# design 1

==> design_1/congestion.png <==
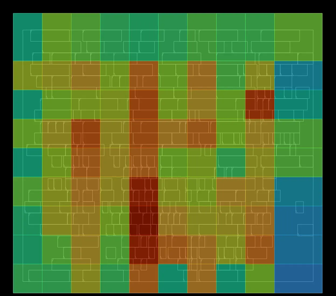

## src/rtl/comm_pkg.sv

```systemverilog
// Shared serial-link definitions for the move transmitter and receiver:
// default baud constants, receiver state encoding and the bit-vote helper.
package comm_pkg;

    localparam int CLK_HZ       = 65_000_000;
    localparam int BAUD_RATE    = 9600;
    localparam int SAMP_PER_BIT = 16;
    localparam int CLK_PER_SAMP = CLK_HZ / (BAUD_RATE * SAMP_PER_BIT);

    // Oversample positions (1-based tick count within a bit) that decide the bit.
    localparam int VOTE_SAMP_A = 7;
    localparam int VOTE_SAMP_B = 8;
    localparam int VOTE_SAMP_C = 9;

    typedef enum logic [2:0] {
        IDLE,
        START,
        DATA,
        STOP,
        WAIT_IDLE
    } rx_state_t;

    function automatic logic majority3(input logic a, input logic b, input logic c);
        return (a & b) | (a & c) | (b & c);
    endfunction

endpackage

```

## src/rtl/sync_2ff.sv

```systemverilog
// Two-flop synchronizer for a single asynchronous input, with a selectable
// reset value so the output can start at the line's idle level.
module sync_2ff #(
    parameter logic RST_VAL = 1'b1
) (
    input  logic clk,
    input  logic rst_n,
    input  logic d,
    output logic q
);

    logic meta;

    // NOTE: non-blocking assignments make meta and q a true two-stage shift;
    // blocking ones here would collapse the chain into a single flop.
    always_ff @(posedge clk or negedge rst_n) begin
        if (!rst_n) begin
            meta <= RST_VAL;
            q    <= RST_VAL;
        end else begin
            meta <= d;
            q    <= meta;
        end
    end

endmodule

```

## src/rtl/move_rx.sv

```systemverilog
// Serial move receiver: oversampled start/data/stop decoder with 2-of-3
// bit voting, false-start rejection and stop-bit error reporting.
module move_rx #(
    parameter int PKT_LEN      = 8,
    parameter int SAMP_PER_BIT = comm_pkg::SAMP_PER_BIT,
    parameter int CLK_PER_SAMP = comm_pkg::CLK_PER_SAMP
) (
    input  logic               clk_in,
    input  logic               rst_in,
    input  logic               rx,
    output logic               ready,
    output logic [PKT_LEN-1:0] data_out,
    output logic               frame_err,
    output logic               busy
);

    import comm_pkg::*;

    localparam int CLK_W  = $clog2(CLK_PER_SAMP);
    localparam int SAMP_W = $clog2(SAMP_PER_BIT + 1);
    localparam int BIT_W  = $clog2(PKT_LEN);

    localparam logic [CLK_W-1:0]  CLK_LAST  = CLK_W'(CLK_PER_SAMP - 1);
    localparam logic [SAMP_W-1:0] SAMP_LAST = SAMP_W'(SAMP_PER_BIT);
    localparam logic [SAMP_W-1:0] VOTE_A    = SAMP_W'(VOTE_SAMP_A);
    localparam logic [SAMP_W-1:0] VOTE_B    = SAMP_W'(VOTE_SAMP_B);
    localparam logic [SAMP_W-1:0] VOTE_C    = SAMP_W'(VOTE_SAMP_C);
    localparam logic [BIT_W-1:0]  BIT_LAST  = BIT_W'(PKT_LEN - 1);

    logic rx_s;
    logic rx_q;

    rx_state_t          state,     state_nxt;
    logic [CLK_W-1:0]   clk_cnt,   clk_cnt_nxt;
    logic [SAMP_W-1:0]  samp_cnt,  samp_cnt_nxt;
    logic [BIT_W-1:0]   bit_cnt,   bit_cnt_nxt;
    logic [1:0]         votes,     votes_nxt;
    logic [PKT_LEN-1:0] shift_reg, shift_nxt;
    logic [PKT_LEN-1:0] dout_nxt;
    logic               ready_nxt;
    logic               err_nxt;

    logic              fall;
    logic              tick;
    logic [SAMP_W-1:0] samp_next;
    logic              at_vote;
    logic              bit_end;
    logic              vote_bit;

    sync_2ff #(
        .RST_VAL (1'b1)
    ) u_sync (
        .clk   (clk_in),
        .rst_n (rst_in),
        .d     (rx),
        .q     (rx_s)
    );

    assign fall      = rx_q & ~rx_s;
    assign tick      = (clk_cnt == CLK_LAST);
    assign samp_next = samp_cnt + 1'b1;
    assign at_vote   = tick && (samp_next == VOTE_C);
    assign bit_end   = tick && (samp_next == SAMP_LAST);
    // votes holds samples A and B; sample C is the live synchronized level.
    assign vote_bit  = majority3(votes[1], votes[0], rx_s);
    assign busy      = (state != IDLE);

    always_ff @(posedge clk_in or negedge rst_in) begin
        if (!rst_in) begin
            rx_q      <= 1'b1;
            state     <= IDLE;
            clk_cnt   <= '0;
            samp_cnt  <= '0;
            bit_cnt   <= '0;
            votes     <= '0;
            shift_reg <= '0;
            data_out  <= '0;
            ready     <= 1'b0;
            frame_err <= 1'b0;
        end else begin
            rx_q      <= rx_s;
            state     <= state_nxt;
            clk_cnt   <= clk_cnt_nxt;
            samp_cnt  <= samp_cnt_nxt;
            bit_cnt   <= bit_cnt_nxt;
            votes     <= votes_nxt;
            shift_reg <= shift_nxt;
            data_out  <= dout_nxt;
            ready     <= ready_nxt;
            frame_err <= err_nxt;
        end
    end

    always_comb begin
        // NOTE: every output of this block gets a default first so no path
        // through the case statement can leave one unassigned and infer a latch.
        state_nxt    = state;
        samp_cnt_nxt = samp_cnt;
        bit_cnt_nxt  = bit_cnt;
        votes_nxt    = votes;
        shift_nxt    = shift_reg;
        dout_nxt     = data_out;
        ready_nxt    = 1'b0;
        err_nxt      = 1'b0;
        clk_cnt_nxt  = tick ? '0 : clk_cnt + 1'b1;

        if (tick && (state inside {START, DATA, STOP}) &&
            (samp_next == VOTE_A || samp_next == VOTE_B)) begin
            votes_nxt = {votes[0], rx_s};
        end

        unique case (state)
            IDLE: begin
                if (fall) begin
                    state_nxt    = START;
                    clk_cnt_nxt  = '0;
                    samp_cnt_nxt = '0;
                    bit_cnt_nxt  = '0;
                end
            end

            START: begin
                if (tick) samp_cnt_nxt = samp_next;
                if (at_vote && vote_bit) begin
                    state_nxt    = IDLE;
                    samp_cnt_nxt = '0;
                end else if (bit_end) begin
                    state_nxt    = DATA;
                    samp_cnt_nxt = '0;
                end
            end

            DATA: begin
                if (tick) samp_cnt_nxt = samp_next;
                if (at_vote) shift_nxt = {vote_bit, shift_reg[PKT_LEN-1:1]};
                if (bit_end) begin
                    samp_cnt_nxt = '0;
                    if (bit_cnt == BIT_LAST) begin
                        state_nxt   = STOP;
                        bit_cnt_nxt = '0;
                    end else begin
                        bit_cnt_nxt = bit_cnt + 1'b1;
                    end
                end
            end

            STOP: begin
                if (tick) samp_cnt_nxt = samp_next;
                // Decide at the vote and leave early so a following start
                // edge at the end of the stop bit is not missed.
                if (at_vote) begin
                    samp_cnt_nxt = '0;
                    if (vote_bit) begin
                        dout_nxt  = shift_reg;
                        ready_nxt = 1'b1;
                        state_nxt = IDLE;
                    end else begin
                        err_nxt   = 1'b1;
                        state_nxt = WAIT_IDLE;
                    end
                end
            end

            WAIT_IDLE: begin
                if (tick) begin
                    if (!rx_s) begin
                        samp_cnt_nxt = '0;
                    end else if (samp_next == SAMP_LAST) begin
                        samp_cnt_nxt = '0;
                        state_nxt    = IDLE;
                    end else begin
                        samp_cnt_nxt = samp_next;
                    end
                end
            end

            default: begin
                state_nxt    = IDLE;
                samp_cnt_nxt = '0;
            end
        endcase
    end

endmodule

```

## config.mk

```make
export PLATFORM = sky130hd
export DESIGN_NAME = move_rx
export DESIGN_NICKNAME = d
export VERILOG_FILES = /design/src/rtl/comm_pkg.sv /design/src/rtl/sync_2ff.sv /design/src/rtl/move_rx.sv
export SDC_FILE = /design/constraint.sdc
export NUM_CORES = 1
export LEC_CHECK = 0
export CORE_ASPECT_RATIO = 0.9
export CORE_MARGIN = 2
export CORE_UTILIZATION = 53
export DETAILED_ROUTE_END_ITERATION = 16
export PLACE_DENSITY_LB_ADDON = 0.1
export SLEW_MARGIN = 5
export SYNTH_ARGS = -nofsm -noshare
export SYNTH_HDL_FRONTEND = slang
export SYNTH_SLANG_ARGS = --single-unit
```

## constraint.sdc

```tcl
create_clock -name clk_in -period 2.2 [get_ports clk_in]
set_input_delay 0.33 -clock clk_in [delete_from_list [all_inputs] [get_ports clk_in]]
set_output_delay 0.33 -clock clk_in [all_outputs]
set_load 0.02 [all_outputs]
```

# design 2

`config.mk`:
```
export PLATFORM = sky130hd
export DESIGN_NAME = reglist_sequencer_flat
export DESIGN_NICKNAME = d
export VERILOG_FILES = /design/src/rtl/reglist_pkg.sv /design/src/rtl/reglist_sequencer_if.sv /design/src/rtl/lsb_prio_enc.sv /design/src/rtl/reglist_sequencer.sv /design/src/flat_wrapper.sv
export SDC_FILE = /design/constraint.sdc
export NUM_CORES = 1
export LEC_CHECK = 0
export ABC_AREA = 1
export CAP_MARGIN = 10
export CORE_MARGIN = 2
export CORE_UTILIZATION = 29
export CTS_BUF_LIST = sky130_fd_sc_hd__clkbuf_16
export DETAILED_ROUTE_END_ITERATION = 16
export PLACE_DENSITY = 0.58
export SLEW_MARGIN = 20
export SYNTH_ARGS = -nofsm -noshare
export SYNTH_HDL_FRONTEND = slang
export SYNTH_SLANG_ARGS = --single-unit
```
`constraint.sdc`:
```
create_clock -name clk -period 5.2 [get_ports clk]
set_clock_uncertainty 0.1 [all_clocks]
set_input_delay 0.52 -clock clk [delete_from_list [all_inputs] [get_ports clk]]
set_output_delay 0.52 -clock clk [all_outputs]
set_load 0.02 [all_outputs]
```
`src/rtl/reglist_pkg.sv`:
```
// Shared encodings and helpers for the PUSH/POP register-list sequencer.
package reglist_pkg;

  localparam int unsigned LIST_W_DEF     = 10;
  localparam int unsigned ADDR_W_DEF     = 32;
  localparam int unsigned LIST_BIT_LRPC  = 8;
  localparam int unsigned CNT_W          = 4;

  localparam logic [1:0] OP_PUSH = 2'b01;
  localparam logic [1:0] OP_POP  = 2'b10;

  localparam logic [1:0] S_IDLE = 2'd0;
  localparam logic [1:0] S_RUN  = 2'd1;
  localparam logic [1:0] S_WB   = 2'd2;

  localparam logic [3:0] LR_IDX = 4'd14;
  localparam logic [3:0] PC_IDX = 4'd15;

  // Number of registers named by the architectural part of the list (r0..r7, LR/PC).
  function automatic logic [CNT_W-1:0] popcount9(input logic [8:0] v);
    logic [CNT_W-1:0] c;
    c = '0;
    for (int i = 0; i < 9; i++) c = c + CNT_W'(v[i]);
    return c;
  endfunction

endpackage

```
`src/rtl/reglist_sequencer_if.sv`:
```
// Decode/LSU-facing bundle of the register-list sequencer.
interface reglist_sequencer_if #(
  parameter int unsigned LIST_W = 10,
  parameter int unsigned ADDR_W = 32
);
  logic              start;
  logic [1:0]        push_pop;
  logic [LIST_W-1:0] list_in;
  logic [ADDR_W-1:0] sp_in;
  logic              mem_ready;
  logic              beat_valid;
  logic [3:0]        reg_addr;
  logic [ADDR_W-1:0] mem_addr;
  logic              mem_we;
  logic [LIST_W-1:0] list_remaining;
  logic              sp_we;
  logic [ADDR_W-1:0] sp_new;
  logic              busy;
  logic              done;

  modport master (
    output start, push_pop, list_in, sp_in, mem_ready,
    input  beat_valid, reg_addr, mem_addr, mem_we, list_remaining,
           sp_we, sp_new, busy, done
  );

  modport slave (
    input  start, push_pop, list_in, sp_in, mem_ready,
    output beat_valid, reg_addr, mem_addr, mem_we, list_remaining,
           sp_we, sp_new, busy, done
  );
endinterface

```
`src/rtl/lsb_prio_enc.sv`:
```
// Lowest-set-bit encoder: index of the lowest set bit plus its one-hot mask.
module lsb_prio_enc #(
  parameter  int unsigned W     = 10,
  localparam int unsigned IDX_W = $clog2(W)
) (
  input  logic [W-1:0]     list,
  output logic [IDX_W-1:0] idx_c,
  output logic [W-1:0]     mask_c
);

  always_comb begin
    idx_c = '0;
    for (int i = int'(W) - 1; i >= 0; i--) begin
      if (list[i]) idx_c = IDX_W'(i);
    end
  end

  assign mask_c = list & (~list + W'(1));

endmodule

```
`src/rtl/reglist_sequencer.sv`:
```
// PUSH/POP multi-register beat sequencer: one beat per list bit, lowest first, then SP writeback.
// Optional build macro REGLIST_EMPTY_DONE_EN: an empty-list start completes with a bare SP writeback.
module reglist_sequencer
  import reglist_pkg::*;
#(
  parameter int unsigned LIST_W     = LIST_W_DEF,
  parameter int unsigned ADDR_W     = ADDR_W_DEF,
  parameter int unsigned WORD_BYTES = 4
) (
  input logic clk,
  input logic rst,
  reglist_sequencer_if.slave bus
);

  localparam int unsigned IDX_W = $clog2(LIST_W);
  localparam logic [LIST_W-1:0] LIST_KEEP = LIST_W'((1 << (LIST_BIT_LRPC + 1)) - 1);

  logic [1:0]        state_q, state_d;
  logic [LIST_W-1:0] list_q, list_d, mask_q, mask_d;
  logic [CNT_W-1:0]  k_q, k_d;
  logic [ADDR_W-1:0] base_q, base_d, sp_new_q, sp_new_d;
  logic              push_q, push_d;

  logic              beat_valid_q, mem_we_q, sp_we_q, busy_q, done_q;
  logic [3:0]        reg_addr_q, reg_addr_d;
  logic [ADDR_W-1:0] mem_addr_q, mem_addr_d;

  logic              start_ok;
  logic [CNT_W-1:0]  n;
  logic [ADDR_W-1:0] span;
  logic [IDX_W-1:0]  idx_nxt;

  assign start_ok = bus.start && (bus.push_pop == OP_PUSH || bus.push_pop == OP_POP);
  assign n        = popcount9(bus.list_in[LIST_BIT_LRPC:0]);
  assign span     = ADDR_W'(WORD_BYTES) * ADDR_W'(n);

  // Next-state, next list and transfer bookkeeping.
  always_comb begin
    state_d  = state_q;
    list_d   = list_q;
    k_d      = k_q;
    base_d   = base_q;
    push_d   = push_q;
    sp_new_d = sp_new_q;
    case (state_q)
      S_IDLE: begin
        if (start_ok) begin
          if ((bus.list_in & LIST_KEEP) != '0) begin
            push_d   = (bus.push_pop == OP_PUSH);
            list_d   = bus.list_in & LIST_KEEP;
            k_d      = '0;
            base_d   = push_d ? bus.sp_in - span : bus.sp_in;
            sp_new_d = push_d ? bus.sp_in - span : bus.sp_in + span;
            state_d  = S_RUN;
          end
`ifdef REGLIST_EMPTY_DONE_EN
          else begin
            push_d   = (bus.push_pop == OP_PUSH);
            sp_new_d = bus.sp_in;
            state_d  = S_WB;
          end
`endif
        end
      end
      S_RUN: begin
        if (bus.mem_ready) begin
          list_d = list_q & ~mask_q;
          k_d    = k_q + CNT_W'(1);
          if ((list_q & ~mask_q) == '0) state_d = S_WB;
        end
      end
      S_WB:    state_d = S_IDLE;
      default: state_d = S_IDLE;
    endcase
  end

  lsb_prio_enc #(.W(LIST_W)) u_enc (
    .list   (list_d),
    .idx_c  (idx_nxt),
    .mask_c (mask_d)
  );

  // Beat payload is precomputed from next-cycle state so every output leaves a flop.
  always_comb begin
    reg_addr_d = '0;
    mem_addr_d = '0;
    if (state_d == S_RUN) begin
      if (idx_nxt == IDX_W'(LIST_BIT_LRPC)) reg_addr_d = push_d ? LR_IDX : PC_IDX;
      else                                  reg_addr_d = 4'(idx_nxt);
      mem_addr_d = base_d + ADDR_W'(WORD_BYTES) * ADDR_W'(k_d);
    end
  end

  always_ff @(posedge clk or posedge rst) begin
    if (rst) begin
      state_q      <= S_IDLE;
      list_q       <= '0;
      mask_q       <= '0;
      k_q          <= '0;
      base_q       <= '0;
      push_q       <= 1'b0;
      sp_new_q     <= '0;
      beat_valid_q <= 1'b0;
      mem_we_q     <= 1'b0;
      sp_we_q      <= 1'b0;
      busy_q       <= 1'b0;
      done_q       <= 1'b0;
      reg_addr_q   <= '0;
      mem_addr_q   <= '0;
    end else begin
      state_q      <= state_d;
      list_q       <= list_d;
      mask_q       <= mask_d;
      k_q          <= k_d;
      base_q       <= base_d;
      push_q       <= push_d;
      sp_new_q     <= sp_new_d;
      beat_valid_q <= (state_d == S_RUN);
      mem_we_q     <= (state_d == S_RUN) && push_d;
      sp_we_q      <= (state_d == S_WB);
      done_q       <= (state_d == S_WB);
      busy_q       <= (state_d != S_IDLE);
      reg_addr_q   <= reg_addr_d;
      mem_addr_q   <= mem_addr_d;
    end
  end

  assign bus.beat_valid     = beat_valid_q;
  assign bus.reg_addr       = reg_addr_q;
  assign bus.mem_addr       = mem_addr_q;
  assign bus.mem_we         = mem_we_q;
  assign bus.list_remaining = list_q;
  assign bus.sp_we          = sp_we_q;
  assign bus.sp_new         = sp_new_q;
  assign bus.busy           = busy_q;
  assign bus.done           = done_q;

endmodule

```
`src/flat_wrapper.sv`:
```
// flat-port wrapper written by rule: the top's interface ports become plain ports
module reglist_sequencer_flat import reglist_pkg::*;
#(
  parameter int unsigned LIST_W     = LIST_W_DEF,
  parameter int unsigned ADDR_W     = ADDR_W_DEF,
  parameter int unsigned WORD_BYTES = 4
)
  (clk, rst, bus_start, bus_push_pop, bus_list_in, bus_sp_in, bus_mem_ready, bus_beat_valid, bus_reg_addr, bus_mem_addr, bus_mem_we, bus_list_remaining, bus_sp_we, bus_sp_new, bus_busy, bus_done);
  reglist_sequencer_if #(.LIST_W(LIST_W), .ADDR_W(ADDR_W)) bus_i ();
  input logic clk;
  input logic rst;
  input wire logic [$bits(bus_i.start)-1:0] bus_start;
  input wire logic [$bits(bus_i.push_pop)-1:0] bus_push_pop;
  input wire logic [$bits(bus_i.list_in)-1:0] bus_list_in;
  input wire logic [$bits(bus_i.sp_in)-1:0] bus_sp_in;
  input wire logic [$bits(bus_i.mem_ready)-1:0] bus_mem_ready;
  output wire logic [$bits(bus_i.beat_valid)-1:0] bus_beat_valid;
  output wire logic [$bits(bus_i.reg_addr)-1:0] bus_reg_addr;
  output wire logic [$bits(bus_i.mem_addr)-1:0] bus_mem_addr;
  output wire logic [$bits(bus_i.mem_we)-1:0] bus_mem_we;
  output wire logic [$bits(bus_i.list_remaining)-1:0] bus_list_remaining;
  output wire logic [$bits(bus_i.sp_we)-1:0] bus_sp_we;
  output wire logic [$bits(bus_i.sp_new)-1:0] bus_sp_new;
  output wire logic [$bits(bus_i.busy)-1:0] bus_busy;
  output wire logic [$bits(bus_i.done)-1:0] bus_done;
  assign bus_i.start = bus_start;
  assign bus_i.push_pop = bus_push_pop;
  assign bus_i.list_in = bus_list_in;
  assign bus_i.sp_in = bus_sp_in;
  assign bus_i.mem_ready = bus_mem_ready;
  assign bus_beat_valid = bus_i.beat_valid;
  assign bus_reg_addr = bus_i.reg_addr;
  assign bus_mem_addr = bus_i.mem_addr;
  assign bus_mem_we = bus_i.mem_we;
  assign bus_list_remaining = bus_i.list_remaining;
  assign bus_sp_we = bus_i.sp_we;
  assign bus_sp_new = bus_i.sp_new;
  assign bus_busy = bus_i.busy;
  assign bus_done = bus_i.done;
  reglist_sequencer #(.LIST_W(LIST_W), .ADDR_W(ADDR_W), .WORD_BYTES(WORD_BYTES)) u_core (.clk(clk), .rst(rst), .bus(bus_i));
endmodule
```
==> design_2/congestion.png <==
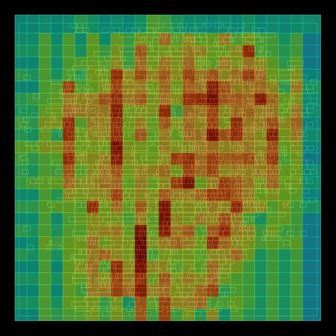
Finished Core Util: 0.435
met2 Use GR: 0.320
global-route track usage on met3: 0.0373

==> design_2/layer_met3.png <==
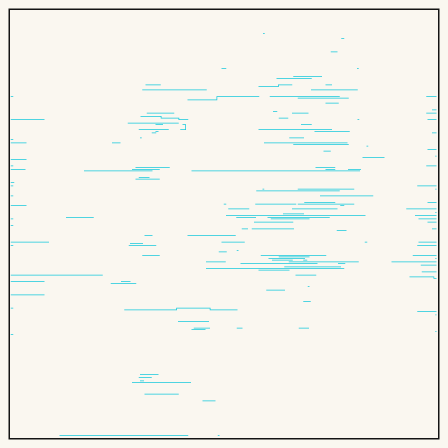
- main direction: horizontal
- longest straight run: 69.0 um
- share of all routed wire: 5.4%
- wire length on this layer: 1640 um
WL final: 30.6 mm
DR vias: 9023

==> impl_metrics.py, design 2 <==
# Generated from Yosys and OpenROAD reports
metrics = {
    "synthesis": {
        "compound_area_frac": 0.0973,
        "mux_area_frac": 0,
        "ys_sh_xor": 0.0133,
        "simple_gate_area_frac": 0.368,
        "top_cell": "nand2_1",
        "common_cells": "nand2_1 (305), nor2_1 (168), inv_1 (151)",
        "ys.flop_type": "dfrtp_1",
        "synth_area_leader_cell": "dfrtp_1",
    },
    "worst_setup_path": {
        "crit_path_start_kind": "primary input",
        "reg2reg_to": "u_core.bus.mem_addr[13]",
        "endpoint": "u_core.bus.mem_addr[30]",
        "r2r_cells": 18,
    },
    "final_layout": {
        "antenna-diode-count": 0,
        "final_common_cell": "nand2_1",
        "inv_count": 168,
        "nNonClkBuffers": 295,
        "sh_seq_area": 0.258,
        "nClkBuffers": 17,
        "fin_area_um2": 12600,
        "largest_class": "combinational gates",
    },
    "outcome": {
        "violations": "setup timing",
        "outcome": "finished, violations left",
    },
    "power": {
        "p_int_w": 0.00394,
        "power_leader": "combinational logic",
        "p_leak_nw": 5.99,
        "powerDensity_nw_per_um2": 550,
        "pg_seq_w": 0.00170,
    },
    "hold_path": {
        "hold_class": "flip-flop to flip-flop",
        "whs_path_depth": 1,
    },
    "sta": {
        "setup_viol": 20,
        "hold_slack_ns": 0.376,
        "hold_viol_final": 0,
        "layout_setup_ws_ns": -0.0942,
        "rsz0062_at_grt": "true",
    },
    "floorplan": {
        "fp_util": 0.297,
        "die_area_um2": 31000,
        "fp.dieW_um": 176,
    },
    "route": {
        "antenna_left": 0,
        "drtIter0Drc": 652,
        "drc": 0,
        "vias_per_cell": 4.76,
        "wl_met1_mm": 14.3,
    },
    "clock_network": {
        "h-tree-depth": 4,
        "cts.sinks": 130,
        "root_buffer": "clkbuf_16",
        "cts_buffer_depth": 2,
        "cts_resized": 77,
    },
    "grt": {
        "grt_pass1_wl_mm": 48.0,
        "busiest_layer": "met2",
    },
    "placed_design": {
        "dp.cells": 1837,
        "hpwl_mm": 22.8,
    },
    "flow_run": {
        "warning_count": 38,
    },
}
==> design_1/layer_met1.png <==
The bar under the picture is 20 um long. Supply wires on this layer in gray.
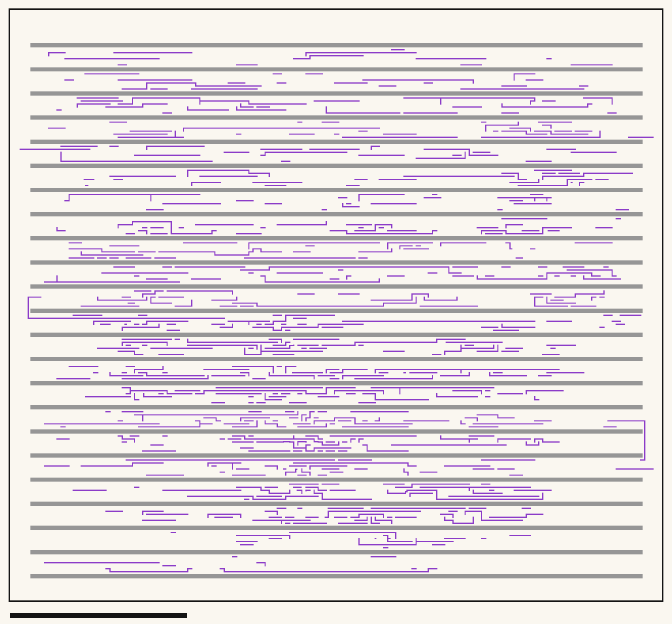
- share of all routed wire: 46%
- wire length on this layer: 2260 um
- main direction: horizontal
- nets with wire on the layer: 244
- longest straight run: 23.5 um
WL final: 4.91 mm
met1 usage in global routing: 0.282
DR vias: 1746

Notes on design_1/congestion.png above:
met2 Use GR: 0.340
layer carrying the most global-route usage: met2
GRT Total Usage: 0.205
global-route track usage on met3: 0.0408
WL/cell: 16.1 um

==> impl_metrics.py, design 1 <==
# Generated from Yosys and OpenROAD reports
metrics = {
    "outcome": {
        "outcome": "finished, violations left",
        "violations": "setup timing",
    },
    "sta": {
        "layout_setup_ws_ns": -0.0275,
        "setup_viol": 11,
    },
    "synthesis": {
        "ys_sh_xor": 0.0565,
        "synth-edff-count": 0,
        "yosysSeqAreaShare": 0.469,
        "ys_types": 48,
    },
    "worst_setup_path": {
        "crit_path_frequent_cell": "buf_4",
        "crit_cells": 8,
        "critical_path_required_ns": 2.38,
        "slowest_stage": "dfrtp_1",
    },
    "power": {
        "p_leak_nw": 1.28,
        "power_frac_clock": 0.292,
    },
    "hold_path": {
        "whs_path_depth": 0,
    },
    "clock_network": {
        "cts_resized": 3,
    },
}

# design 3

==> design_3/congestion.png <==
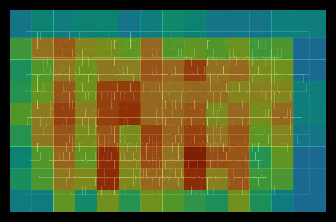

`src/rtl/ide_pio_if.sv`:
```
// Bus-side signal bundle of the IDE PIO engine: Zorro II slave decode inputs,
// IDE port strobes/selects and the acknowledge/status returned to bus logic.
interface ide_pio_if #(
    parameter int CHANNELS = 2
);
    logic [15:1]           ADDR;
    logic                  AS_n;
    logic                  UDS_n;
    logic                  LDS_n;
    logic                  RW;
    logic [2:0]            DIN;
    logic                  ide_access;
    logic                  IORDY;
    logic                  IOR_n;
    logic                  IOW_n;
    logic [2*CHANNELS-1:0] CS_n;
    logic [2:0]            DA;
    logic                  DTACK;
    logic                  busy;
    logic                  iordy_err;

    modport master (
        output ADDR, AS_n, UDS_n, LDS_n, RW, DIN, ide_access, IORDY,
        input  IOR_n, IOW_n, CS_n, DA, DTACK, busy, iordy_err
    );

    modport slave (
        input  ADDR, AS_n, UDS_n, LDS_n, RW, DIN, ide_access, IORDY,
        output IOR_n, IOW_n, CS_n, DA, DTACK, busy, iordy_err
    );
endinterface

```
`src/rtl/ide_pio_engine.sv`:
```
// Multi-channel IDE PIO cycle generator: per-channel timing modes 0-4, IORDY
// wait insertion with timeout, recovery spacing and DTACK generation.
module ide_pio_engine #(
    parameter int CHANNELS      = 2,
    parameter int TIMING_SCALE  = 1,
    parameter int IORDY_TIMEOUT = 64,
    parameter int CNT_W         = 8
) (
    input  logic     CLK,
    input  logic     RESET,
    ide_pio_if.slave bus
);

    typedef enum logic [2:0] {
        IDLE,
        SETUP,
        ACTIVE,
        ACK,
        WAITAS,
        RECOVER
    } state_t;

    localparam logic [CNT_W-1:0] SETUP_LEN = CNT_W'(TIMING_SCALE);
    localparam logic [CNT_W-1:0] TIMEOUT   = CNT_W'(IORDY_TIMEOUT);
    localparam logic [CNT_W-1:0] ONE       = CNT_W'(1);

    state_t           state;
    logic [2:0]       mode_r [CHANNELS];
    logic [CNT_W-1:0] cnt;
    logic [CNT_W-1:0] wait_cnt;
    logic [CNT_W-1:0] act_len;
    logic [CNT_W-1:0] rec_len;
    logic             rd;

    logic [2:0] ch;
    logic       start;
    logic       ch_valid;
    logic [2:0] sel_mode;
    logic       release_now;
    logic       unused_addr;

    function automatic logic [2:0] clamp_mode(input logic [2:0] d);
        return (d > 3'd4) ? 3'd4 : d;
    endfunction

    function automatic logic [CNT_W-1:0] act_len_f(input logic [2:0] m);
        int n;
        case (m)
            3'd0:       n = 3;
            3'd1, 3'd2: n = 2;
            default:    n = 1;
        endcase
        return CNT_W'(n * TIMING_SCALE);
    endfunction

    function automatic logic [CNT_W-1:0] rec_len_f(input logic [2:0] m);
        int n;
        case (m)
            3'd0, 3'd1: n = 2;
            3'd2, 3'd3: n = 1;
            default:    n = 0;
        endcase
        return CNT_W'(n * TIMING_SCALE);
    endfunction

    function automatic logic [2*CHANNELS-1:0] cs_pattern(input logic [2:0] c, input logic cs1);
        logic [2*CHANNELS-1:0] r;
        for (int i = 0; i < 2*CHANNELS; i++) begin
            r[i] = !((c == 3'(i / 2)) && (cs1 == 1'(i % 2)));
        end
        return r;
    endfunction

    assign ch          = bus.ADDR[15:13];
    assign start       = !bus.AS_n && bus.ide_access && (!bus.UDS_n || !bus.LDS_n);
    assign ch_valid    = (32'(ch) < 32'(CHANNELS));
    assign unused_addr = ^{bus.ADDR[11:5], bus.ADDR[1]};

    // Releasing the bus on AS_n high covers both the normal ACK exit and an abort.
    assign release_now = bus.AS_n && (state == SETUP || state == ACTIVE || state == ACK);

    always_comb begin
        sel_mode = '0;
        for (int c = 0; c < CHANNELS; c++) begin
            if (ch == 3'(c)) sel_mode = mode_r[c];
        end
    end

    always_ff @(posedge CLK or posedge RESET) begin
        if (RESET) begin
            state         <= IDLE;
            bus.IOR_n     <= 1'b1;
            bus.IOW_n     <= 1'b1;
            bus.CS_n      <= '1;
            bus.DA        <= '0;
            bus.DTACK     <= 1'b0;
            bus.busy      <= 1'b0;
            bus.iordy_err <= 1'b0;
            cnt           <= '0;
            wait_cnt      <= '0;
            act_len       <= '0;
            rec_len       <= '0;
            rd            <= 1'b0;
            for (int c = 0; c < CHANNELS; c++) mode_r[c] <= '0;
        end else if (release_now) begin
            bus.IOR_n <= 1'b1;
            bus.IOW_n <= 1'b1;
            bus.CS_n  <= '1;
            bus.DA    <= '0;
            bus.DTACK <= 1'b0;
            cnt       <= '0;
            if (rec_len == '0) begin
                state    <= IDLE;
                bus.busy <= 1'b0;
            end else begin
                state <= RECOVER;
            end
        end else begin
            case (state)
                IDLE: begin
                    if (start && ch == 3'd7) begin
                        if (!bus.RW) begin
                            for (int c = 0; c < CHANNELS; c++) begin
                                if (bus.ADDR[3:2] == 2'(c)) mode_r[c] <= clamp_mode(bus.DIN);
                            end
                        end
                        bus.DTACK <= 1'b1;
                        bus.busy  <= 1'b1;
                        state     <= WAITAS;
                    end else if (start && ch_valid) begin
                        bus.CS_n <= cs_pattern(ch, bus.ADDR[12]);
                        bus.DA   <= bus.ADDR[4:2];
                        rd       <= bus.RW;
                        act_len  <= act_len_f(sel_mode);
                        rec_len  <= rec_len_f(sel_mode);
                        cnt      <= '0;
                        wait_cnt <= '0;
                        bus.busy <= 1'b1;
                        state    <= SETUP;
                    end
                end
                SETUP: begin
                    if (cnt == SETUP_LEN - ONE) begin
                        cnt   <= '0;
                        state <= ACTIVE;
                        if (rd) bus.IOR_n <= 1'b0;
                        else    bus.IOW_n <= 1'b0;
                    end else begin
                        cnt <= cnt + ONE;
                    end
                end
                ACTIVE: begin
                    // Wait cycles only accrue once the programmed active time is spent.
                    if (cnt != act_len - ONE) begin
                        cnt <= cnt + ONE;
                    end else if (bus.IORDY) begin
                        bus.DTACK <= 1'b1;
                        state     <= ACK;
                    end else if (wait_cnt == TIMEOUT) begin
                        bus.iordy_err <= 1'b1;
                        bus.DTACK     <= 1'b1;
                        state         <= ACK;
                    end else begin
                        wait_cnt <= wait_cnt + ONE;
                    end
                end
                ACK: begin
                    state <= ACK;
                end
                RECOVER: begin
                    if (cnt == rec_len - ONE) begin
                        cnt      <= '0;
                        bus.busy <= 1'b0;
                        state    <= IDLE;
                    end else begin
                        cnt <= cnt + ONE;
                    end
                end
                WAITAS: begin
                    if (bus.AS_n) begin
                        bus.DTACK <= 1'b0;
                        bus.busy  <= 1'b0;
                        state     <= IDLE;
                    end
                end
                default: begin
                    state <= IDLE;
                end
            endcase
        end
    end

endmodule

```
`src/flat_wrapper.sv`:
```
// flat-port wrapper written by rule: the top's interface ports become plain ports
module ide_pio_engine_flat 
#(
    parameter int CHANNELS      = 2,
    parameter int TIMING_SCALE  = 1,
    parameter int IORDY_TIMEOUT = 64,
    parameter int CNT_W         = 8
)
  (CLK, RESET, bus_ADDR, bus_AS_n, bus_UDS_n, bus_LDS_n, bus_RW, bus_DIN, bus_ide_access, bus_IORDY, bus_IOR_n, bus_IOW_n, bus_CS_n, bus_DA, bus_DTACK, bus_busy, bus_iordy_err);
  ide_pio_if #(.CHANNELS(CHANNELS)) bus_i ();
  input  logic CLK;
  input  logic RESET;
  input wire logic [$bits(bus_i.ADDR)-1:0] bus_ADDR;
  input wire logic [$bits(bus_i.AS_n)-1:0] bus_AS_n;
  input wire logic [$bits(bus_i.UDS_n)-1:0] bus_UDS_n;
  input wire logic [$bits(bus_i.LDS_n)-1:0] bus_LDS_n;
  input wire logic [$bits(bus_i.RW)-1:0] bus_RW;
  input wire logic [$bits(bus_i.DIN)-1:0] bus_DIN;
  input wire logic [$bits(bus_i.ide_access)-1:0] bus_ide_access;
  input wire logic [$bits(bus_i.IORDY)-1:0] bus_IORDY;
  output wire logic [$bits(bus_i.IOR_n)-1:0] bus_IOR_n;
  output wire logic [$bits(bus_i.IOW_n)-1:0] bus_IOW_n;
  output wire logic [$bits(bus_i.CS_n)-1:0] bus_CS_n;
  output wire logic [$bits(bus_i.DA)-1:0] bus_DA;
  output wire logic [$bits(bus_i.DTACK)-1:0] bus_DTACK;
  output wire logic [$bits(bus_i.busy)-1:0] bus_busy;
  output wire logic [$bits(bus_i.iordy_err)-1:0] bus_iordy_err;
  assign bus_i.ADDR = bus_ADDR;
  assign bus_i.AS_n = bus_AS_n;
  assign bus_i.UDS_n = bus_UDS_n;
  assign bus_i.LDS_n = bus_LDS_n;
  assign bus_i.RW = bus_RW;
  assign bus_i.DIN = bus_DIN;
  assign bus_i.ide_access = bus_ide_access;
  assign bus_i.IORDY = bus_IORDY;
  assign bus_IOR_n = bus_i.IOR_n;
  assign bus_IOW_n = bus_i.IOW_n;
  assign bus_CS_n = bus_i.CS_n;
  assign bus_DA = bus_i.DA;
  assign bus_DTACK = bus_i.DTACK;
  assign bus_busy = bus_i.busy;
  assign bus_iordy_err = bus_i.iordy_err;
  ide_pio_engine #(.CHANNELS(CHANNELS), .TIMING_SCALE(TIMING_SCALE), .IORDY_TIMEOUT(IORDY_TIMEOUT), .CNT_W(CNT_W)) u_core (.CLK(CLK), .RESET(RESET), .bus(bus_i));
endmodule
```
`config.mk`:
```
export PLATFORM = sky130hd
export DESIGN_NAME = ide_pio_engine_flat
export DESIGN_NICKNAME = d
export VERILOG_FILES = /design/src/rtl/ide_pio_if.sv /design/src/rtl/ide_pio_engine.sv /design/src/flat_wrapper.sv
export SDC_FILE = /design/constraint.sdc
export NUM_CORES = 1
export LEC_CHECK = 0
export ABC_AREA = 1
export CORE_ASPECT_RATIO = 0.6
export CORE_MARGIN = 5
export CORE_UTILIZATION = 60
export CTS_CLUSTER_DIAMETER = 50
export CTS_CLUSTER_SIZE = 16
export DETAILED_ROUTE_END_ITERATION = 10
export PLACE_DENSITY = 0.92
export SYNTH_ARGS = -nofsm -noshare
export SYNTH_HDL_FRONTEND = slang
export SYNTH_SLANG_ARGS = --single-unit
```
`constraint.sdc`:
```
create_clock -name CLK -period 2.5 [get_ports CLK]
set_input_delay 0.375 -clock CLK [delete_from_list [all_inputs] [get_ports CLK]]
set_output_delay 0.375 -clock CLK [all_outputs]
set_load 0.03 [all_outputs]
```
# design 4

<file path="src/rtl/aes_pkg.sv">
// Shared definitions for the AES result path.
// Contents:
//   AES_BLK_W / AES_WORD_W / AES_WORDS_PER_BLK : block and bus geometry
//   AES_IDX_W / AES_LAST_IDX                   : word index width and final index
//   ser_state_t                                : serializer FSM states
package aes_pkg;

    localparam int AES_BLK_W         = 128;
    localparam int AES_WORD_W        = 32;
    localparam int AES_WORDS_PER_BLK = 4;
    localparam int AES_IDX_W         = $clog2(AES_WORDS_PER_BLK);

    localparam logic [AES_IDX_W-1:0] AES_LAST_IDX = AES_IDX_W'(AES_WORDS_PER_BLK - 1);

    typedef enum logic {
        IDLE = 1'b0,
        SEND = 1'b1
    } ser_state_t;

endpackage

</file>
<file path="src/rtl/aes_blk_fifo.sv">
// Small synchronous FIFO holding whole AES result blocks.
// Pointers are one bit wider than the address so that full and empty are told
// apart by the extra MSB; both pointers wrap naturally.
// Ports:
//   clk, rst_n : clock, asynchronous active-low reset (pointers only)
//   push/wdata : write wdata at the tail (ignored when full unless popping)
//   pop/rdata  : rdata always shows the head; pop advances it
//   full/empty : occupancy flags
module aes_blk_fifo #(
    parameter int DEPTH = 2,
    parameter int WIDTH = 128
) (
    input  logic             clk,
    input  logic             rst_n,
    input  logic             push,
    input  logic             pop,
    input  logic [WIDTH-1:0] wdata,
    output logic [WIDTH-1:0] rdata,
    output logic             full,
    output logic             empty
);

    localparam int AW = $clog2(DEPTH);

    logic [WIDTH-1:0] mem [DEPTH];
    logic [AW:0]      wptr;
    logic [AW:0]      rptr;
    logic             do_push;
    logic             do_pop;

    assign empty   = (wptr == rptr);
    assign full    = (wptr[AW] != rptr[AW]) && (wptr[AW-1:0] == rptr[AW-1:0]);
    assign do_pop  = pop & ~empty;
    // When full, a simultaneous pop frees the head slot, which is the same
    // slot the write lands in; the read below still sees the old contents.
    assign do_push = push & (~full | do_pop);
    assign rdata   = mem[rptr[AW-1:0]];

    always_ff @(posedge clk or negedge rst_n) begin
        if (!rst_n) begin
            wptr <= '0;
            rptr <= '0;
        end else begin
            if (do_push) wptr <= wptr + 1'b1;
            if (do_pop)  rptr <= rptr + 1'b1;
        end
    end

    always_ff @(posedge clk) begin
        if (do_push) mem[wptr[AW-1:0]] <= wdata;
    end

endmodule

</file>
<file path="src/rtl/aes_result_serializer.sv">
// Captures each 128-bit AES result on the rising edge of AES_data_out_valid,
// buffers it in a small FIFO and streams it as four 32-bit words, most
// significant first, over a valid/ready handshake.
// Optional feature macro: AES_SER_OVF_CNT_EN adds an 8-bit saturating count of
// dropped blocks (ser_ovf_cnt) and derives ser_ovf from it.
// Ports:
//   AES_clk, AES_rst_n            : clock, asynchronous active-low reset
//   AES_data_out_valid/_out       : result strobe and data from AES_top
//   ser_word_out/valid/ready/last : word stream to the consumer
//   ser_busy                      : FIFO non-empty or a block in flight
//   ser_ovf                       : sticky, a result was dropped on a full FIFO
//   ser_ovf_cnt                   : (AES_SER_OVF_CNT_EN only) dropped-block count
module aes_result_serializer
    import aes_pkg::*;
#(
    parameter int FIFO_DEPTH = 2
) (
    input  logic                  AES_clk,
    input  logic                  AES_rst_n,
    input  logic                  AES_data_out_valid,
    input  logic [AES_BLK_W-1:0]  AES_data_out,
    output logic [AES_WORD_W-1:0] ser_word_out,
    output logic                  ser_word_valid,
    input  logic                  ser_word_ready,
    output logic                  ser_word_last,
    output logic                  ser_busy,
    output logic                  ser_ovf
`ifdef AES_SER_OVF_CNT_EN
    ,
    output logic [7:0]            ser_ovf_cnt
`endif
);

    logic                 vld_d;
    logic                 capture;
    logic                 fifo_push;
    logic                 fifo_pop;
    logic                 fifo_full;
    logic                 fifo_empty;
    logic                 drop;
    logic                 hs;
    logic                 load;
    logic [AES_BLK_W-1:0] fifo_rdata;
    logic [AES_BLK_W-1:0] shreg;
    logic [AES_IDX_W-1:0] idx;
    ser_state_t           state;
    ser_state_t           next_state;

    // Only a rising edge of valid captures, so a held-high strobe counts once.
    always_ff @(posedge AES_clk or negedge AES_rst_n) begin
        if (!AES_rst_n) vld_d <= 1'b0;
        else            vld_d <= AES_data_out_valid;
    end

    assign capture   = AES_data_out_valid & ~vld_d;
    assign fifo_push = capture & (~fifo_full | fifo_pop);
    assign drop      = capture & fifo_full & ~fifo_pop;

    aes_blk_fifo #(
        .DEPTH (FIFO_DEPTH),
        .WIDTH (AES_BLK_W)
    ) u_fifo (
        .clk   (AES_clk),
        .rst_n (AES_rst_n),
        .push  (fifo_push),
        .pop   (fifo_pop),
        .wdata (AES_data_out),
        .rdata (fifo_rdata),
        .full  (fifo_full),
        .empty (fifo_empty)
    );

    assign hs = (state == SEND) & ser_word_ready;

    always_ff @(posedge AES_clk or negedge AES_rst_n) begin
        if (!AES_rst_n) state <= IDLE;
        else            state <= next_state;
    end

    // Reloading on the final handshake keeps consecutive blocks bubble-free.
    always_comb begin
        next_state = state;
        fifo_pop   = 1'b0;
        load       = 1'b0;
        case (state)
            IDLE: begin
                if (!fifo_empty) begin
                    load       = 1'b1;
                    fifo_pop   = 1'b1;
                    next_state = SEND;
                end
            end
            SEND: begin
                if (hs && (idx == AES_LAST_IDX)) begin
                    if (!fifo_empty) begin
                        load     = 1'b1;
                        fifo_pop = 1'b1;
                    end else begin
                        next_state = IDLE;
                    end
                end
            end
            default: next_state = IDLE;
        endcase
    end

    always_ff @(posedge AES_clk or negedge AES_rst_n) begin
        if (!AES_rst_n) begin
            shreg <= '0;
            idx   <= '0;
        end else if (load) begin
            shreg <= fifo_rdata;
            idx   <= '0;
        end else if (hs) begin
            shreg <= {shreg[AES_BLK_W-AES_WORD_W-1:0], {AES_WORD_W{1'b0}}};
            idx   <= idx + 1'b1;
        end
    end

    assign ser_word_out   = shreg[AES_BLK_W-1 -: AES_WORD_W];
    assign ser_word_valid = (state == SEND);
    assign ser_word_last  = (state == SEND) && (idx == AES_LAST_IDX);
    assign ser_busy       = (state == SEND) | ~fifo_empty;

`ifdef AES_SER_OVF_CNT_EN
    always_ff @(posedge AES_clk or negedge AES_rst_n) begin
        if (!AES_rst_n)                     ser_ovf_cnt <= 8'd0;
        else if (drop && ser_ovf_cnt != 8'hFF) ser_ovf_cnt <= ser_ovf_cnt + 8'd1;
    end

    assign ser_ovf = (ser_ovf_cnt != 8'd0);
`else
    always_ff @(posedge AES_clk or negedge AES_rst_n) begin
        if (!AES_rst_n) ser_ovf <= 1'b0;
        else if (drop)  ser_ovf <= 1'b1;
    end
`endif

endmodule

</file>
<file path="config.mk">
export PLATFORM = sky130hd
export DESIGN_NAME = aes_result_serializer
export DESIGN_NICKNAME = d
export VERILOG_FILES = /design/src/rtl/aes_pkg.sv /design/src/rtl/aes_blk_fifo.sv /design/src/rtl/aes_result_serializer.sv
export SDC_FILE = /design/constraint.sdc
export NUM_CORES = 1
export LEC_CHECK = 0
export ABC_AREA = 1
export CAP_MARGIN = 15
export CORE_MARGIN = 3
export CORE_UTILIZATION = 61
export DETAILED_ROUTE_END_ITERATION = 8
export PLACE_DENSITY = 0.85
export RECOVER_POWER = 100
export SYNTH_ARGS = -nofsm -noshare
export SYNTH_HDL_FRONTEND = slang
export SYNTH_SLANG_ARGS = --single-unit
</file>
<file path="constraint.sdc">
create_clock -name AES_clk -period 13.95 [get_ports AES_clk]
set_input_delay 2.79 -clock AES_clk [delete_from_list [all_inputs] [get_ports AES_clk]]
set_output_delay 2.79 -clock AES_clk [all_outputs]
set_load 0.01 [all_outputs]
</file>
# design 5

===== src/rtl/alu4_issue_ctrl.sv =====
// Issue controller for the 4-bit ALU: it queues commands, drives the ALU, and returns the
// tagged result. Optional op counter: define ALU4_ISSUE_STATS_EN.
module alu4_issue_ctrl #(
    parameter int DEPTH = 4,
    parameter int TAG_W = 4
) (
    input  logic             clk,
    input  logic             rst_n,
    input  logic             cmd_valid,
    output logic             cmd_ready,
    input  logic [2:0]       cmd_op,
    input  logic [3:0]       cmd_a,
    input  logic [3:0]       cmd_b,
    input  logic [TAG_W-1:0] cmd_tag,
    output logic [3:0]       alu_a,
    output logic [3:0]       alu_b,
    output logic [2:0]       alu_option,
    input  logic [3:0]       alu_result,
    input  logic             alu_carry,
    input  logic             alu_overflow,
    input  logic             alu_zero,
    output logic             rsp_valid,
    input  logic             rsp_ready,
    output logic [3:0]       rsp_result,
    output logic [2:0]       rsp_flags,
    output logic [TAG_W-1:0] rsp_tag,
    output logic [2:0]       sticky_flags,
`ifdef ALU4_ISSUE_STATS_EN
    output logic [15:0]      op_count,
`endif
    input  logic             sticky_clr
);
    localparam int AW = $clog2(DEPTH);
    localparam logic [AW:0] FULL = (AW+1)'(DEPTH);

    typedef struct packed {
        logic [2:0]       op;
        logic [3:0]       a;
        logic [3:0]       b;
        logic [TAG_W-1:0] tag;
    } cmd_t;

    typedef enum logic [1:0] {IDLE, EXEC, RESP} state_t;

    state_t      state, state_nxt;
    cmd_t        mem [DEPTH];
    cmd_t        exec_q;
    logic [AW:0] wptr, rptr, count, count_nxt;
    logic        push, pop, empty;

    assign count = wptr - rptr;
    assign empty = (count == '0);
    assign push  = cmd_valid && cmd_ready;
    assign count_nxt = count + {{AW{1'b0}}, push} - {{AW{1'b0}}, pop};
    assign rsp_valid = (state == RESP);

    always_comb begin
        state_nxt = state;
        pop       = 1'b0;
        case (state)
            IDLE: if (!empty) begin
                pop       = 1'b1;
                state_nxt = EXEC;
            end
            EXEC: state_nxt = RESP;
            RESP: if (rsp_ready) begin
                if (!empty) begin
                    pop       = 1'b1;
                    state_nxt = EXEC;
                end else begin
                    state_nxt = IDLE;
                end
            end
            default: state_nxt = IDLE;
        endcase
    end

    // The ALU is only driven while a command is executing, so idle cycles present zeros.
    always_comb begin
        alu_a      = '0;
        alu_b      = '0;
        alu_option = '0;
        if (state == EXEC) begin
            alu_a      = exec_q.a;
            alu_b      = exec_q.b;
            alu_option = exec_q.op;
        end
    end

    always_ff @(posedge clk) begin
        if (push) mem[wptr[AW-1:0]] <= '{op: cmd_op, a: cmd_a, b: cmd_b, tag: cmd_tag};
    end

    always_ff @(posedge clk or negedge rst_n) begin
        if (!rst_n) begin
            state     <= IDLE;
            wptr      <= '0;
            rptr      <= '0;
            cmd_ready <= 1'b1;
            exec_q    <= '0;
        end else begin
            state     <= state_nxt;
            cmd_ready <= (count_nxt < FULL);
            if (push) wptr <= wptr + 1'b1;
            if (pop) begin
                rptr   <= rptr + 1'b1;
                exec_q <= mem[rptr[AW-1:0]];
            end
        end
    end

    always_ff @(posedge clk or negedge rst_n) begin
        if (!rst_n) begin
            rsp_result   <= '0;
            rsp_flags    <= '0;
            rsp_tag      <= '0;
            sticky_flags <= '0;
        end else begin
            if (state == EXEC) begin
                rsp_result <= alu_result;
                rsp_flags  <= {alu_carry, alu_overflow, alu_zero};
                rsp_tag    <= exec_q.tag;
            end
            // A clear in the capture cycle drops that op's flags too.
            if (sticky_clr)
                sticky_flags <= '0;
            else if (state == EXEC)
                sticky_flags <= sticky_flags | {alu_carry, alu_overflow, alu_zero};
        end
    end

`ifdef ALU4_ISSUE_STATS_EN
    always_ff @(posedge clk or negedge rst_n) begin
        if (!rst_n)
            op_count <= '0;
        else if (sticky_clr)
            op_count <= '0;
        else if (rsp_valid && rsp_ready && op_count != 16'hFFFF)
            op_count <= op_count + 16'd1;
    end
`endif

endmodule


===== config.mk =====
export PLATFORM = sky130hd
export DESIGN_NAME = alu4_issue_ctrl
export DESIGN_NICKNAME = d
export VERILOG_FILES = /design/src/rtl/alu4_issue_ctrl.sv
export SDC_FILE = /design/constraint.sdc
export NUM_CORES = 1
export LEC_CHECK = 0
export CORE_MARGIN = 5
export CORE_UTILIZATION = 58
export CTS_CLUSTER_DIAMETER = 60
export DETAILED_ROUTE_END_ITERATION = 12
export PLACE_DENSITY = 0.84
export SYNTH_ARGS = -nofsm -noshare
export SYNTH_HDL_FRONTEND = slang
export SYNTH_SLANG_ARGS = --single-unit

===== constraint.sdc =====
create_clock -name clk -period 8.7 [get_ports clk]
set_clock_uncertainty 0.15 [all_clocks]
set_input_delay 0.87 -clock clk [delete_from_list [all_inputs] [get_ports clk]]
set_output_delay 0.87 -clock clk [all_outputs]
set_load 0.05 [all_outputs]


==> screenshots <==
Metal 2.
(a)
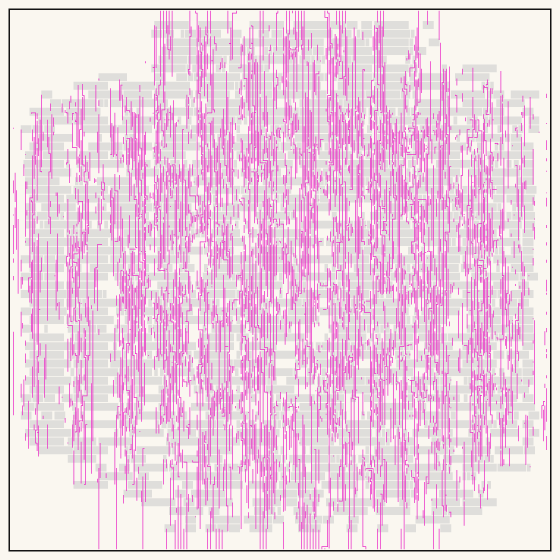
(b)
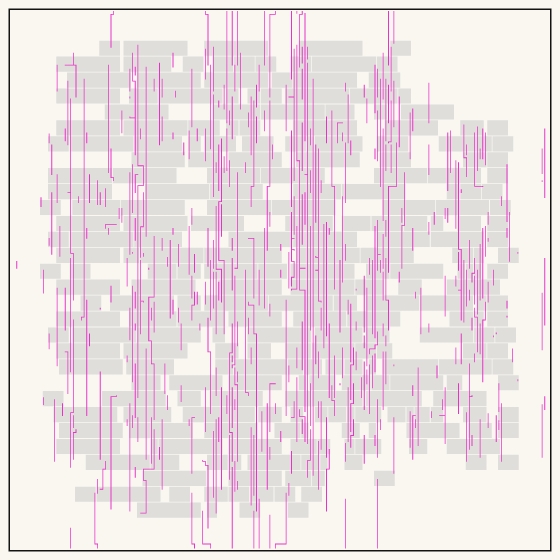
(c)
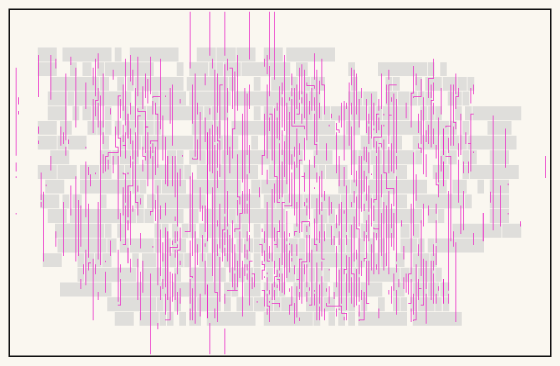
(b): design 5
(a): design 4
(c): design 3

==> design_3/layer_met3.png <==
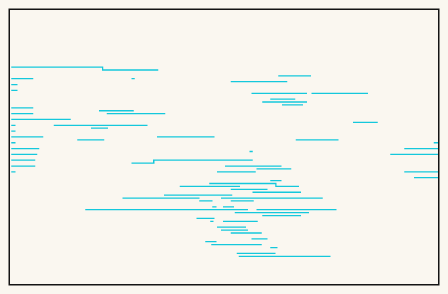
- nets with wire on the layer: 61
- wire length on this layer: 620 um
- longest straight run: 37.7 um
- main direction: horizontal
- share of all routed wire: 8.8%
DR vias: 2703
WL final: 7.08 mm
global-route track usage on met3: 0.0467

==> design_3/layer_met1.png <==
The bar under the picture is 20 um long. Supply wires on this layer in gray.
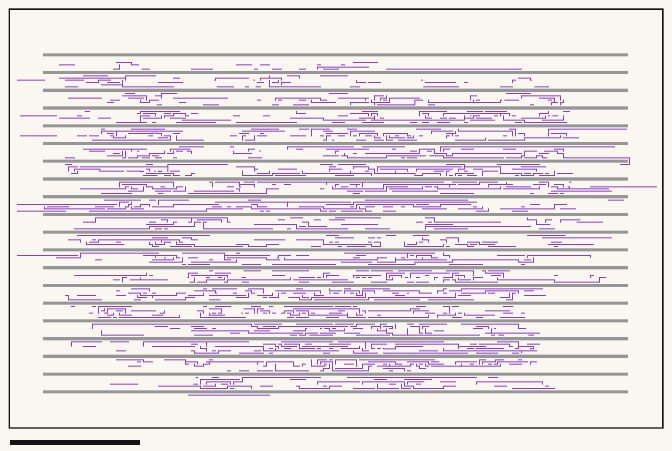
- nets with wire on the layer: 425
- wire length on this layer: 3240 um
met1 usage in global routing: 0.336

Notes on design_3/congestion.png above:
WL/cell: 14.2 um
layer carrying the most global-route usage: met2
met2 Use GR: 0.378
Finished Core Util: 0.727

==> impl_metrics.py, design 3 <==
# Generated from Yosys and OpenROAD reports
metrics = {
    "worst_setup_path": {
        "path_max_fanout": 8,
        "cp_top_family": "simple AND/OR/NAND/NOR gates",
        "critPathBufInv": 3,
        "endpoint": "u_core.cnt[7]",
        "reg2reg_setup_slack_ns": 0.50,
        "worstSetupEndpointType": "flip-flop",
        "crit_arrival_ns": 2.20,
        "crit_path_frequent_cell": "nand2_1",
        "crit_type": "flip-flop to flip-flop",
        "crit_cells": 12,
    },
    "synthesis": {
        "top_cell": "nand2_1",
        "syn_nets": 434,
        "ys.flop_type": "dfrtp_1",
        "logic_family": "simple AND/OR/NAND/NOR gates",
        "topCellsByArea": "dfrtp_1 (31%), nand2_1 (16%), dfstp_2 (5.4%)",
        "yosysSeqAreaShare": 0.363,
        "mux_area_frac": 0,
        "synth-adder-area-share": 0.0300,
        "synth_area_leader_cell": "dfrtp_1",
        "ys_area_um2": 2920,
        "syn_area_per_cell_um2": 7.27,
        "ys_types": 42,
        "simple_gate_area_frac": 0.403,
        "synth-cells-yosys": 401,
    },
    "floorplan": {
        "die_area_um2": 6400,
        "taps": 63,
        "row_count": 19,
        "die_h_um": 64.0,
        "fp.dieW_um": 100,
        "fp_util": 0.629,
        "io_pins": 38,
    },
    "grt": {
        "grt_overflow": 0,
        "antenna_found_initial": 0,
        "track_usage": 0.237,
    },
    "route": {
        "antenna_left": 0,
        "route.met2.wl_mm": 3.14,
        "drtIter0Drc": 278,
        "wl_met3_um": 620,
    },
    "clock_network": {
        "insertion_delay_ns": 0.31,
        "h-tree-depth": 2,
        "root_buffer": "clkbuf_8",
        "cts.sinks": 42,
    },
    "final_layout": {
        "fillers": 359,
        "top_regs": "u_core.cnt: 8 flops, u_core.wait_cnt: 8 flops, u_core.mode_r: 6 flops",
        "antenna-diode-count": 0,
        "final_net_count": 466,
        "largest_class": "combinational gates",
        "register_area_um2": 1060,
        "syn_to_final_growth_pct": 15.6,
        "comb_cells": 293,
    },
    "power": {
        "finalPower_w": 0.00316,
        "power_frac_seq": 0.285,
        "swShare": 0.472,
        "p_comb_frac": 0.537,
        "pg_clk_w": 0.000561,
        "vdd_ir_drop_max_uv": 491,
    },
    "sta": {
        "hold_viol_final": 0,
        "fmax_mhz": 499,
        "finClkSkew_ns": 0.00339,
    },
    "flow_run": {
        "warning_count": 37,
        "cap_viol_max_count": 0,
    },
    "placed_design": {
        "portBuffers": 29,
        "place_congestion": 0.921,
        "hpwl_mm": 5.37,
        "post-place-ws_ns": 0.276,
    },
    "outcome": {
        "outcome": "finished clean",
    },
}
==> design_4/congestion.png <==
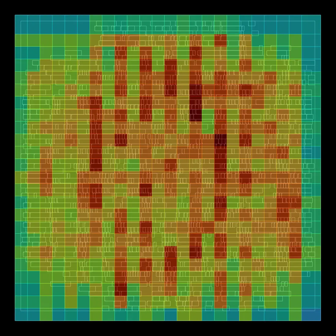
met1 usage in global routing: 0.354
global-route track usage on met3: 0.0459

==> impl_metrics.py, design 4 <==
# Generated from Yosys and OpenROAD reports
metrics = {
    "clock_network": {
        "cts_tree": "done",
        "cts_setup_buffers": 0,
        "cts_resized": 0,
        "cts_buffers": 40,
        "root_buffer": "clkbuf_16",
        "cts_buffer_depth": 3,
        "insertion_delay_ns": 0.53,
        "ctsHoldBuffers": 0,
    },
    "flow_run": {
        "warning_count": 30,
        "cap_viol_max_count": 5,
    },
    "power": {
        "p_comb_frac": 0.298,
        "pg_clk_w": 0.00106,
        "p_leak_nw": 8.11,
        "p_switching_w": 0.00137,
        "finalPower_w": 0.00387,
    },
    "synthesis": {
        "compound_area_frac": 0.0409,
        "simple_gate_area_frac": 0.194,
        "ys_types": 22,
        "synth-cells-yosys": 1549,
        "top_area_frac": 0.473,
        "logic_family": "simple AND/OR/NAND/NOR gates",
        "top_cell": "nand2_1",
        "synthCells": 1549,
        "ys.flop_type": "edfxtp_1",
        "ys_sh_xor": 0.00108,
    },
    "worst_setup_path": {
        "crit_path_start_kind": "primary input",
        "reg2reg_to": "shreg[5]",
        "slowest_stage": "clkbuf_1",
        "r2r_cells": 9,
        "crit_type": "primary input to flip-flop",
        "crit_arrival_ns": 10.08,
        "crit_cells": 9,
        "cp_top_family": "buffers and inverters",
        "worstSetupEndpointType": "flip-flop",
    },
    "placed_design": {
        "portBuffers": 167,
        "post-place-ws_ns": 7.30,
        "dp.cells": 1933,
        "place_congestion": 0.794,
        "placed_area_um2": 17800,
    },
    "outcome": {
        "outcome": "finished, violations left",
        "violations": "capacitance limit, slew limit",
    },
    "final_layout": {
        "final_cells": 2007,
        "register_area_um2": 11100,
        "fin_area_um2": 19000,
        "sh_seq_area": 0.584,
        "antenna-diode-count": 0,
        "nClkBuffers": 60,
        "comb_area_share": 0.203,
    },
    "floorplan": {
        "row_count": 59,
        "core_um2": 26100,
        "fp.dieW_um": 169,
    },
    "sta": {
        "tightestPinTransition_ns": 5.05,
        "finalCritPeriodShare": 0.693,
        "hold_viol_final": 0,
        "hold_slack_ns": 0.457,
        "post-route-min-period_ns": 9.67,
        "drv_slew": 379,
    },
    "grt": {
        "track_usage": 0.260,
        "antenna_found_initial": 1,
    },
    "route": {
        "route.met2.wl_mm": 18.5,
        "first_pass_iters": 6,
        "vias_per_cell": 5.70,
        "vias": 11446,
        "wl_met3_mm": 3.18,
    },
    "hold_path": {
        "whs_path_depth": 1,
        "holdPathEnd": "ser_ovf",
    },
}
==> design_5/congestion.png <==
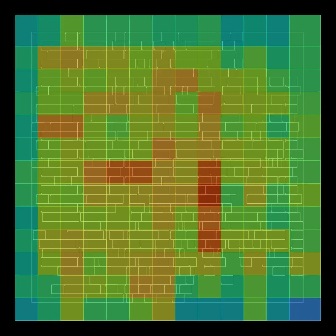
met1 usage in global routing: 0.209
met2 Use GR: 0.263
GRT Total Usage: 0.162
Finished Core Util: 0.709

==> impl_metrics.py, design 5 <==
# Generated from Yosys and OpenROAD reports
metrics = {
    "sta": {
        "hold_slack_ns": 0.357,
        "drv_slew": 0,
        "slew_headroom": 0.188,
        "finalCritPeriodShare": 0.453,
    },
    "worst_setup_path": {
        "slowest_stage": "a311oi_4",
        "endpoint": "cmd_ready",
        "worstSetupEndpointType": "flip-flop",
        "critical_path_required_ns": 8.82,
        "crit_arrival_ns": 4.06,
        "r2r_start": "rptr[1]",
        "critPathBufInv": 1,
        "crit_path_max_incr_delay_ns": 1.07,
        "crit_path_cell_trace": "fa_1 -> xnor3_2 -> a311oi_4 -> ha_1 -> inv_1 -> ha_1 -> a21oi_1 -> xnor2_1",
    },
    "clock_network": {
        "cts_setup_buffers": 0,
        "cts_resized": 0,
        "ctsHoldBuffers": 0,
        "clk_pin_slew_worst_paths_ns": 0.09,
    },
    "grt": {
        "grt_max_degree": 39,
        "grt_pass1_wl_mm": 10.3,
    },
    "route": {
        "top_layer": "met4",
        "wl_met1_mm": 2.67,
        "route.met2.wl_mm": 3.22,
        "drt_wl_total_mm": 6.25,
        "vias_per_cell": 5.52,
    },
    "synthesis": {
        "synth-adder-area-share": 0.0306,
        "synth_area_um2": 3920,
        "mux_area_frac": 0.180,
        "synth-edff-count": 60,
        "syn_area_per_cell_um2": 19.3,
        "yosysSeqAreaShare": 0.703,
        "ys_async_sr_fraction": 0.388,
        "ys.flop_type": "edfxtp_1",
        "logic_family": "multiplexers",
    },
    "placed_design": {
        "placed_area_um2": 4520,
    },
    "power": {
        "p_switching_w": 0.000706,
        "power_frac_seq": 0.370,
        "swShare": 0.365,
        "powerDensity_nw_per_um2": 408,
        "p_comb_frac": 0.469,
    },
    "final_layout": {
        "comb_area_share": 0.235,
        "logic_area_um2": 1110,
        "nNonClkBuffers": 55,
        "syn_to_final_growth_pct": 20.8,
        "comb_cells": 93,
        "largest_class": "flip-flops and latches",
        "clk_share": 0.0457,
        "register_area_um2": 2750,
    },
    "outcome": {
        "outcome": "finished clean",
    },
    "floorplan": {
        "row_count": 30,
    },
    "hold_path": {
        "hold_class": "flip-flop to flip-flop",
    },
    "flow_run": {
        "warning_count": 29,
    },
}

# design 6

==> design_6/congestion.png <==
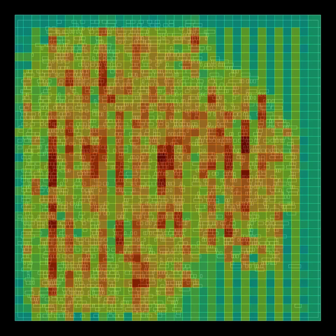

[src/rtl/alu_pkg.sv]
// Shared definitions for the pipelined ALU: op codes, FSM states and flag positions.
// Flags are packed {N,Z,C,V}, matching the older combinational ALU.
package alu_pkg;

  localparam logic [2:0] OP_ADD = 3'b000;
  localparam logic [2:0] OP_SUB = 3'b001;
  localparam logic [2:0] OP_AND = 3'b010;
  localparam logic [2:0] OP_OR  = 3'b011;
  localparam logic [2:0] OP_MUL = 3'b100;
  localparam logic [2:0] OP_SLT = 3'b101;
  localparam logic [2:0] OP_XOR = 3'b110;
  localparam logic [2:0] OP_NEG = 3'b111;

  typedef enum logic [1:0] {
    S_IDLE = 2'b00,
    S_BUSY = 2'b01,
    S_HOLD = 2'b10
  } state_t;

  localparam int FLAG_N = 3;
  localparam int FLAG_Z = 2;
  localparam int FLAG_C = 1;
  localparam int FLAG_V = 0;

endpackage

[src/rtl/alu_core.sv]
// Combinational result and flags for every single-cycle ALU op.
// MUL is produced by the sequential datapath in alu_pipe, so it yields zero here.
module alu_core
  import alu_pkg::*;
#(
  parameter int WIDTH = 32
) (
  input  logic [WIDTH-1:0] a,
  input  logic [WIDTH-1:0] b,
  input  logic [2:0]       op,
  output logic [WIDTH-1:0] result,
  output logic [3:0]       flags
);

  logic [WIDTH-1:0] b_eff_s;
  logic [WIDTH:0]   sum_s;
  logic             carry_s;
  logic             ovf_s;

  // SUB reuses the adder as a + ~b + 1; bit WIDTH of the sum is the carry-out.
  always_comb begin
    if (op[0]) begin
      b_eff_s = ~b;
    end else begin
      b_eff_s = b;
    end
    sum_s = {1'b0, a} + {1'b0, b_eff_s} + {{WIDTH{1'b0}}, op[0]};
  end

  // Op decode with N/Z derived uniformly from the selected result.
  always_comb begin
    result  = {WIDTH{1'b0}};
    carry_s = 1'b0;
    ovf_s   = 1'b0;
    case (op)
      OP_ADD, OP_SUB: begin
        result  = sum_s[WIDTH-1:0];
        carry_s = sum_s[WIDTH];
        ovf_s   = ~(a[WIDTH-1] ^ b[WIDTH-1] ^ op[0]) & (a[WIDTH-1] ^ sum_s[WIDTH-1]);
      end
      OP_AND:  result = a & b;
      OP_OR:   result = a | b;
      OP_XOR:  result = a ^ b;
      OP_SLT:  result = {{(WIDTH-1){1'b0}}, ($signed(a) < $signed(b))};
      OP_NEG: begin
        result = {WIDTH{1'b0}} - a;
        ovf_s  = (a == {1'b1, {(WIDTH-1){1'b0}}});
      end
      OP_MUL:  result = {WIDTH{1'b0}};
      default: result = {WIDTH{1'b0}};
    endcase
    flags         = 4'b0000;
    flags[FLAG_N] = result[WIDTH-1];
    flags[FLAG_Z] = (result == {WIDTH{1'b0}});
    flags[FLAG_C] = carry_s;
    flags[FLAG_V] = ovf_s;
  end

endmodule

[src/rtl/alu_pipe.sv]
// Valid/ready wrapped ALU: single-cycle ops land in the output registers on accept,
// MUL runs a WIDTH-cycle shift-add before presenting its result.
module alu_pipe
  import alu_pkg::*;
#(
  parameter int WIDTH = 32
) (
  input  logic             clk,
  input  logic             reset,
  input  logic             in_valid,
  output logic             in_ready,
  input  logic [WIDTH-1:0] a,
  input  logic [WIDTH-1:0] b,
  input  logic [2:0]       ALUControl,
  output logic             out_valid,
  input  logic             out_ready,
  output logic [WIDTH-1:0] Result,
  output logic [3:0]       ALUFlags
);

  localparam int CW = $clog2(WIDTH + 1);

  state_t             state_r;
  logic [2*WIDTH-1:0] mcand_r;
  logic [WIDTH-1:0]   mplier_r;
  logic [2*WIDTH-1:0] acc_r;
  logic [CW-1:0]      cnt_r;
  logic [2*WIDTH-1:0] acc_next_s;
  logic [3:0]         mul_flags_s;
  logic [WIDTH-1:0]   core_result_s;
  logic [3:0]         core_flags_s;
  logic               accept_s;

  alu_core #(.WIDTH(WIDTH)) u_core (
    .a      (a),
    .b      (b),
    .op     (ALUControl),
    .result (core_result_s),
    .flags  (core_flags_s)
  );

  // in_ready depends only on state and out_ready, never on in_valid.
  always_comb begin
    case (state_r)
      S_IDLE:  in_ready = 1'b1;
      S_HOLD:  in_ready = out_ready;
      default: in_ready = 1'b0;
    endcase
  end

  assign accept_s = in_valid & in_ready;

  // One shift-add step and the flags of the product it would finish with.
  always_comb begin
    if (mplier_r[0]) begin
      acc_next_s = acc_r + mcand_r;
    end else begin
      acc_next_s = acc_r;
    end
    mul_flags_s         = 4'b0000;
    mul_flags_s[FLAG_N] = acc_next_s[WIDTH-1];
    mul_flags_s[FLAG_Z] = (acc_next_s[WIDTH-1:0] == {WIDTH{1'b0}});
    mul_flags_s[FLAG_V] = |acc_next_s[2*WIDTH-1:WIDTH];
  end

  // FSM, multiply datapath and output registers.
  always_ff @(posedge clk) begin
    if (reset) begin
      state_r   <= S_IDLE;
      out_valid <= 1'b0;
      Result    <= {WIDTH{1'b0}};
      ALUFlags  <= 4'b0000;
      cnt_r     <= {CW{1'b0}};
      acc_r     <= {(2*WIDTH){1'b0}};
      mcand_r   <= {(2*WIDTH){1'b0}};
      mplier_r  <= {WIDTH{1'b0}};
    end else begin
      case (state_r)
        S_IDLE, S_HOLD: begin
          if (accept_s && (ALUControl == OP_MUL)) begin
            state_r   <= S_BUSY;
            out_valid <= 1'b0;
            mcand_r   <= {{WIDTH{1'b0}}, a};
            mplier_r  <= b;
            acc_r     <= {(2*WIDTH){1'b0}};
            cnt_r     <= CW'(WIDTH);
          end else if (accept_s) begin
            state_r   <= S_HOLD;
            out_valid <= 1'b1;
            Result    <= core_result_s;
            ALUFlags  <= core_flags_s;
          end else if ((state_r == S_HOLD) && out_ready) begin
            state_r   <= S_IDLE;
            out_valid <= 1'b0;
          end
        end
        S_BUSY: begin
          acc_r    <= acc_next_s;
          mcand_r  <= mcand_r << 1;
          mplier_r <= mplier_r >> 1;
          cnt_r    <= cnt_r - CW'(1);
          if (cnt_r == CW'(1)) begin
            state_r   <= S_HOLD;
            out_valid <= 1'b1;
            Result    <= acc_next_s[WIDTH-1:0];
            ALUFlags  <= mul_flags_s;
          end
        end
        default: begin
          state_r   <= S_IDLE;
          out_valid <= 1'b0;
        end
      endcase
    end
  end

endmodule

[config.mk]
export PLATFORM = sky130hd
export DESIGN_NAME = alu_pipe
export DESIGN_NICKNAME = d
export VERILOG_FILES = /design/src/rtl/alu_pkg.sv /design/src/rtl/alu_core.sv /design/src/rtl/alu_pipe.sv
export SDC_FILE = /design/constraint.sdc
export NUM_CORES = 1
export LEC_CHECK = 0
export CELL_PAD_IN_SITES_DETAIL_PLACEMENT = 0
export CELL_PAD_IN_SITES_GLOBAL_PLACEMENT = 1
export CORE_MARGIN = 2
export CORE_UTILIZATION = 30
export CTS_CLUSTER_DIAMETER = 150
export DETAILED_ROUTE_END_ITERATION = 10
export GPL_TIMING_DRIVEN = 0
export PLACE_DENSITY = 0.62
export REMOVE_ABC_BUFFERS = 1
export SYNTH_ARGS = -nofsm -noshare
export SYNTH_HDL_FRONTEND = slang
export SYNTH_SLANG_ARGS = --single-unit
[constraint.sdc]
create_clock -name clk -period 8.05 [get_ports clk]
set_clock_uncertainty 0.1 [all_clocks]
set_input_delay 2.0125 -clock clk [delete_from_list [all_inputs] [get_ports clk]]
set_output_delay 2.0125 -clock clk [all_outputs]
set_load 0.02 [all_outputs]
# design 7

<file path="src/rtl/simd_run_ctrl_if.sv">
// simd_run_ctrl_if: PS command/status and datapath handshake bundle for simd_run_ctrl.
// master = PS/datapath side that issues commands and completion,
// slave  = the run controller itself.
interface simd_run_ctrl_if #(
  parameter int CNT_WIDTH = 32
);
  logic                 start;
  logic                 pause;
  logic                 abort;
  logic                 clear_done;
  logic [2:0]           ps_wr_en_in;
  logic [2:0]           bram_wr_en_out;
  logic                 dp_out_data_valid;
  logic                 dp_in_data_valid;
  logic                 dp_stall;
  logic                 dp_soft_rst;
  logic                 busy;
  logic                 done;
  logic                 err_timeout;
  logic                 wr_blocked;
  logic                 irq;
  logic [CNT_WIDTH-1:0] cycle_count;

  modport master (
    output start, pause, abort, clear_done, ps_wr_en_in, dp_out_data_valid,
    input  bram_wr_en_out, dp_in_data_valid, dp_stall, dp_soft_rst,
           busy, done, err_timeout, wr_blocked, irq, cycle_count
  );

  modport slave (
    input  start, pause, abort, clear_done, ps_wr_en_in, dp_out_data_valid,
    output bram_wr_en_out, dp_in_data_valid, dp_stall, dp_soft_rst,
           busy, done, err_timeout, wr_blocked, irq, cycle_count
  );
endinterface

</file>
<file path="src/rtl/simd_run_ctrl.sv">
// simd_run_ctrl: run controller between the PS register block and datapath_top.
// Launches a run with a one-cycle dp_in_data_valid, stalls the datapath while
// paused, detects completion on dp_out_data_valid, gates PS BRAM writes while
// busy and keeps busy/done/error status, a RUN-cycle counter and an irq pulse.
// Optional watchdog: define RUN_CTRL_WATCHDOG_EN to add the ERROR state, which
// is entered when a run spends TIMEOUT_CYCLES RUN cycles without completing.
module simd_run_ctrl #(
  parameter int CNT_WIDTH      = 32,
  parameter int TIMEOUT_CYCLES = 1000000
) (
  input  logic           clk,
  input  logic           rst,
  simd_run_ctrl_if.slave bus
);

  typedef enum logic [2:0] {
    ST_IDLE   = 3'd0,
    ST_LAUNCH = 3'd1,
    ST_RUN    = 3'd2,
    ST_PAUSED = 3'd3,
`ifdef RUN_CTRL_WATCHDOG_EN
    ST_DONE   = 3'd4,
    ST_ERROR  = 3'd5
`else
    ST_DONE   = 3'd4
`endif
  } state_t;

  localparam logic [CNT_WIDTH-1:0] CNT_MAX = {CNT_WIDTH{1'b1}};

  state_t               state_q, state_d;
  logic [CNT_WIDTH-1:0] cycle_count_q, cycle_count_d;
  logic                 busy_q, busy_d;
  logic                 done_q, done_d;
  logic                 err_timeout_q, err_timeout_d;
  logic                 wr_blocked_q, wr_blocked_d;
  logic                 irq_q, irq_d;
  logic                 in_valid_q, in_valid_d;
  logic                 stall_q, stall_d;
  logic                 soft_rst_q, soft_rst_d;
  logic                 was_busy;
  logic                 entering_done;
  logic                 entering_error;

`ifdef RUN_CTRL_WATCHDOG_EN
  localparam logic [CNT_WIDTH-1:0] TIMEOUT_LAST = CNT_WIDTH'(TIMEOUT_CYCLES - 1);
  logic watchdog_hit;
  // The run has already spent TIMEOUT_CYCLES-1 RUN cycles, so this one is the last allowed
  assign watchdog_hit = (cycle_count_q == TIMEOUT_LAST);
`endif

  // State register
  always_ff @(posedge clk or posedge rst) begin
    if (rst) begin
      state_q <= ST_IDLE;
    end else begin
      state_q <= state_d;
    end
  end

  // Next-state: abort beats completion, completion beats timeout and pause
  always_comb begin
    state_d = state_q;
    unique case (state_q)
      ST_IDLE: begin
        if (bus.start && !bus.abort) state_d = ST_LAUNCH;
      end
      ST_LAUNCH: begin
        if (bus.abort) state_d = ST_IDLE;
        else           state_d = ST_RUN;
      end
      ST_RUN: begin
        if (bus.abort)                  state_d = ST_IDLE;
        else if (bus.dp_out_data_valid) state_d = ST_DONE;
`ifdef RUN_CTRL_WATCHDOG_EN
        else if (watchdog_hit)          state_d = ST_ERROR;
`endif
        else if (bus.pause)             state_d = ST_PAUSED;
      end
      ST_PAUSED: begin
        if (bus.abort)                  state_d = ST_IDLE;
        else if (bus.dp_out_data_valid) state_d = ST_DONE;
        else if (!bus.pause)            state_d = ST_RUN;
      end
      ST_DONE: begin
        if (bus.start)           state_d = ST_LAUNCH;
        else if (bus.clear_done) state_d = ST_IDLE;
      end
`ifdef RUN_CTRL_WATCHDOG_EN
      ST_ERROR: begin
        if (bus.start)           state_d = ST_LAUNCH;
        else if (bus.clear_done) state_d = ST_IDLE;
      end
`endif
      default: state_d = ST_IDLE;
    endcase
  end

  // Output decode from the upcoming state so every status output can be registered
  always_comb begin
    was_busy       = (state_q == ST_LAUNCH) || (state_q == ST_RUN) || (state_q == ST_PAUSED);
    entering_done  = (state_d == ST_DONE) && (state_q != ST_DONE);
`ifdef RUN_CTRL_WATCHDOG_EN
    entering_error = (state_d == ST_ERROR) && (state_q != ST_ERROR);
    err_timeout_d  = (state_d == ST_ERROR);
`else
    entering_error = 1'b0;
    err_timeout_d  = 1'b0;
`endif
    busy_d     = (state_d == ST_LAUNCH) || (state_d == ST_RUN) || (state_d == ST_PAUSED);
    in_valid_d = (state_d == ST_LAUNCH);
    stall_d    = (state_d == ST_PAUSED);
    done_d     = (state_d == ST_DONE);
    irq_d      = entering_done || entering_error;
    // A busy state only falls back to IDLE through abort
    soft_rst_d = (was_busy && (state_d == ST_IDLE)) || entering_error;

    cycle_count_d = cycle_count_q;
    if (state_d == ST_LAUNCH) begin
      cycle_count_d = '0;
    end else if ((state_q == ST_RUN) && (cycle_count_q != CNT_MAX)) begin
      cycle_count_d = cycle_count_q + 1'b1;
    end

    if (state_d == ST_LAUNCH) begin
      wr_blocked_d = 1'b0;
    end else begin
      wr_blocked_d = wr_blocked_q | (|(bus.ps_wr_en_in & {3{busy_q}}));
    end
  end

  // Registered status and datapath control outputs
  always_ff @(posedge clk or posedge rst) begin
    if (rst) begin
      cycle_count_q <= '0;
      busy_q        <= 1'b0;
      done_q        <= 1'b0;
      err_timeout_q <= 1'b0;
      wr_blocked_q  <= 1'b0;
      irq_q         <= 1'b0;
      in_valid_q    <= 1'b0;
      stall_q       <= 1'b0;
      soft_rst_q    <= 1'b0;
    end else begin
      cycle_count_q <= cycle_count_d;
      busy_q        <= busy_d;
      done_q        <= done_d;
      err_timeout_q <= err_timeout_d;
      wr_blocked_q  <= wr_blocked_d;
      irq_q         <= irq_d;
      in_valid_q    <= in_valid_d;
      stall_q       <= stall_d;
      soft_rst_q    <= soft_rst_d;
    end
  end

  assign bus.bram_wr_en_out   = bus.ps_wr_en_in & {3{~busy_q}};
  assign bus.dp_in_data_valid = in_valid_q;
  assign bus.dp_stall         = stall_q;
  assign bus.dp_soft_rst      = soft_rst_q;
  assign bus.busy             = busy_q;
  assign bus.done             = done_q;
  assign bus.err_timeout      = err_timeout_q;
  assign bus.wr_blocked       = wr_blocked_q;
  assign bus.irq              = irq_q;
  assign bus.cycle_count      = cycle_count_q;

endmodule

</file>
<file path="src/flat_wrapper.sv">
// flat-port wrapper written by rule: the top's interface ports become plain ports
module simd_run_ctrl_flat 
#(
  parameter int CNT_WIDTH      = 32,
  parameter int TIMEOUT_CYCLES = 1000000
)
  (clk, rst, bus_start, bus_pause, bus_abort, bus_clear_done, bus_ps_wr_en_in, bus_dp_out_data_valid, bus_bram_wr_en_out, bus_dp_in_data_valid, bus_dp_stall, bus_dp_soft_rst, bus_busy, bus_done, bus_err_timeout, bus_wr_blocked, bus_irq, bus_cycle_count);
  simd_run_ctrl_if #(.CNT_WIDTH(CNT_WIDTH)) bus_i ();
  input  logic clk;
  input  logic rst;
  input wire logic [$bits(bus_i.start)-1:0] bus_start;
  input wire logic [$bits(bus_i.pause)-1:0] bus_pause;
  input wire logic [$bits(bus_i.abort)-1:0] bus_abort;
  input wire logic [$bits(bus_i.clear_done)-1:0] bus_clear_done;
  input wire logic [$bits(bus_i.ps_wr_en_in)-1:0] bus_ps_wr_en_in;
  input wire logic [$bits(bus_i.dp_out_data_valid)-1:0] bus_dp_out_data_valid;
  output wire logic [$bits(bus_i.bram_wr_en_out)-1:0] bus_bram_wr_en_out;
  output wire logic [$bits(bus_i.dp_in_data_valid)-1:0] bus_dp_in_data_valid;
  output wire logic [$bits(bus_i.dp_stall)-1:0] bus_dp_stall;
  output wire logic [$bits(bus_i.dp_soft_rst)-1:0] bus_dp_soft_rst;
  output wire logic [$bits(bus_i.busy)-1:0] bus_busy;
  output wire logic [$bits(bus_i.done)-1:0] bus_done;
  output wire logic [$bits(bus_i.err_timeout)-1:0] bus_err_timeout;
  output wire logic [$bits(bus_i.wr_blocked)-1:0] bus_wr_blocked;
  output wire logic [$bits(bus_i.irq)-1:0] bus_irq;
  output wire logic [$bits(bus_i.cycle_count)-1:0] bus_cycle_count;
  assign bus_i.start = bus_start;
  assign bus_i.pause = bus_pause;
  assign bus_i.abort = bus_abort;
  assign bus_i.clear_done = bus_clear_done;
  assign bus_i.ps_wr_en_in = bus_ps_wr_en_in;
  assign bus_i.dp_out_data_valid = bus_dp_out_data_valid;
  assign bus_bram_wr_en_out = bus_i.bram_wr_en_out;
  assign bus_dp_in_data_valid = bus_i.dp_in_data_valid;
  assign bus_dp_stall = bus_i.dp_stall;
  assign bus_dp_soft_rst = bus_i.dp_soft_rst;
  assign bus_busy = bus_i.busy;
  assign bus_done = bus_i.done;
  assign bus_err_timeout = bus_i.err_timeout;
  assign bus_wr_blocked = bus_i.wr_blocked;
  assign bus_irq = bus_i.irq;
  assign bus_cycle_count = bus_i.cycle_count;
  simd_run_ctrl #(.CNT_WIDTH(CNT_WIDTH), .TIMEOUT_CYCLES(TIMEOUT_CYCLES)) u_core (.clk(clk), .rst(rst), .bus(bus_i));
endmodule
</file>
<file path="config.mk">
export PLATFORM = sky130hd
export DESIGN_NAME = simd_run_ctrl_flat
export DESIGN_NICKNAME = d
export VERILOG_FILES = /design/src/rtl/simd_run_ctrl_if.sv /design/src/rtl/simd_run_ctrl.sv /design/src/flat_wrapper.sv
export SDC_FILE = /design/constraint.sdc
export NUM_CORES = 1
export LEC_CHECK = 0
export CORE_MARGIN = 2
export CORE_UTILIZATION = 53
export DETAILED_ROUTE_END_ITERATION = 7
export PLACE_DENSITY = 0.83
export RECOVER_POWER = 100
export SETUP_SLACK_MARGIN = 0.4
export SYNTH_ARGS = -nofsm -noshare
export SYNTH_HDL_FRONTEND = slang
export SYNTH_SLANG_ARGS = --single-unit
export TNS_END_PERCENT = 5
</file>
<file path="constraint.sdc">
create_clock -name clk -period 6.3 [get_ports clk]
set_input_delay 1.26 -clock clk [delete_from_list [all_inputs] [get_ports clk]]
set_output_delay 1.26 -clock clk [all_outputs]
set_load 0.01 [all_outputs]
</file>
# design 8

`config.mk`:
```
export PLATFORM = sky130hd
export DESIGN_NAME = xgmm_writer
export DESIGN_NICKNAME = d
export VERILOG_FILES = /design/src/rtl/xgmm_writer.sv
export SDC_FILE = /design/constraint.sdc
export NUM_CORES = 1
export LEC_CHECK = 0
export CAP_MARGIN = 10
export CORE_MARGIN = 4
export CORE_UTILIZATION = 40
export CTS_CLUSTER_SIZE = 16
export DETAILED_ROUTE_END_ITERATION = 6
export HOLD_SLACK_MARGIN = 0.06
export PLACE_DENSITY = 0.8
export SLEW_MARGIN = 20
export SYNTH_ARGS = -nofsm -noshare
export SYNTH_HDL_FRONTEND = slang
export SYNTH_SLANG_ARGS = --single-unit
```
`constraint.sdc`:
```
create_clock -name clk_sys -period 5.3 [get_ports clk_sys]
set_clock_uncertainty 0.05 [all_clocks]
set_input_delay 0.795 -clock clk_sys [delete_from_list [all_inputs] [get_ports clk_sys]]
set_output_delay 0.795 -clock clk_sys [all_outputs]
set_load 0.02 [all_outputs]
```
`src/rtl/xgmm_writer.sv`:
```
// Drains XGRI pattern/attribute FIFOs into VRAM write ports; XGMM_VBLANK_ONLY_EN restricts new service to vblank.
// Latency: 9 cycles per 64-bit pattern write, 2 per attribute write; a write holds req until ack and blocks all pops.
module xgmm_writer #(
  parameter int PAT_WORDS = 4,
  parameter int PAT_AW    = 12,
  parameter int ATTR_AW   = 15
) (
  input  logic                    clk_sys,
  input  logic                    rst_n,
  input  logic                    p_empty,
  input  logic [15:0]             p_data,
  input  logic [PAT_AW-1:0]       par,
  output logic                    p_pop,
  input  logic                    a_empty,
  input  logic [15:0]             a_data,
  input  logic [ATTR_AW-1:0]      aar,
  output logic                    a_pop,
  input  logic                    vblank,
  output logic                    pat_wr_req,
  output logic [PAT_AW-1:0]       pat_wr_addr,
  output logic [16*PAT_WORDS-1:0] pat_wr_data,
  input  logic                    pat_wr_ack,
  output logic                    attr_wr_req,
  output logic [ATTR_AW-1:0]      attr_wr_addr,
  output logic [15:0]             attr_wr_data,
  input  logic                    attr_wr_ack,
  output logic                    busy
);

  typedef enum logic [2:0] {
    IDLE    = 3'd0,
    P_POP   = 3'd1,
    P_GAP   = 3'd2,
    P_WRITE = 3'd3,
    A_POP   = 3'd4,
    A_WRITE = 3'd5
  } state_t;

  localparam logic [1:0] CNT_LAST = 2'(PAT_WORDS - 1);

  state_t     state;
  logic [1:0] cnt;
  logic       rr_attr;
  logic       start_ok;

`ifdef XGMM_VBLANK_ONLY_EN
  assign start_ok = vblank;
`else
  logic unused_vblank;
  assign unused_vblank = vblank;
  assign start_ok      = 1'b1;
`endif

  // Pops are decoded from state so the FIFO head advances on the same edge that captures it.
  assign p_pop = (state == P_POP) && !p_empty;
  assign a_pop = (state == A_POP) && !a_empty;
  assign busy  = (state != IDLE);

  always_ff @(posedge clk_sys or negedge rst_n) begin
    if (!rst_n) begin
      state        <= IDLE;
      cnt          <= 2'd0;
      rr_attr      <= 1'b0;
      pat_wr_req   <= 1'b0;
      pat_wr_addr  <= '0;
      pat_wr_data  <= '0;
      attr_wr_req  <= 1'b0;
      attr_wr_addr <= '0;
      attr_wr_data <= '0;
    end else begin
      case (state)
        IDLE: begin
          if (start_ok) begin
            if (!p_empty && (a_empty || !rr_attr)) begin
              state <= P_POP;
            end else if (!a_empty) begin
              state <= A_POP;
            end
          end
        end
        P_POP: begin
          if (!p_empty) begin
            pat_wr_data[{cnt, 4'b0000} +: 16] <= p_data;
            // par only moves after the last pop of a burst, so word0 time holds the burst address.
            if (cnt == 2'd0) begin
              pat_wr_addr <= par;
            end
            state <= P_GAP;
          end
        end
        P_GAP: begin
          if (cnt == CNT_LAST) begin
            cnt        <= 2'd0;
            pat_wr_req <= 1'b1;
            state      <= P_WRITE;
          end else begin
            cnt   <= cnt + 2'd1;
            state <= P_POP;
          end
        end
        P_WRITE: begin
          if (pat_wr_ack) begin
            pat_wr_req <= 1'b0;
            rr_attr    <= 1'b1;
            state      <= IDLE;
          end
        end
        A_POP: begin
          if (!a_empty) begin
            attr_wr_data <= a_data;
            attr_wr_addr <= aar;
            attr_wr_req  <= 1'b1;
            state        <= A_WRITE;
          end else begin
            state <= IDLE;
          end
        end
        A_WRITE: begin
          if (attr_wr_ack) begin
            attr_wr_req <= 1'b0;
            rr_attr     <= 1'b0;
            state       <= IDLE;
          end
        end
        default: state <= IDLE;
      endcase
    end
  end

endmodule
```
# design 9

$ cat src/rtl/mips_defs.sv
// mips_defs: shared definitions for the P6 fetch path.
//   - npc_sel encodings driven by the ID-stage control
//   - reset PC, instruction-memory window, nop encoding
//   - pc_fault(): fetch-address legality check (alignment + window)
package mips_defs;

    typedef enum logic [1:0] {
        NPC_SEQ = 2'd0,
        NPC_BR  = 2'd1,
        NPC_J   = 2'd2,
        NPC_JR  = 2'd3
    } npc_sel_e;

    localparam logic [31:0] PC_RESET = 32'h0000_3000;
    localparam logic [31:0] IM_BASE  = 32'h0000_3000;
    localparam int unsigned IM_DEPTH = 4096;
    localparam logic [31:0] IM_LAST  = IM_BASE + 32'(4 * IM_DEPTH) - 32'd4;
    localparam logic [31:0] NOP      = 32'h0000_0000;

    // A fetch is faulty if the word address is misaligned or falls
    // outside the instruction-memory window.
    function automatic logic pc_fault(input logic [31:0] pc);
        return (pc[1:0] != 2'b00) || (pc < IM_BASE) || (pc > IM_LAST);
    endfunction

endpackage

$ cat src/rtl/npc_calc.sv
// npc_calc: combinational next-PC selection.
//   pc        : current fetch PC (sequential fall-through)
//   id_pc     : PC of the branch/jump sitting in ID (target base)
//   npc_sel   : NPC_SEQ / NPC_BR / NPC_J / NPC_JR
//   br_taken  : ID comparator result, used only for NPC_BR
//   imm16     : branch offset in words, sign-extended
//   index26   : jump index
//   rs_val    : forwarded register target for jr/jalr
//   next_pc   : PC to load on the next unstalled edge
module npc_calc
    import mips_defs::*;
(
    input  logic [31:0] pc,
    input  logic [31:0] id_pc,
    input  logic [1:0]  npc_sel,
    input  logic        br_taken,
    input  logic [15:0] imm16,
    input  logic [25:0] index26,
    input  logic [31:0] rs_val,
    output logic [31:0] next_pc
);

    logic [31:0] pc_plus4;
    logic [31:0] br_target;
    logic [31:0] j_target;

    assign pc_plus4  = pc + 32'd4;
    // Branch offset is relative to the delay slot (id_pc+4); wraps mod 2^32.
    assign br_target = id_pc + 32'd4 + {{14{imm16[15]}}, imm16, 2'b00};
    // Region bits come from the jump's own PC, not from the fetch PC.
    assign j_target  = {id_pc[31:28], index26, 2'b00};

    always_comb begin
        next_pc = pc_plus4;
        case (npc_sel_e'(npc_sel))
            NPC_SEQ: next_pc = pc_plus4;
            NPC_BR:  next_pc = br_taken ? br_target : pc_plus4;
            NPC_J:   next_pc = j_target;
            NPC_JR:  next_pc = rs_val;
            default: next_pc = pc_plus4;
        endcase
    end

endmodule

$ cat src/rtl/if_stage.sv
// if_stage: instruction-fetch stage with PC register and IF/ID register.
//   clk, reset_n        : clock, async active-low reset
//   stall               : freezes PC and IF/ID
//   npc_sel, br_taken,
//   id_imm16, id_index26,
//   id_rs_val           : redirect request from ID
//   im_addr / im_rdata  : combinational instruction-memory port
//   id_instr, id_pc,
//   id_pc8, id_fetch_err: IF/ID register outputs
// Redirects never flush: the word fetched while a redirect resolves in ID
// is the delay slot and is latched as usual.
module if_stage
    import mips_defs::*;
(
    input  logic        clk,
    input  logic        reset_n,
    input  logic        stall,
    input  logic [1:0]  npc_sel,
    input  logic        br_taken,
    input  logic [15:0] id_imm16,
    input  logic [25:0] id_index26,
    input  logic [31:0] id_rs_val,
    output logic [31:0] im_addr,
    input  logic [31:0] im_rdata,
    output logic [31:0] id_instr,
    output logic [31:0] id_pc,
    output logic [31:0] id_pc8,
    output logic        id_fetch_err
);

    logic [31:0] pc;
    logic [31:0] next_pc;
    logic        fetch_err;

    npc_calc u_npc_calc (
        .pc       (pc),
        .id_pc    (id_pc),
        .npc_sel  (npc_sel),
        .br_taken (br_taken),
        .imm16    (id_imm16),
        .index26  (id_index26),
        .rs_val   (id_rs_val),
        .next_pc  (next_pc)
    );

    assign fetch_err = pc_fault(pc);
    assign im_addr   = pc;

    always_ff @(posedge clk or negedge reset_n) begin
        if (!reset_n) begin
            pc           <= PC_RESET;
            id_instr     <= NOP;
            id_pc        <= PC_RESET;
            id_pc8       <= PC_RESET + 32'd8;
            id_fetch_err <= 1'b0;
        end else if (!stall) begin
            pc           <= next_pc;
            // A faulty fetch hands a nop to decode; the flag carries the fault.
            id_instr     <= fetch_err ? NOP : im_rdata;
            id_pc        <= pc;
            id_pc8       <= pc + 32'd8;
            id_fetch_err <= fetch_err;
        end
    end

endmodule
$ cat config.mk
export PLATFORM = sky130hd
export DESIGN_NAME = if_stage
export DESIGN_NICKNAME = d
export VERILOG_FILES = /design/src/rtl/mips_defs.sv /design/src/rtl/npc_calc.sv /design/src/rtl/if_stage.sv
export SDC_FILE = /design/constraint.sdc
export NUM_CORES = 1
export LEC_CHECK = 0
export CAP_MARGIN = 5
export CORE_ASPECT_RATIO = 1.4
export CORE_UTILIZATION = 49
export CTS_CLUSTER_DIAMETER = 40
export DETAILED_ROUTE_END_ITERATION = 7
export PLACE_DENSITY = 0.92
export SYNTH_ARGS = -nofsm -noshare
export SYNTH_HDL_FRONTEND = slang
export SYNTH_SLANG_ARGS = --single-unit
$ cat constraint.sdc
create_clock -name clk -period 3.69 [get_ports clk]
set_clock_uncertainty 0.05 [all_clocks]
set_input_delay 0.9225 -clock clk [delete_from_list [all_inputs] [get_ports clk]]
set_output_delay 0.9225 -clock clk [all_outputs]
set_load 0.01 [all_outputs]
==> design_6/layer_met3.png <==
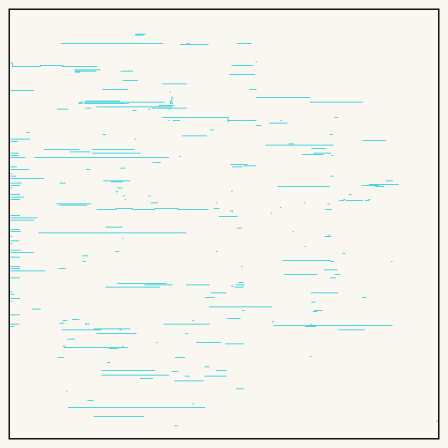
- share of all routed wire: 3.5%
- wire length on this layer: 2300 um
- longest straight run: 86.7 um
WL final: 66.0 mm
global-route track usage on met3: 0.0187
DR vias: 18549

About design_6/congestion.png:
WL/cell: 19.8 um
GRT Total Usage: 0.203
met1 usage in global routing: 0.264
met2 Use GR: 0.358

==> impl_metrics.py, design 6 <==
# Generated from Yosys and OpenROAD reports
metrics = {
    "outcome": {
        "outcome": "finished clean",
    },
    "synthesis": {
        "synthCells": 2539,
        "ys_area_um2": 18400,
        "synth-cells-yosys": 2539,
        "yosys_register_bits": 203,
        "synth_area_leader_cell": "dfxtp_1",
        "synth_area_um2": 18400,
        "synth-adder-area-share": 0.133,
    },
    "grt": {
        "antenna_found_initial": 0,
    },
    "power": {
        "powerDensity_nw_per_um2": 145,
        "p_comb_frac": 0.227,
        "pg_seq_w": 0.00106,
        "combinationalPower_w": 0.000700,
    },
    "sta": {
        "finalCritPeriodShare": 0.883,
        "tightestPinTransition_ns": 1.27,
        "setup_viol": 0,
        "hold_viol_final": 0,
        "drv_slew": 0,
        "hold_slack_ns": 0.350,
        "fin_setup_tns_ns": 0,
    },
    "worst_setup_path": {
        "crit_path_cell_trace": "buf_4 -> buf_16 -> nor3b_1 -> nor4b_1 -> a21o_1 -> nor2_1 -> nand2_1 -> o31ai_1 -> a211oi_1 -> o2111ai_1 -> nor4_1 -> nand4_1 -> nor4_2 -> nor3_1",
        "startpoint": "ALUControl[0]",
        "r2r_start": "mcand_r[0]",
        "crit_path_max_incr_delay_ns": 1.00,
        "endpoint": "ALUFlags[0]",
        "crit_arrival_ns": 7.43,
    },
    "final_layout": {
        "final_net_count": 2800,
        "antenna-diode-count": 0,
        "logic_area_um2": 13400,
        "fin_area_um2": 21200,
        "final_common_cell": "nand2_1",
        "top_regs": "acc_r: 64 flops, mcand_r: 64 flops, mplier_r: 32 flops",
    },
    "route": {
        "route.met2.wl_mm": 32.0,
        "drc": 0,
    },
    "floorplan": {
        "row_count": 90,
        "fp.dieW_um": 252,
        "fp_util": 0.304,
    },
    "clock_network": {
        "cts_resized": 0,
        "ctsHoldBuffers": 0,
        "cts_tree": "done",
    },
    "hold_path": {
        "hp-start": "Result[6]",
    },
}
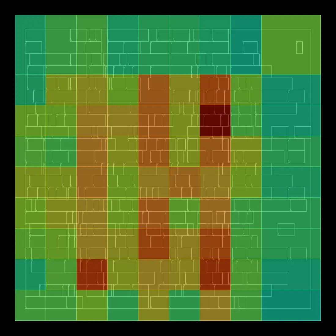
(design_7/congestion.png)
met1 usage in global routing: 0.278
Finished Core Util: 0.697
global-route track usage on met3: 0.0493
WL/cell: 14.5 um

==> design_7/layer_met3.png <==
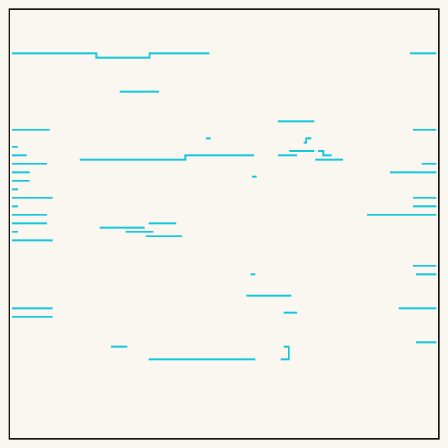
- nets with wire on the layer: 43
- main direction: horizontal
- longest straight run: 16.8 um
DR vias: 1870
WL final: 4.73 mm

==> impl_metrics.py, design 7 <==
# Generated from Yosys and OpenROAD reports
metrics = {
    "final_layout": {
        "final_net_count": 286,
        "sh_seq_area": 0.377,
        "inv_count": 4,
        "largest_register_ffs": 32,
        "final-nonclk-buf-share": 0.184,
        "final_common_cell": "dlygate4sd3_1",
        "register_area_um2": 1050,
        "final_cells": 326,
        "fin_area_um2": 2790,
        "antenna-diode-count": 0,
    },
    "synthesis": {
        "top_area_frac": 0.477,
        "synth-edff-count": 0,
        "common_cells": "dfrtp_1 (42), nor2_1 (31), nand2_1 (20)",
        "logic_family": "simple AND/OR/NAND/NOR gates",
        "ys_warn_count": 0,
        "ys.flop_type": "dfrtp_1",
        "ys_sh_xor": 0.0795,
        "ys_area_um2": 2200,
        "syn_nets": 238,
        "top_cell": "dfrtp_1",
        "syn_area_per_cell_um2": 9.71,
        "synthCells": 227,
    },
    "hold_path": {
        "hold_class": "flip-flop to flip-flop",
    },
    "clock_network": {
        "clk_pin_slew_worst_paths_ns": 0.08,
        "cts_buffers": 5,
        "h-tree-depth": 2,
        "cts_tree": "done",
        "cts.sinks": 42,
        "cts_setup_buffers": 0,
        "cts_buffer_depth": 2,
    },
    "outcome": {
        "outcome": "finished, violations left",
        "violations": "capacitance limit, slew limit",
    },
    "power": {
        "power_frac_seq": 0.535,
        "p_int_w": 0.000406,
        "vdd_ir_drop_max_uv": 174,
        "pg_seq_w": 0.000294,
        "power_leader": "registers",
        "p_switching_w": 0.000143,
    },
    "grt": {
        "grt_overflow": 0,
        "track_usage": 0.218,
        "grt_pass1_wl_mm": 7.65,
        "met2_usage": 0.369,
        "grt_max_degree": 43,
    },
    "worst_setup_path": {
        "crit_cells": 5,
        "startpoint": "u_core.bus.cycle_count[16]",
        "crit_arrival_ns": 4.33,
        "r2r_start": "u_core.bus.cycle_count[16]",
        "crit_path_max_incr_delay_ns": 2.08,
        "crit_type": "flip-flop to flip-flop",
        "crit_path_start_kind": "flip-flop",
        "cp_top_family": "simple AND/OR/NAND/NOR gates",
    },
    "flow_run": {
        "cap_viol_max_count": 2,
        "warning_count": 26,
    },
    "sta": {
        "setup_viol": 0,
        "fmax_mhz": 243,
        "layout_setup_ws_ns": 2.18,
        "drv_slew": 63,
    },
    "floorplan": {
        "fp_util": 0.551,
        "fp.dieW_um": 68.5,
        "io_pins": 53,
        "die_area_um2": 4690,
        "taps": 50,
    },
    "route": {
        "antenna_left": 0,
        "top_layer": "met4",
    },
    "placed_design": {
        "placed_area_um2": 2730,
    },
}
==> design_8/layer_met4.png <==
The bar under the picture is 20 um long. Supply wires on this layer in gray.
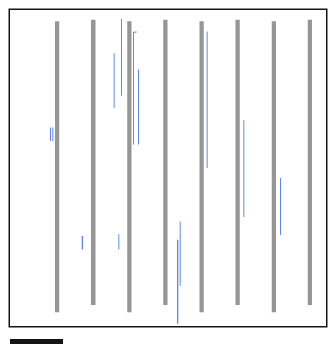
- longest straight run: 51.0 um
- share of all routed wire: 2.2%
- wire length on this layer: 303 um
- main direction: vertical
DR vias: 4074
WL final: 14.0 mm

==> impl_metrics.py, design 8 <==
# Generated from Yosys and OpenROAD reports
metrics = {
    "sta": {
        "layout_setup_ws_ns": 1.73,
        "setup_viol": 0,
        "hold_viol_final": 0,
        "finalCritPeriodShare": 0.674,
        "rsz0062_at_grt": "false",
        "fmax_mhz": 280,
        "drv_slew": 0,
    },
    "final_layout": {
        "nClkBuffers": 20,
        "comb_cells": 222,
        "syn_to_final_growth_pct": 51.1,
        "largest-register": "pat_wr_data",
        "fin_area_um2": 7410,
        "largest_register_ffs": 64,
        "logic_area_um2": 1630,
        "register_area_um2": 2880,
        "clk_share": 0.0871,
        "inv_count": 69,
        "antenna-diode-count": 0,
    },
    "placed_design": {
        "portBuffers": 176,
        "post-place-ws_ns": 1.67,
        "place_congestion": 0.849,
        "hpwl_mm": 10.1,
    },
    "grt": {
        "busiest_layer": "met2",
        "met2_usage": 0.343,
        "use_met3": 0.0555,
        "grt_overflow": 0,
        "grt_pass1_wl_mm": 22.9,
        "grtUsageMet1": 0.248,
    },
    "floorplan": {
        "io_pins": 178,
        "row_count": 40,
    },
    "worst_setup_path": {
        "cp_top_family": "buffers and inverters",
        "crit_cells": 5,
        "slowest_stage": "clkdlybuf4s50_1",
        "crit_path_cell_trace": "clkdlybuf4s50_1 -> nor3b_2 -> nor2b_2 -> buf_4 -> clkdlybuf4s50_1",
        "r2r_start": "state[0]",
        "path_max_fanout": 32,
        "crit_path_frequent_cell": "clkdlybuf4s50_1",
        "reg2reg_to": "pat_wr_addr[6]",
    },
    "synthesis": {
        "ys.flop_type": "dfrtp_1",
        "synth-adder-area-share": 0.0153,
        "ys_types": 34,
        "top_cell": "dfrtp_1",
        "top_area_frac": 0.587,
        "ys_async_sr_fraction": 1.00,
        "synth-cells-yosys": 439,
        "ys_area_um2": 4900,
        "synthCells": 439,
        "mux_area_frac": 0.103,
        "topCellsByArea": "dfrtp_1 (59%), mux2_2 (9.2%), nand4_1 (8.2%)",
    },
    "outcome": {
        "outcome": "finished clean",
    },
    "clock_network": {
        "cts_resized": 0,
        "clk_pin_slew_worst_paths_ns": 0.05,
        "ctsHoldBuffers": 0,
        "cts.sinks": 115,
    },
    "power": {
        "pg_seq_w": 0.00156,
        "power_leader": "combinational logic",
        "p_leak_nw": 3.11,
        "finalPower_w": 0.00499,
        "p_comb_frac": 0.442,
    },
    "route": {
        "vias_per_cell": 5.30,
        "route.met2.wl_mm": 7.36,
        "first_pass_iters": 4,
    },
    "flow_run": {
        "cap_viol_max_count": 0,
    },
    "hold_path": {
        "hold_class": "primary input to asynchronous set/reset pin",
    },
}
==> design_9/layer_met3.png <==
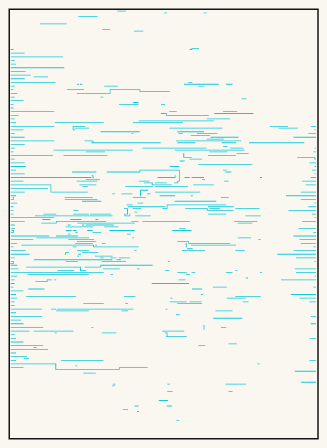
- main direction: horizontal
- longest straight run: 34.3 um
- nets with wire on the layer: 274
DR vias: 8933
global-route track usage on met3: 0.0780
WL final: 31.0 mm

==> impl_metrics.py, design 9 <==
# Generated from Yosys and OpenROAD reports
metrics = {
    "clock_network": {
        "h-tree-depth": 4,
        "clk_pin_slew_worst_paths_ns": 0.06,
    },
    "worst_setup_path": {
        "worstSetupEndpointType": "flip-flop",
        "crit_path_start_kind": "primary input",
        "crit_path_cell_trace": "clkdlybuf4s50_1 -> inv_1 -> ha_1 -> inv_1 -> ha_1 -> inv_1 -> fa_1 -> nor2b_2 -> o31a_1 -> o21ai_2 -> a211oi_4 -> nor4_1 -> o31ai_1 -> xnor2_1 -> o21ai_1",
        "startpoint": "id_imm16[0]",
    },
    "route": {
        "drc": 0,
        "top_layer": "met4",
    },
    "synthesis": {
        "logic_family": "AND-OR/OR-AND gates",
    },
    "outcome": {
        "outcome": "finished clean",
    },
    "power": {
        "power_leader": "combinational logic",
    },
    "hold_path": {
        "whs_path_depth": 2,
    },
    "final_layout": {
        "fin_area_um2": 12300,
    },
    "floorplan": {
        "fp.dieW_um": 114,
    },
    "placed_design": {
        "post-place-ws_ns": -0.299,
    },
}


==> gallery <==
Metal 2.
shot_01.png
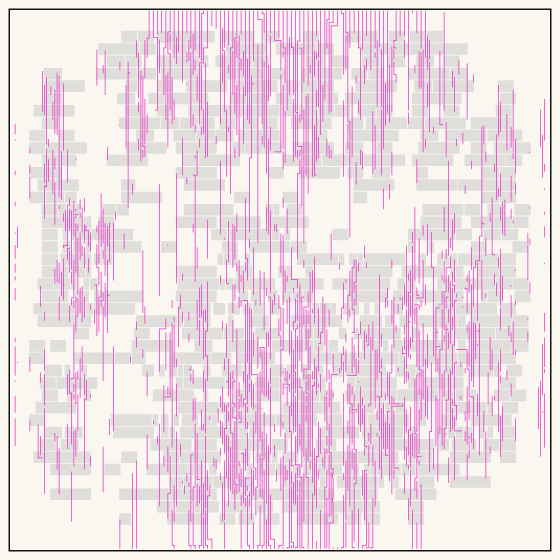
shot_02.png
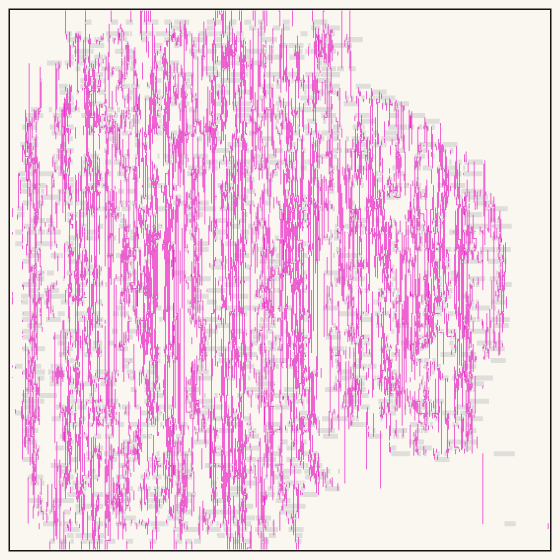
shot_03.png
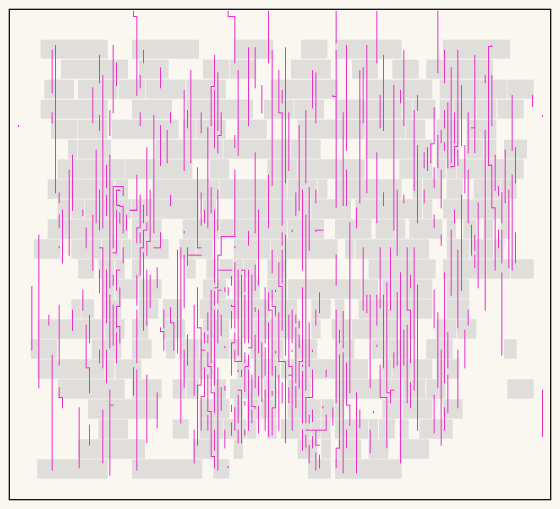
shot_04.png
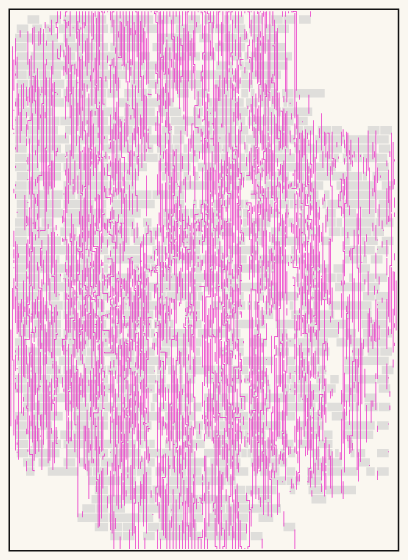
shot_05.png
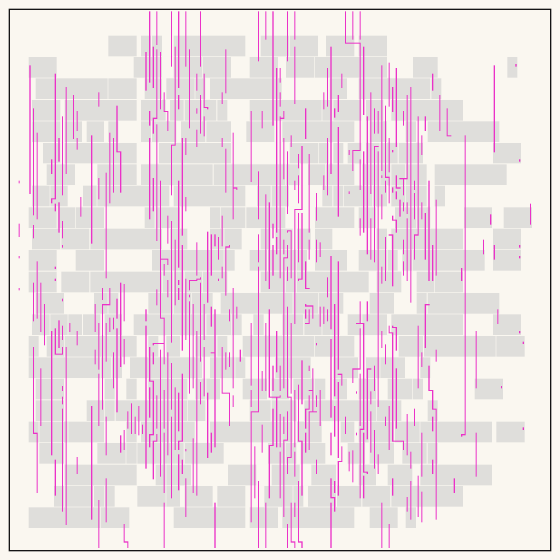
shot_06.png
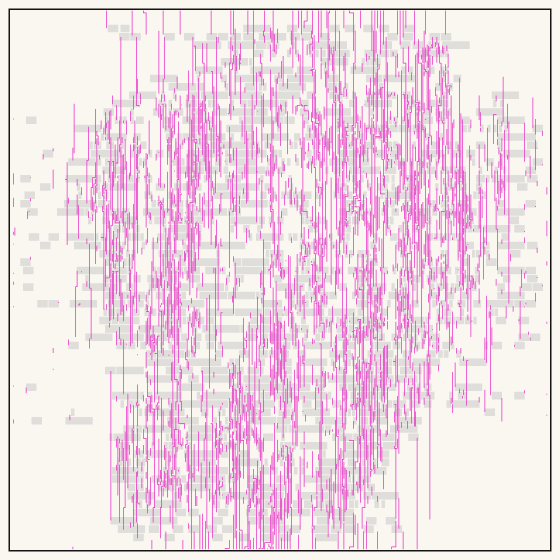
- shot_02.png = design 6
- shot_04.png = design 9
- shot_03.png = design 1
- shot_05.png = design 7
- shot_01.png = design 8
- shot_06.png = design 2

Key to shot_06.png:
- nets with wire on the layer: 1266
- share of all routed wire: 46%
- wire length on this layer: 14100 um
- longest straight run: 59.8 um
- main direction: vertical


==> layout pictures side by side <==
Metal 4.
panel A
The bar under the picture is 50 um long. Supply wires on this layer in gray.
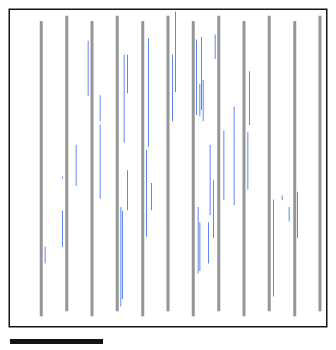
panel B
The bar under the picture is 20 um long. Supply wires on this layer in gray.
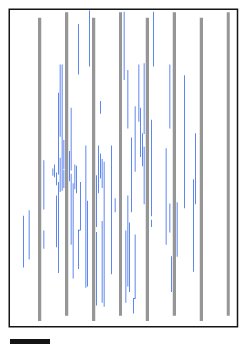
panel C
The bar under the picture is 100 um long. Supply wires on this layer in gray.
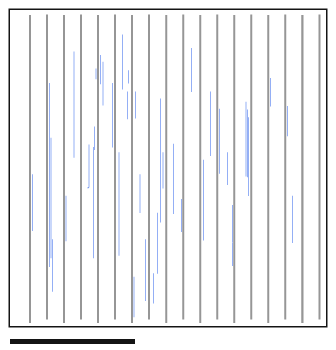
panel D
The bar under the picture is 50 um long. Supply wires on this layer in gray.
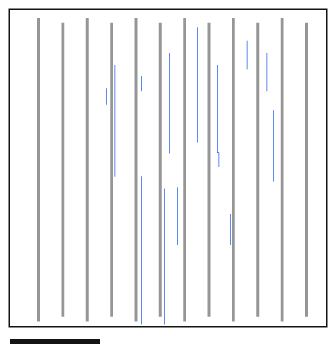
Of these, largest die: panel C
Of these, smallest die: panel B
For design 4, see panel A.
For design 2, see panel D.
For design 6, see panel C.
For design 9, see panel B.

Key to panel A:
- share of all routed wire: 2.8%
- main direction: vertical

Power is estimated from default activity; no workload was simulated.
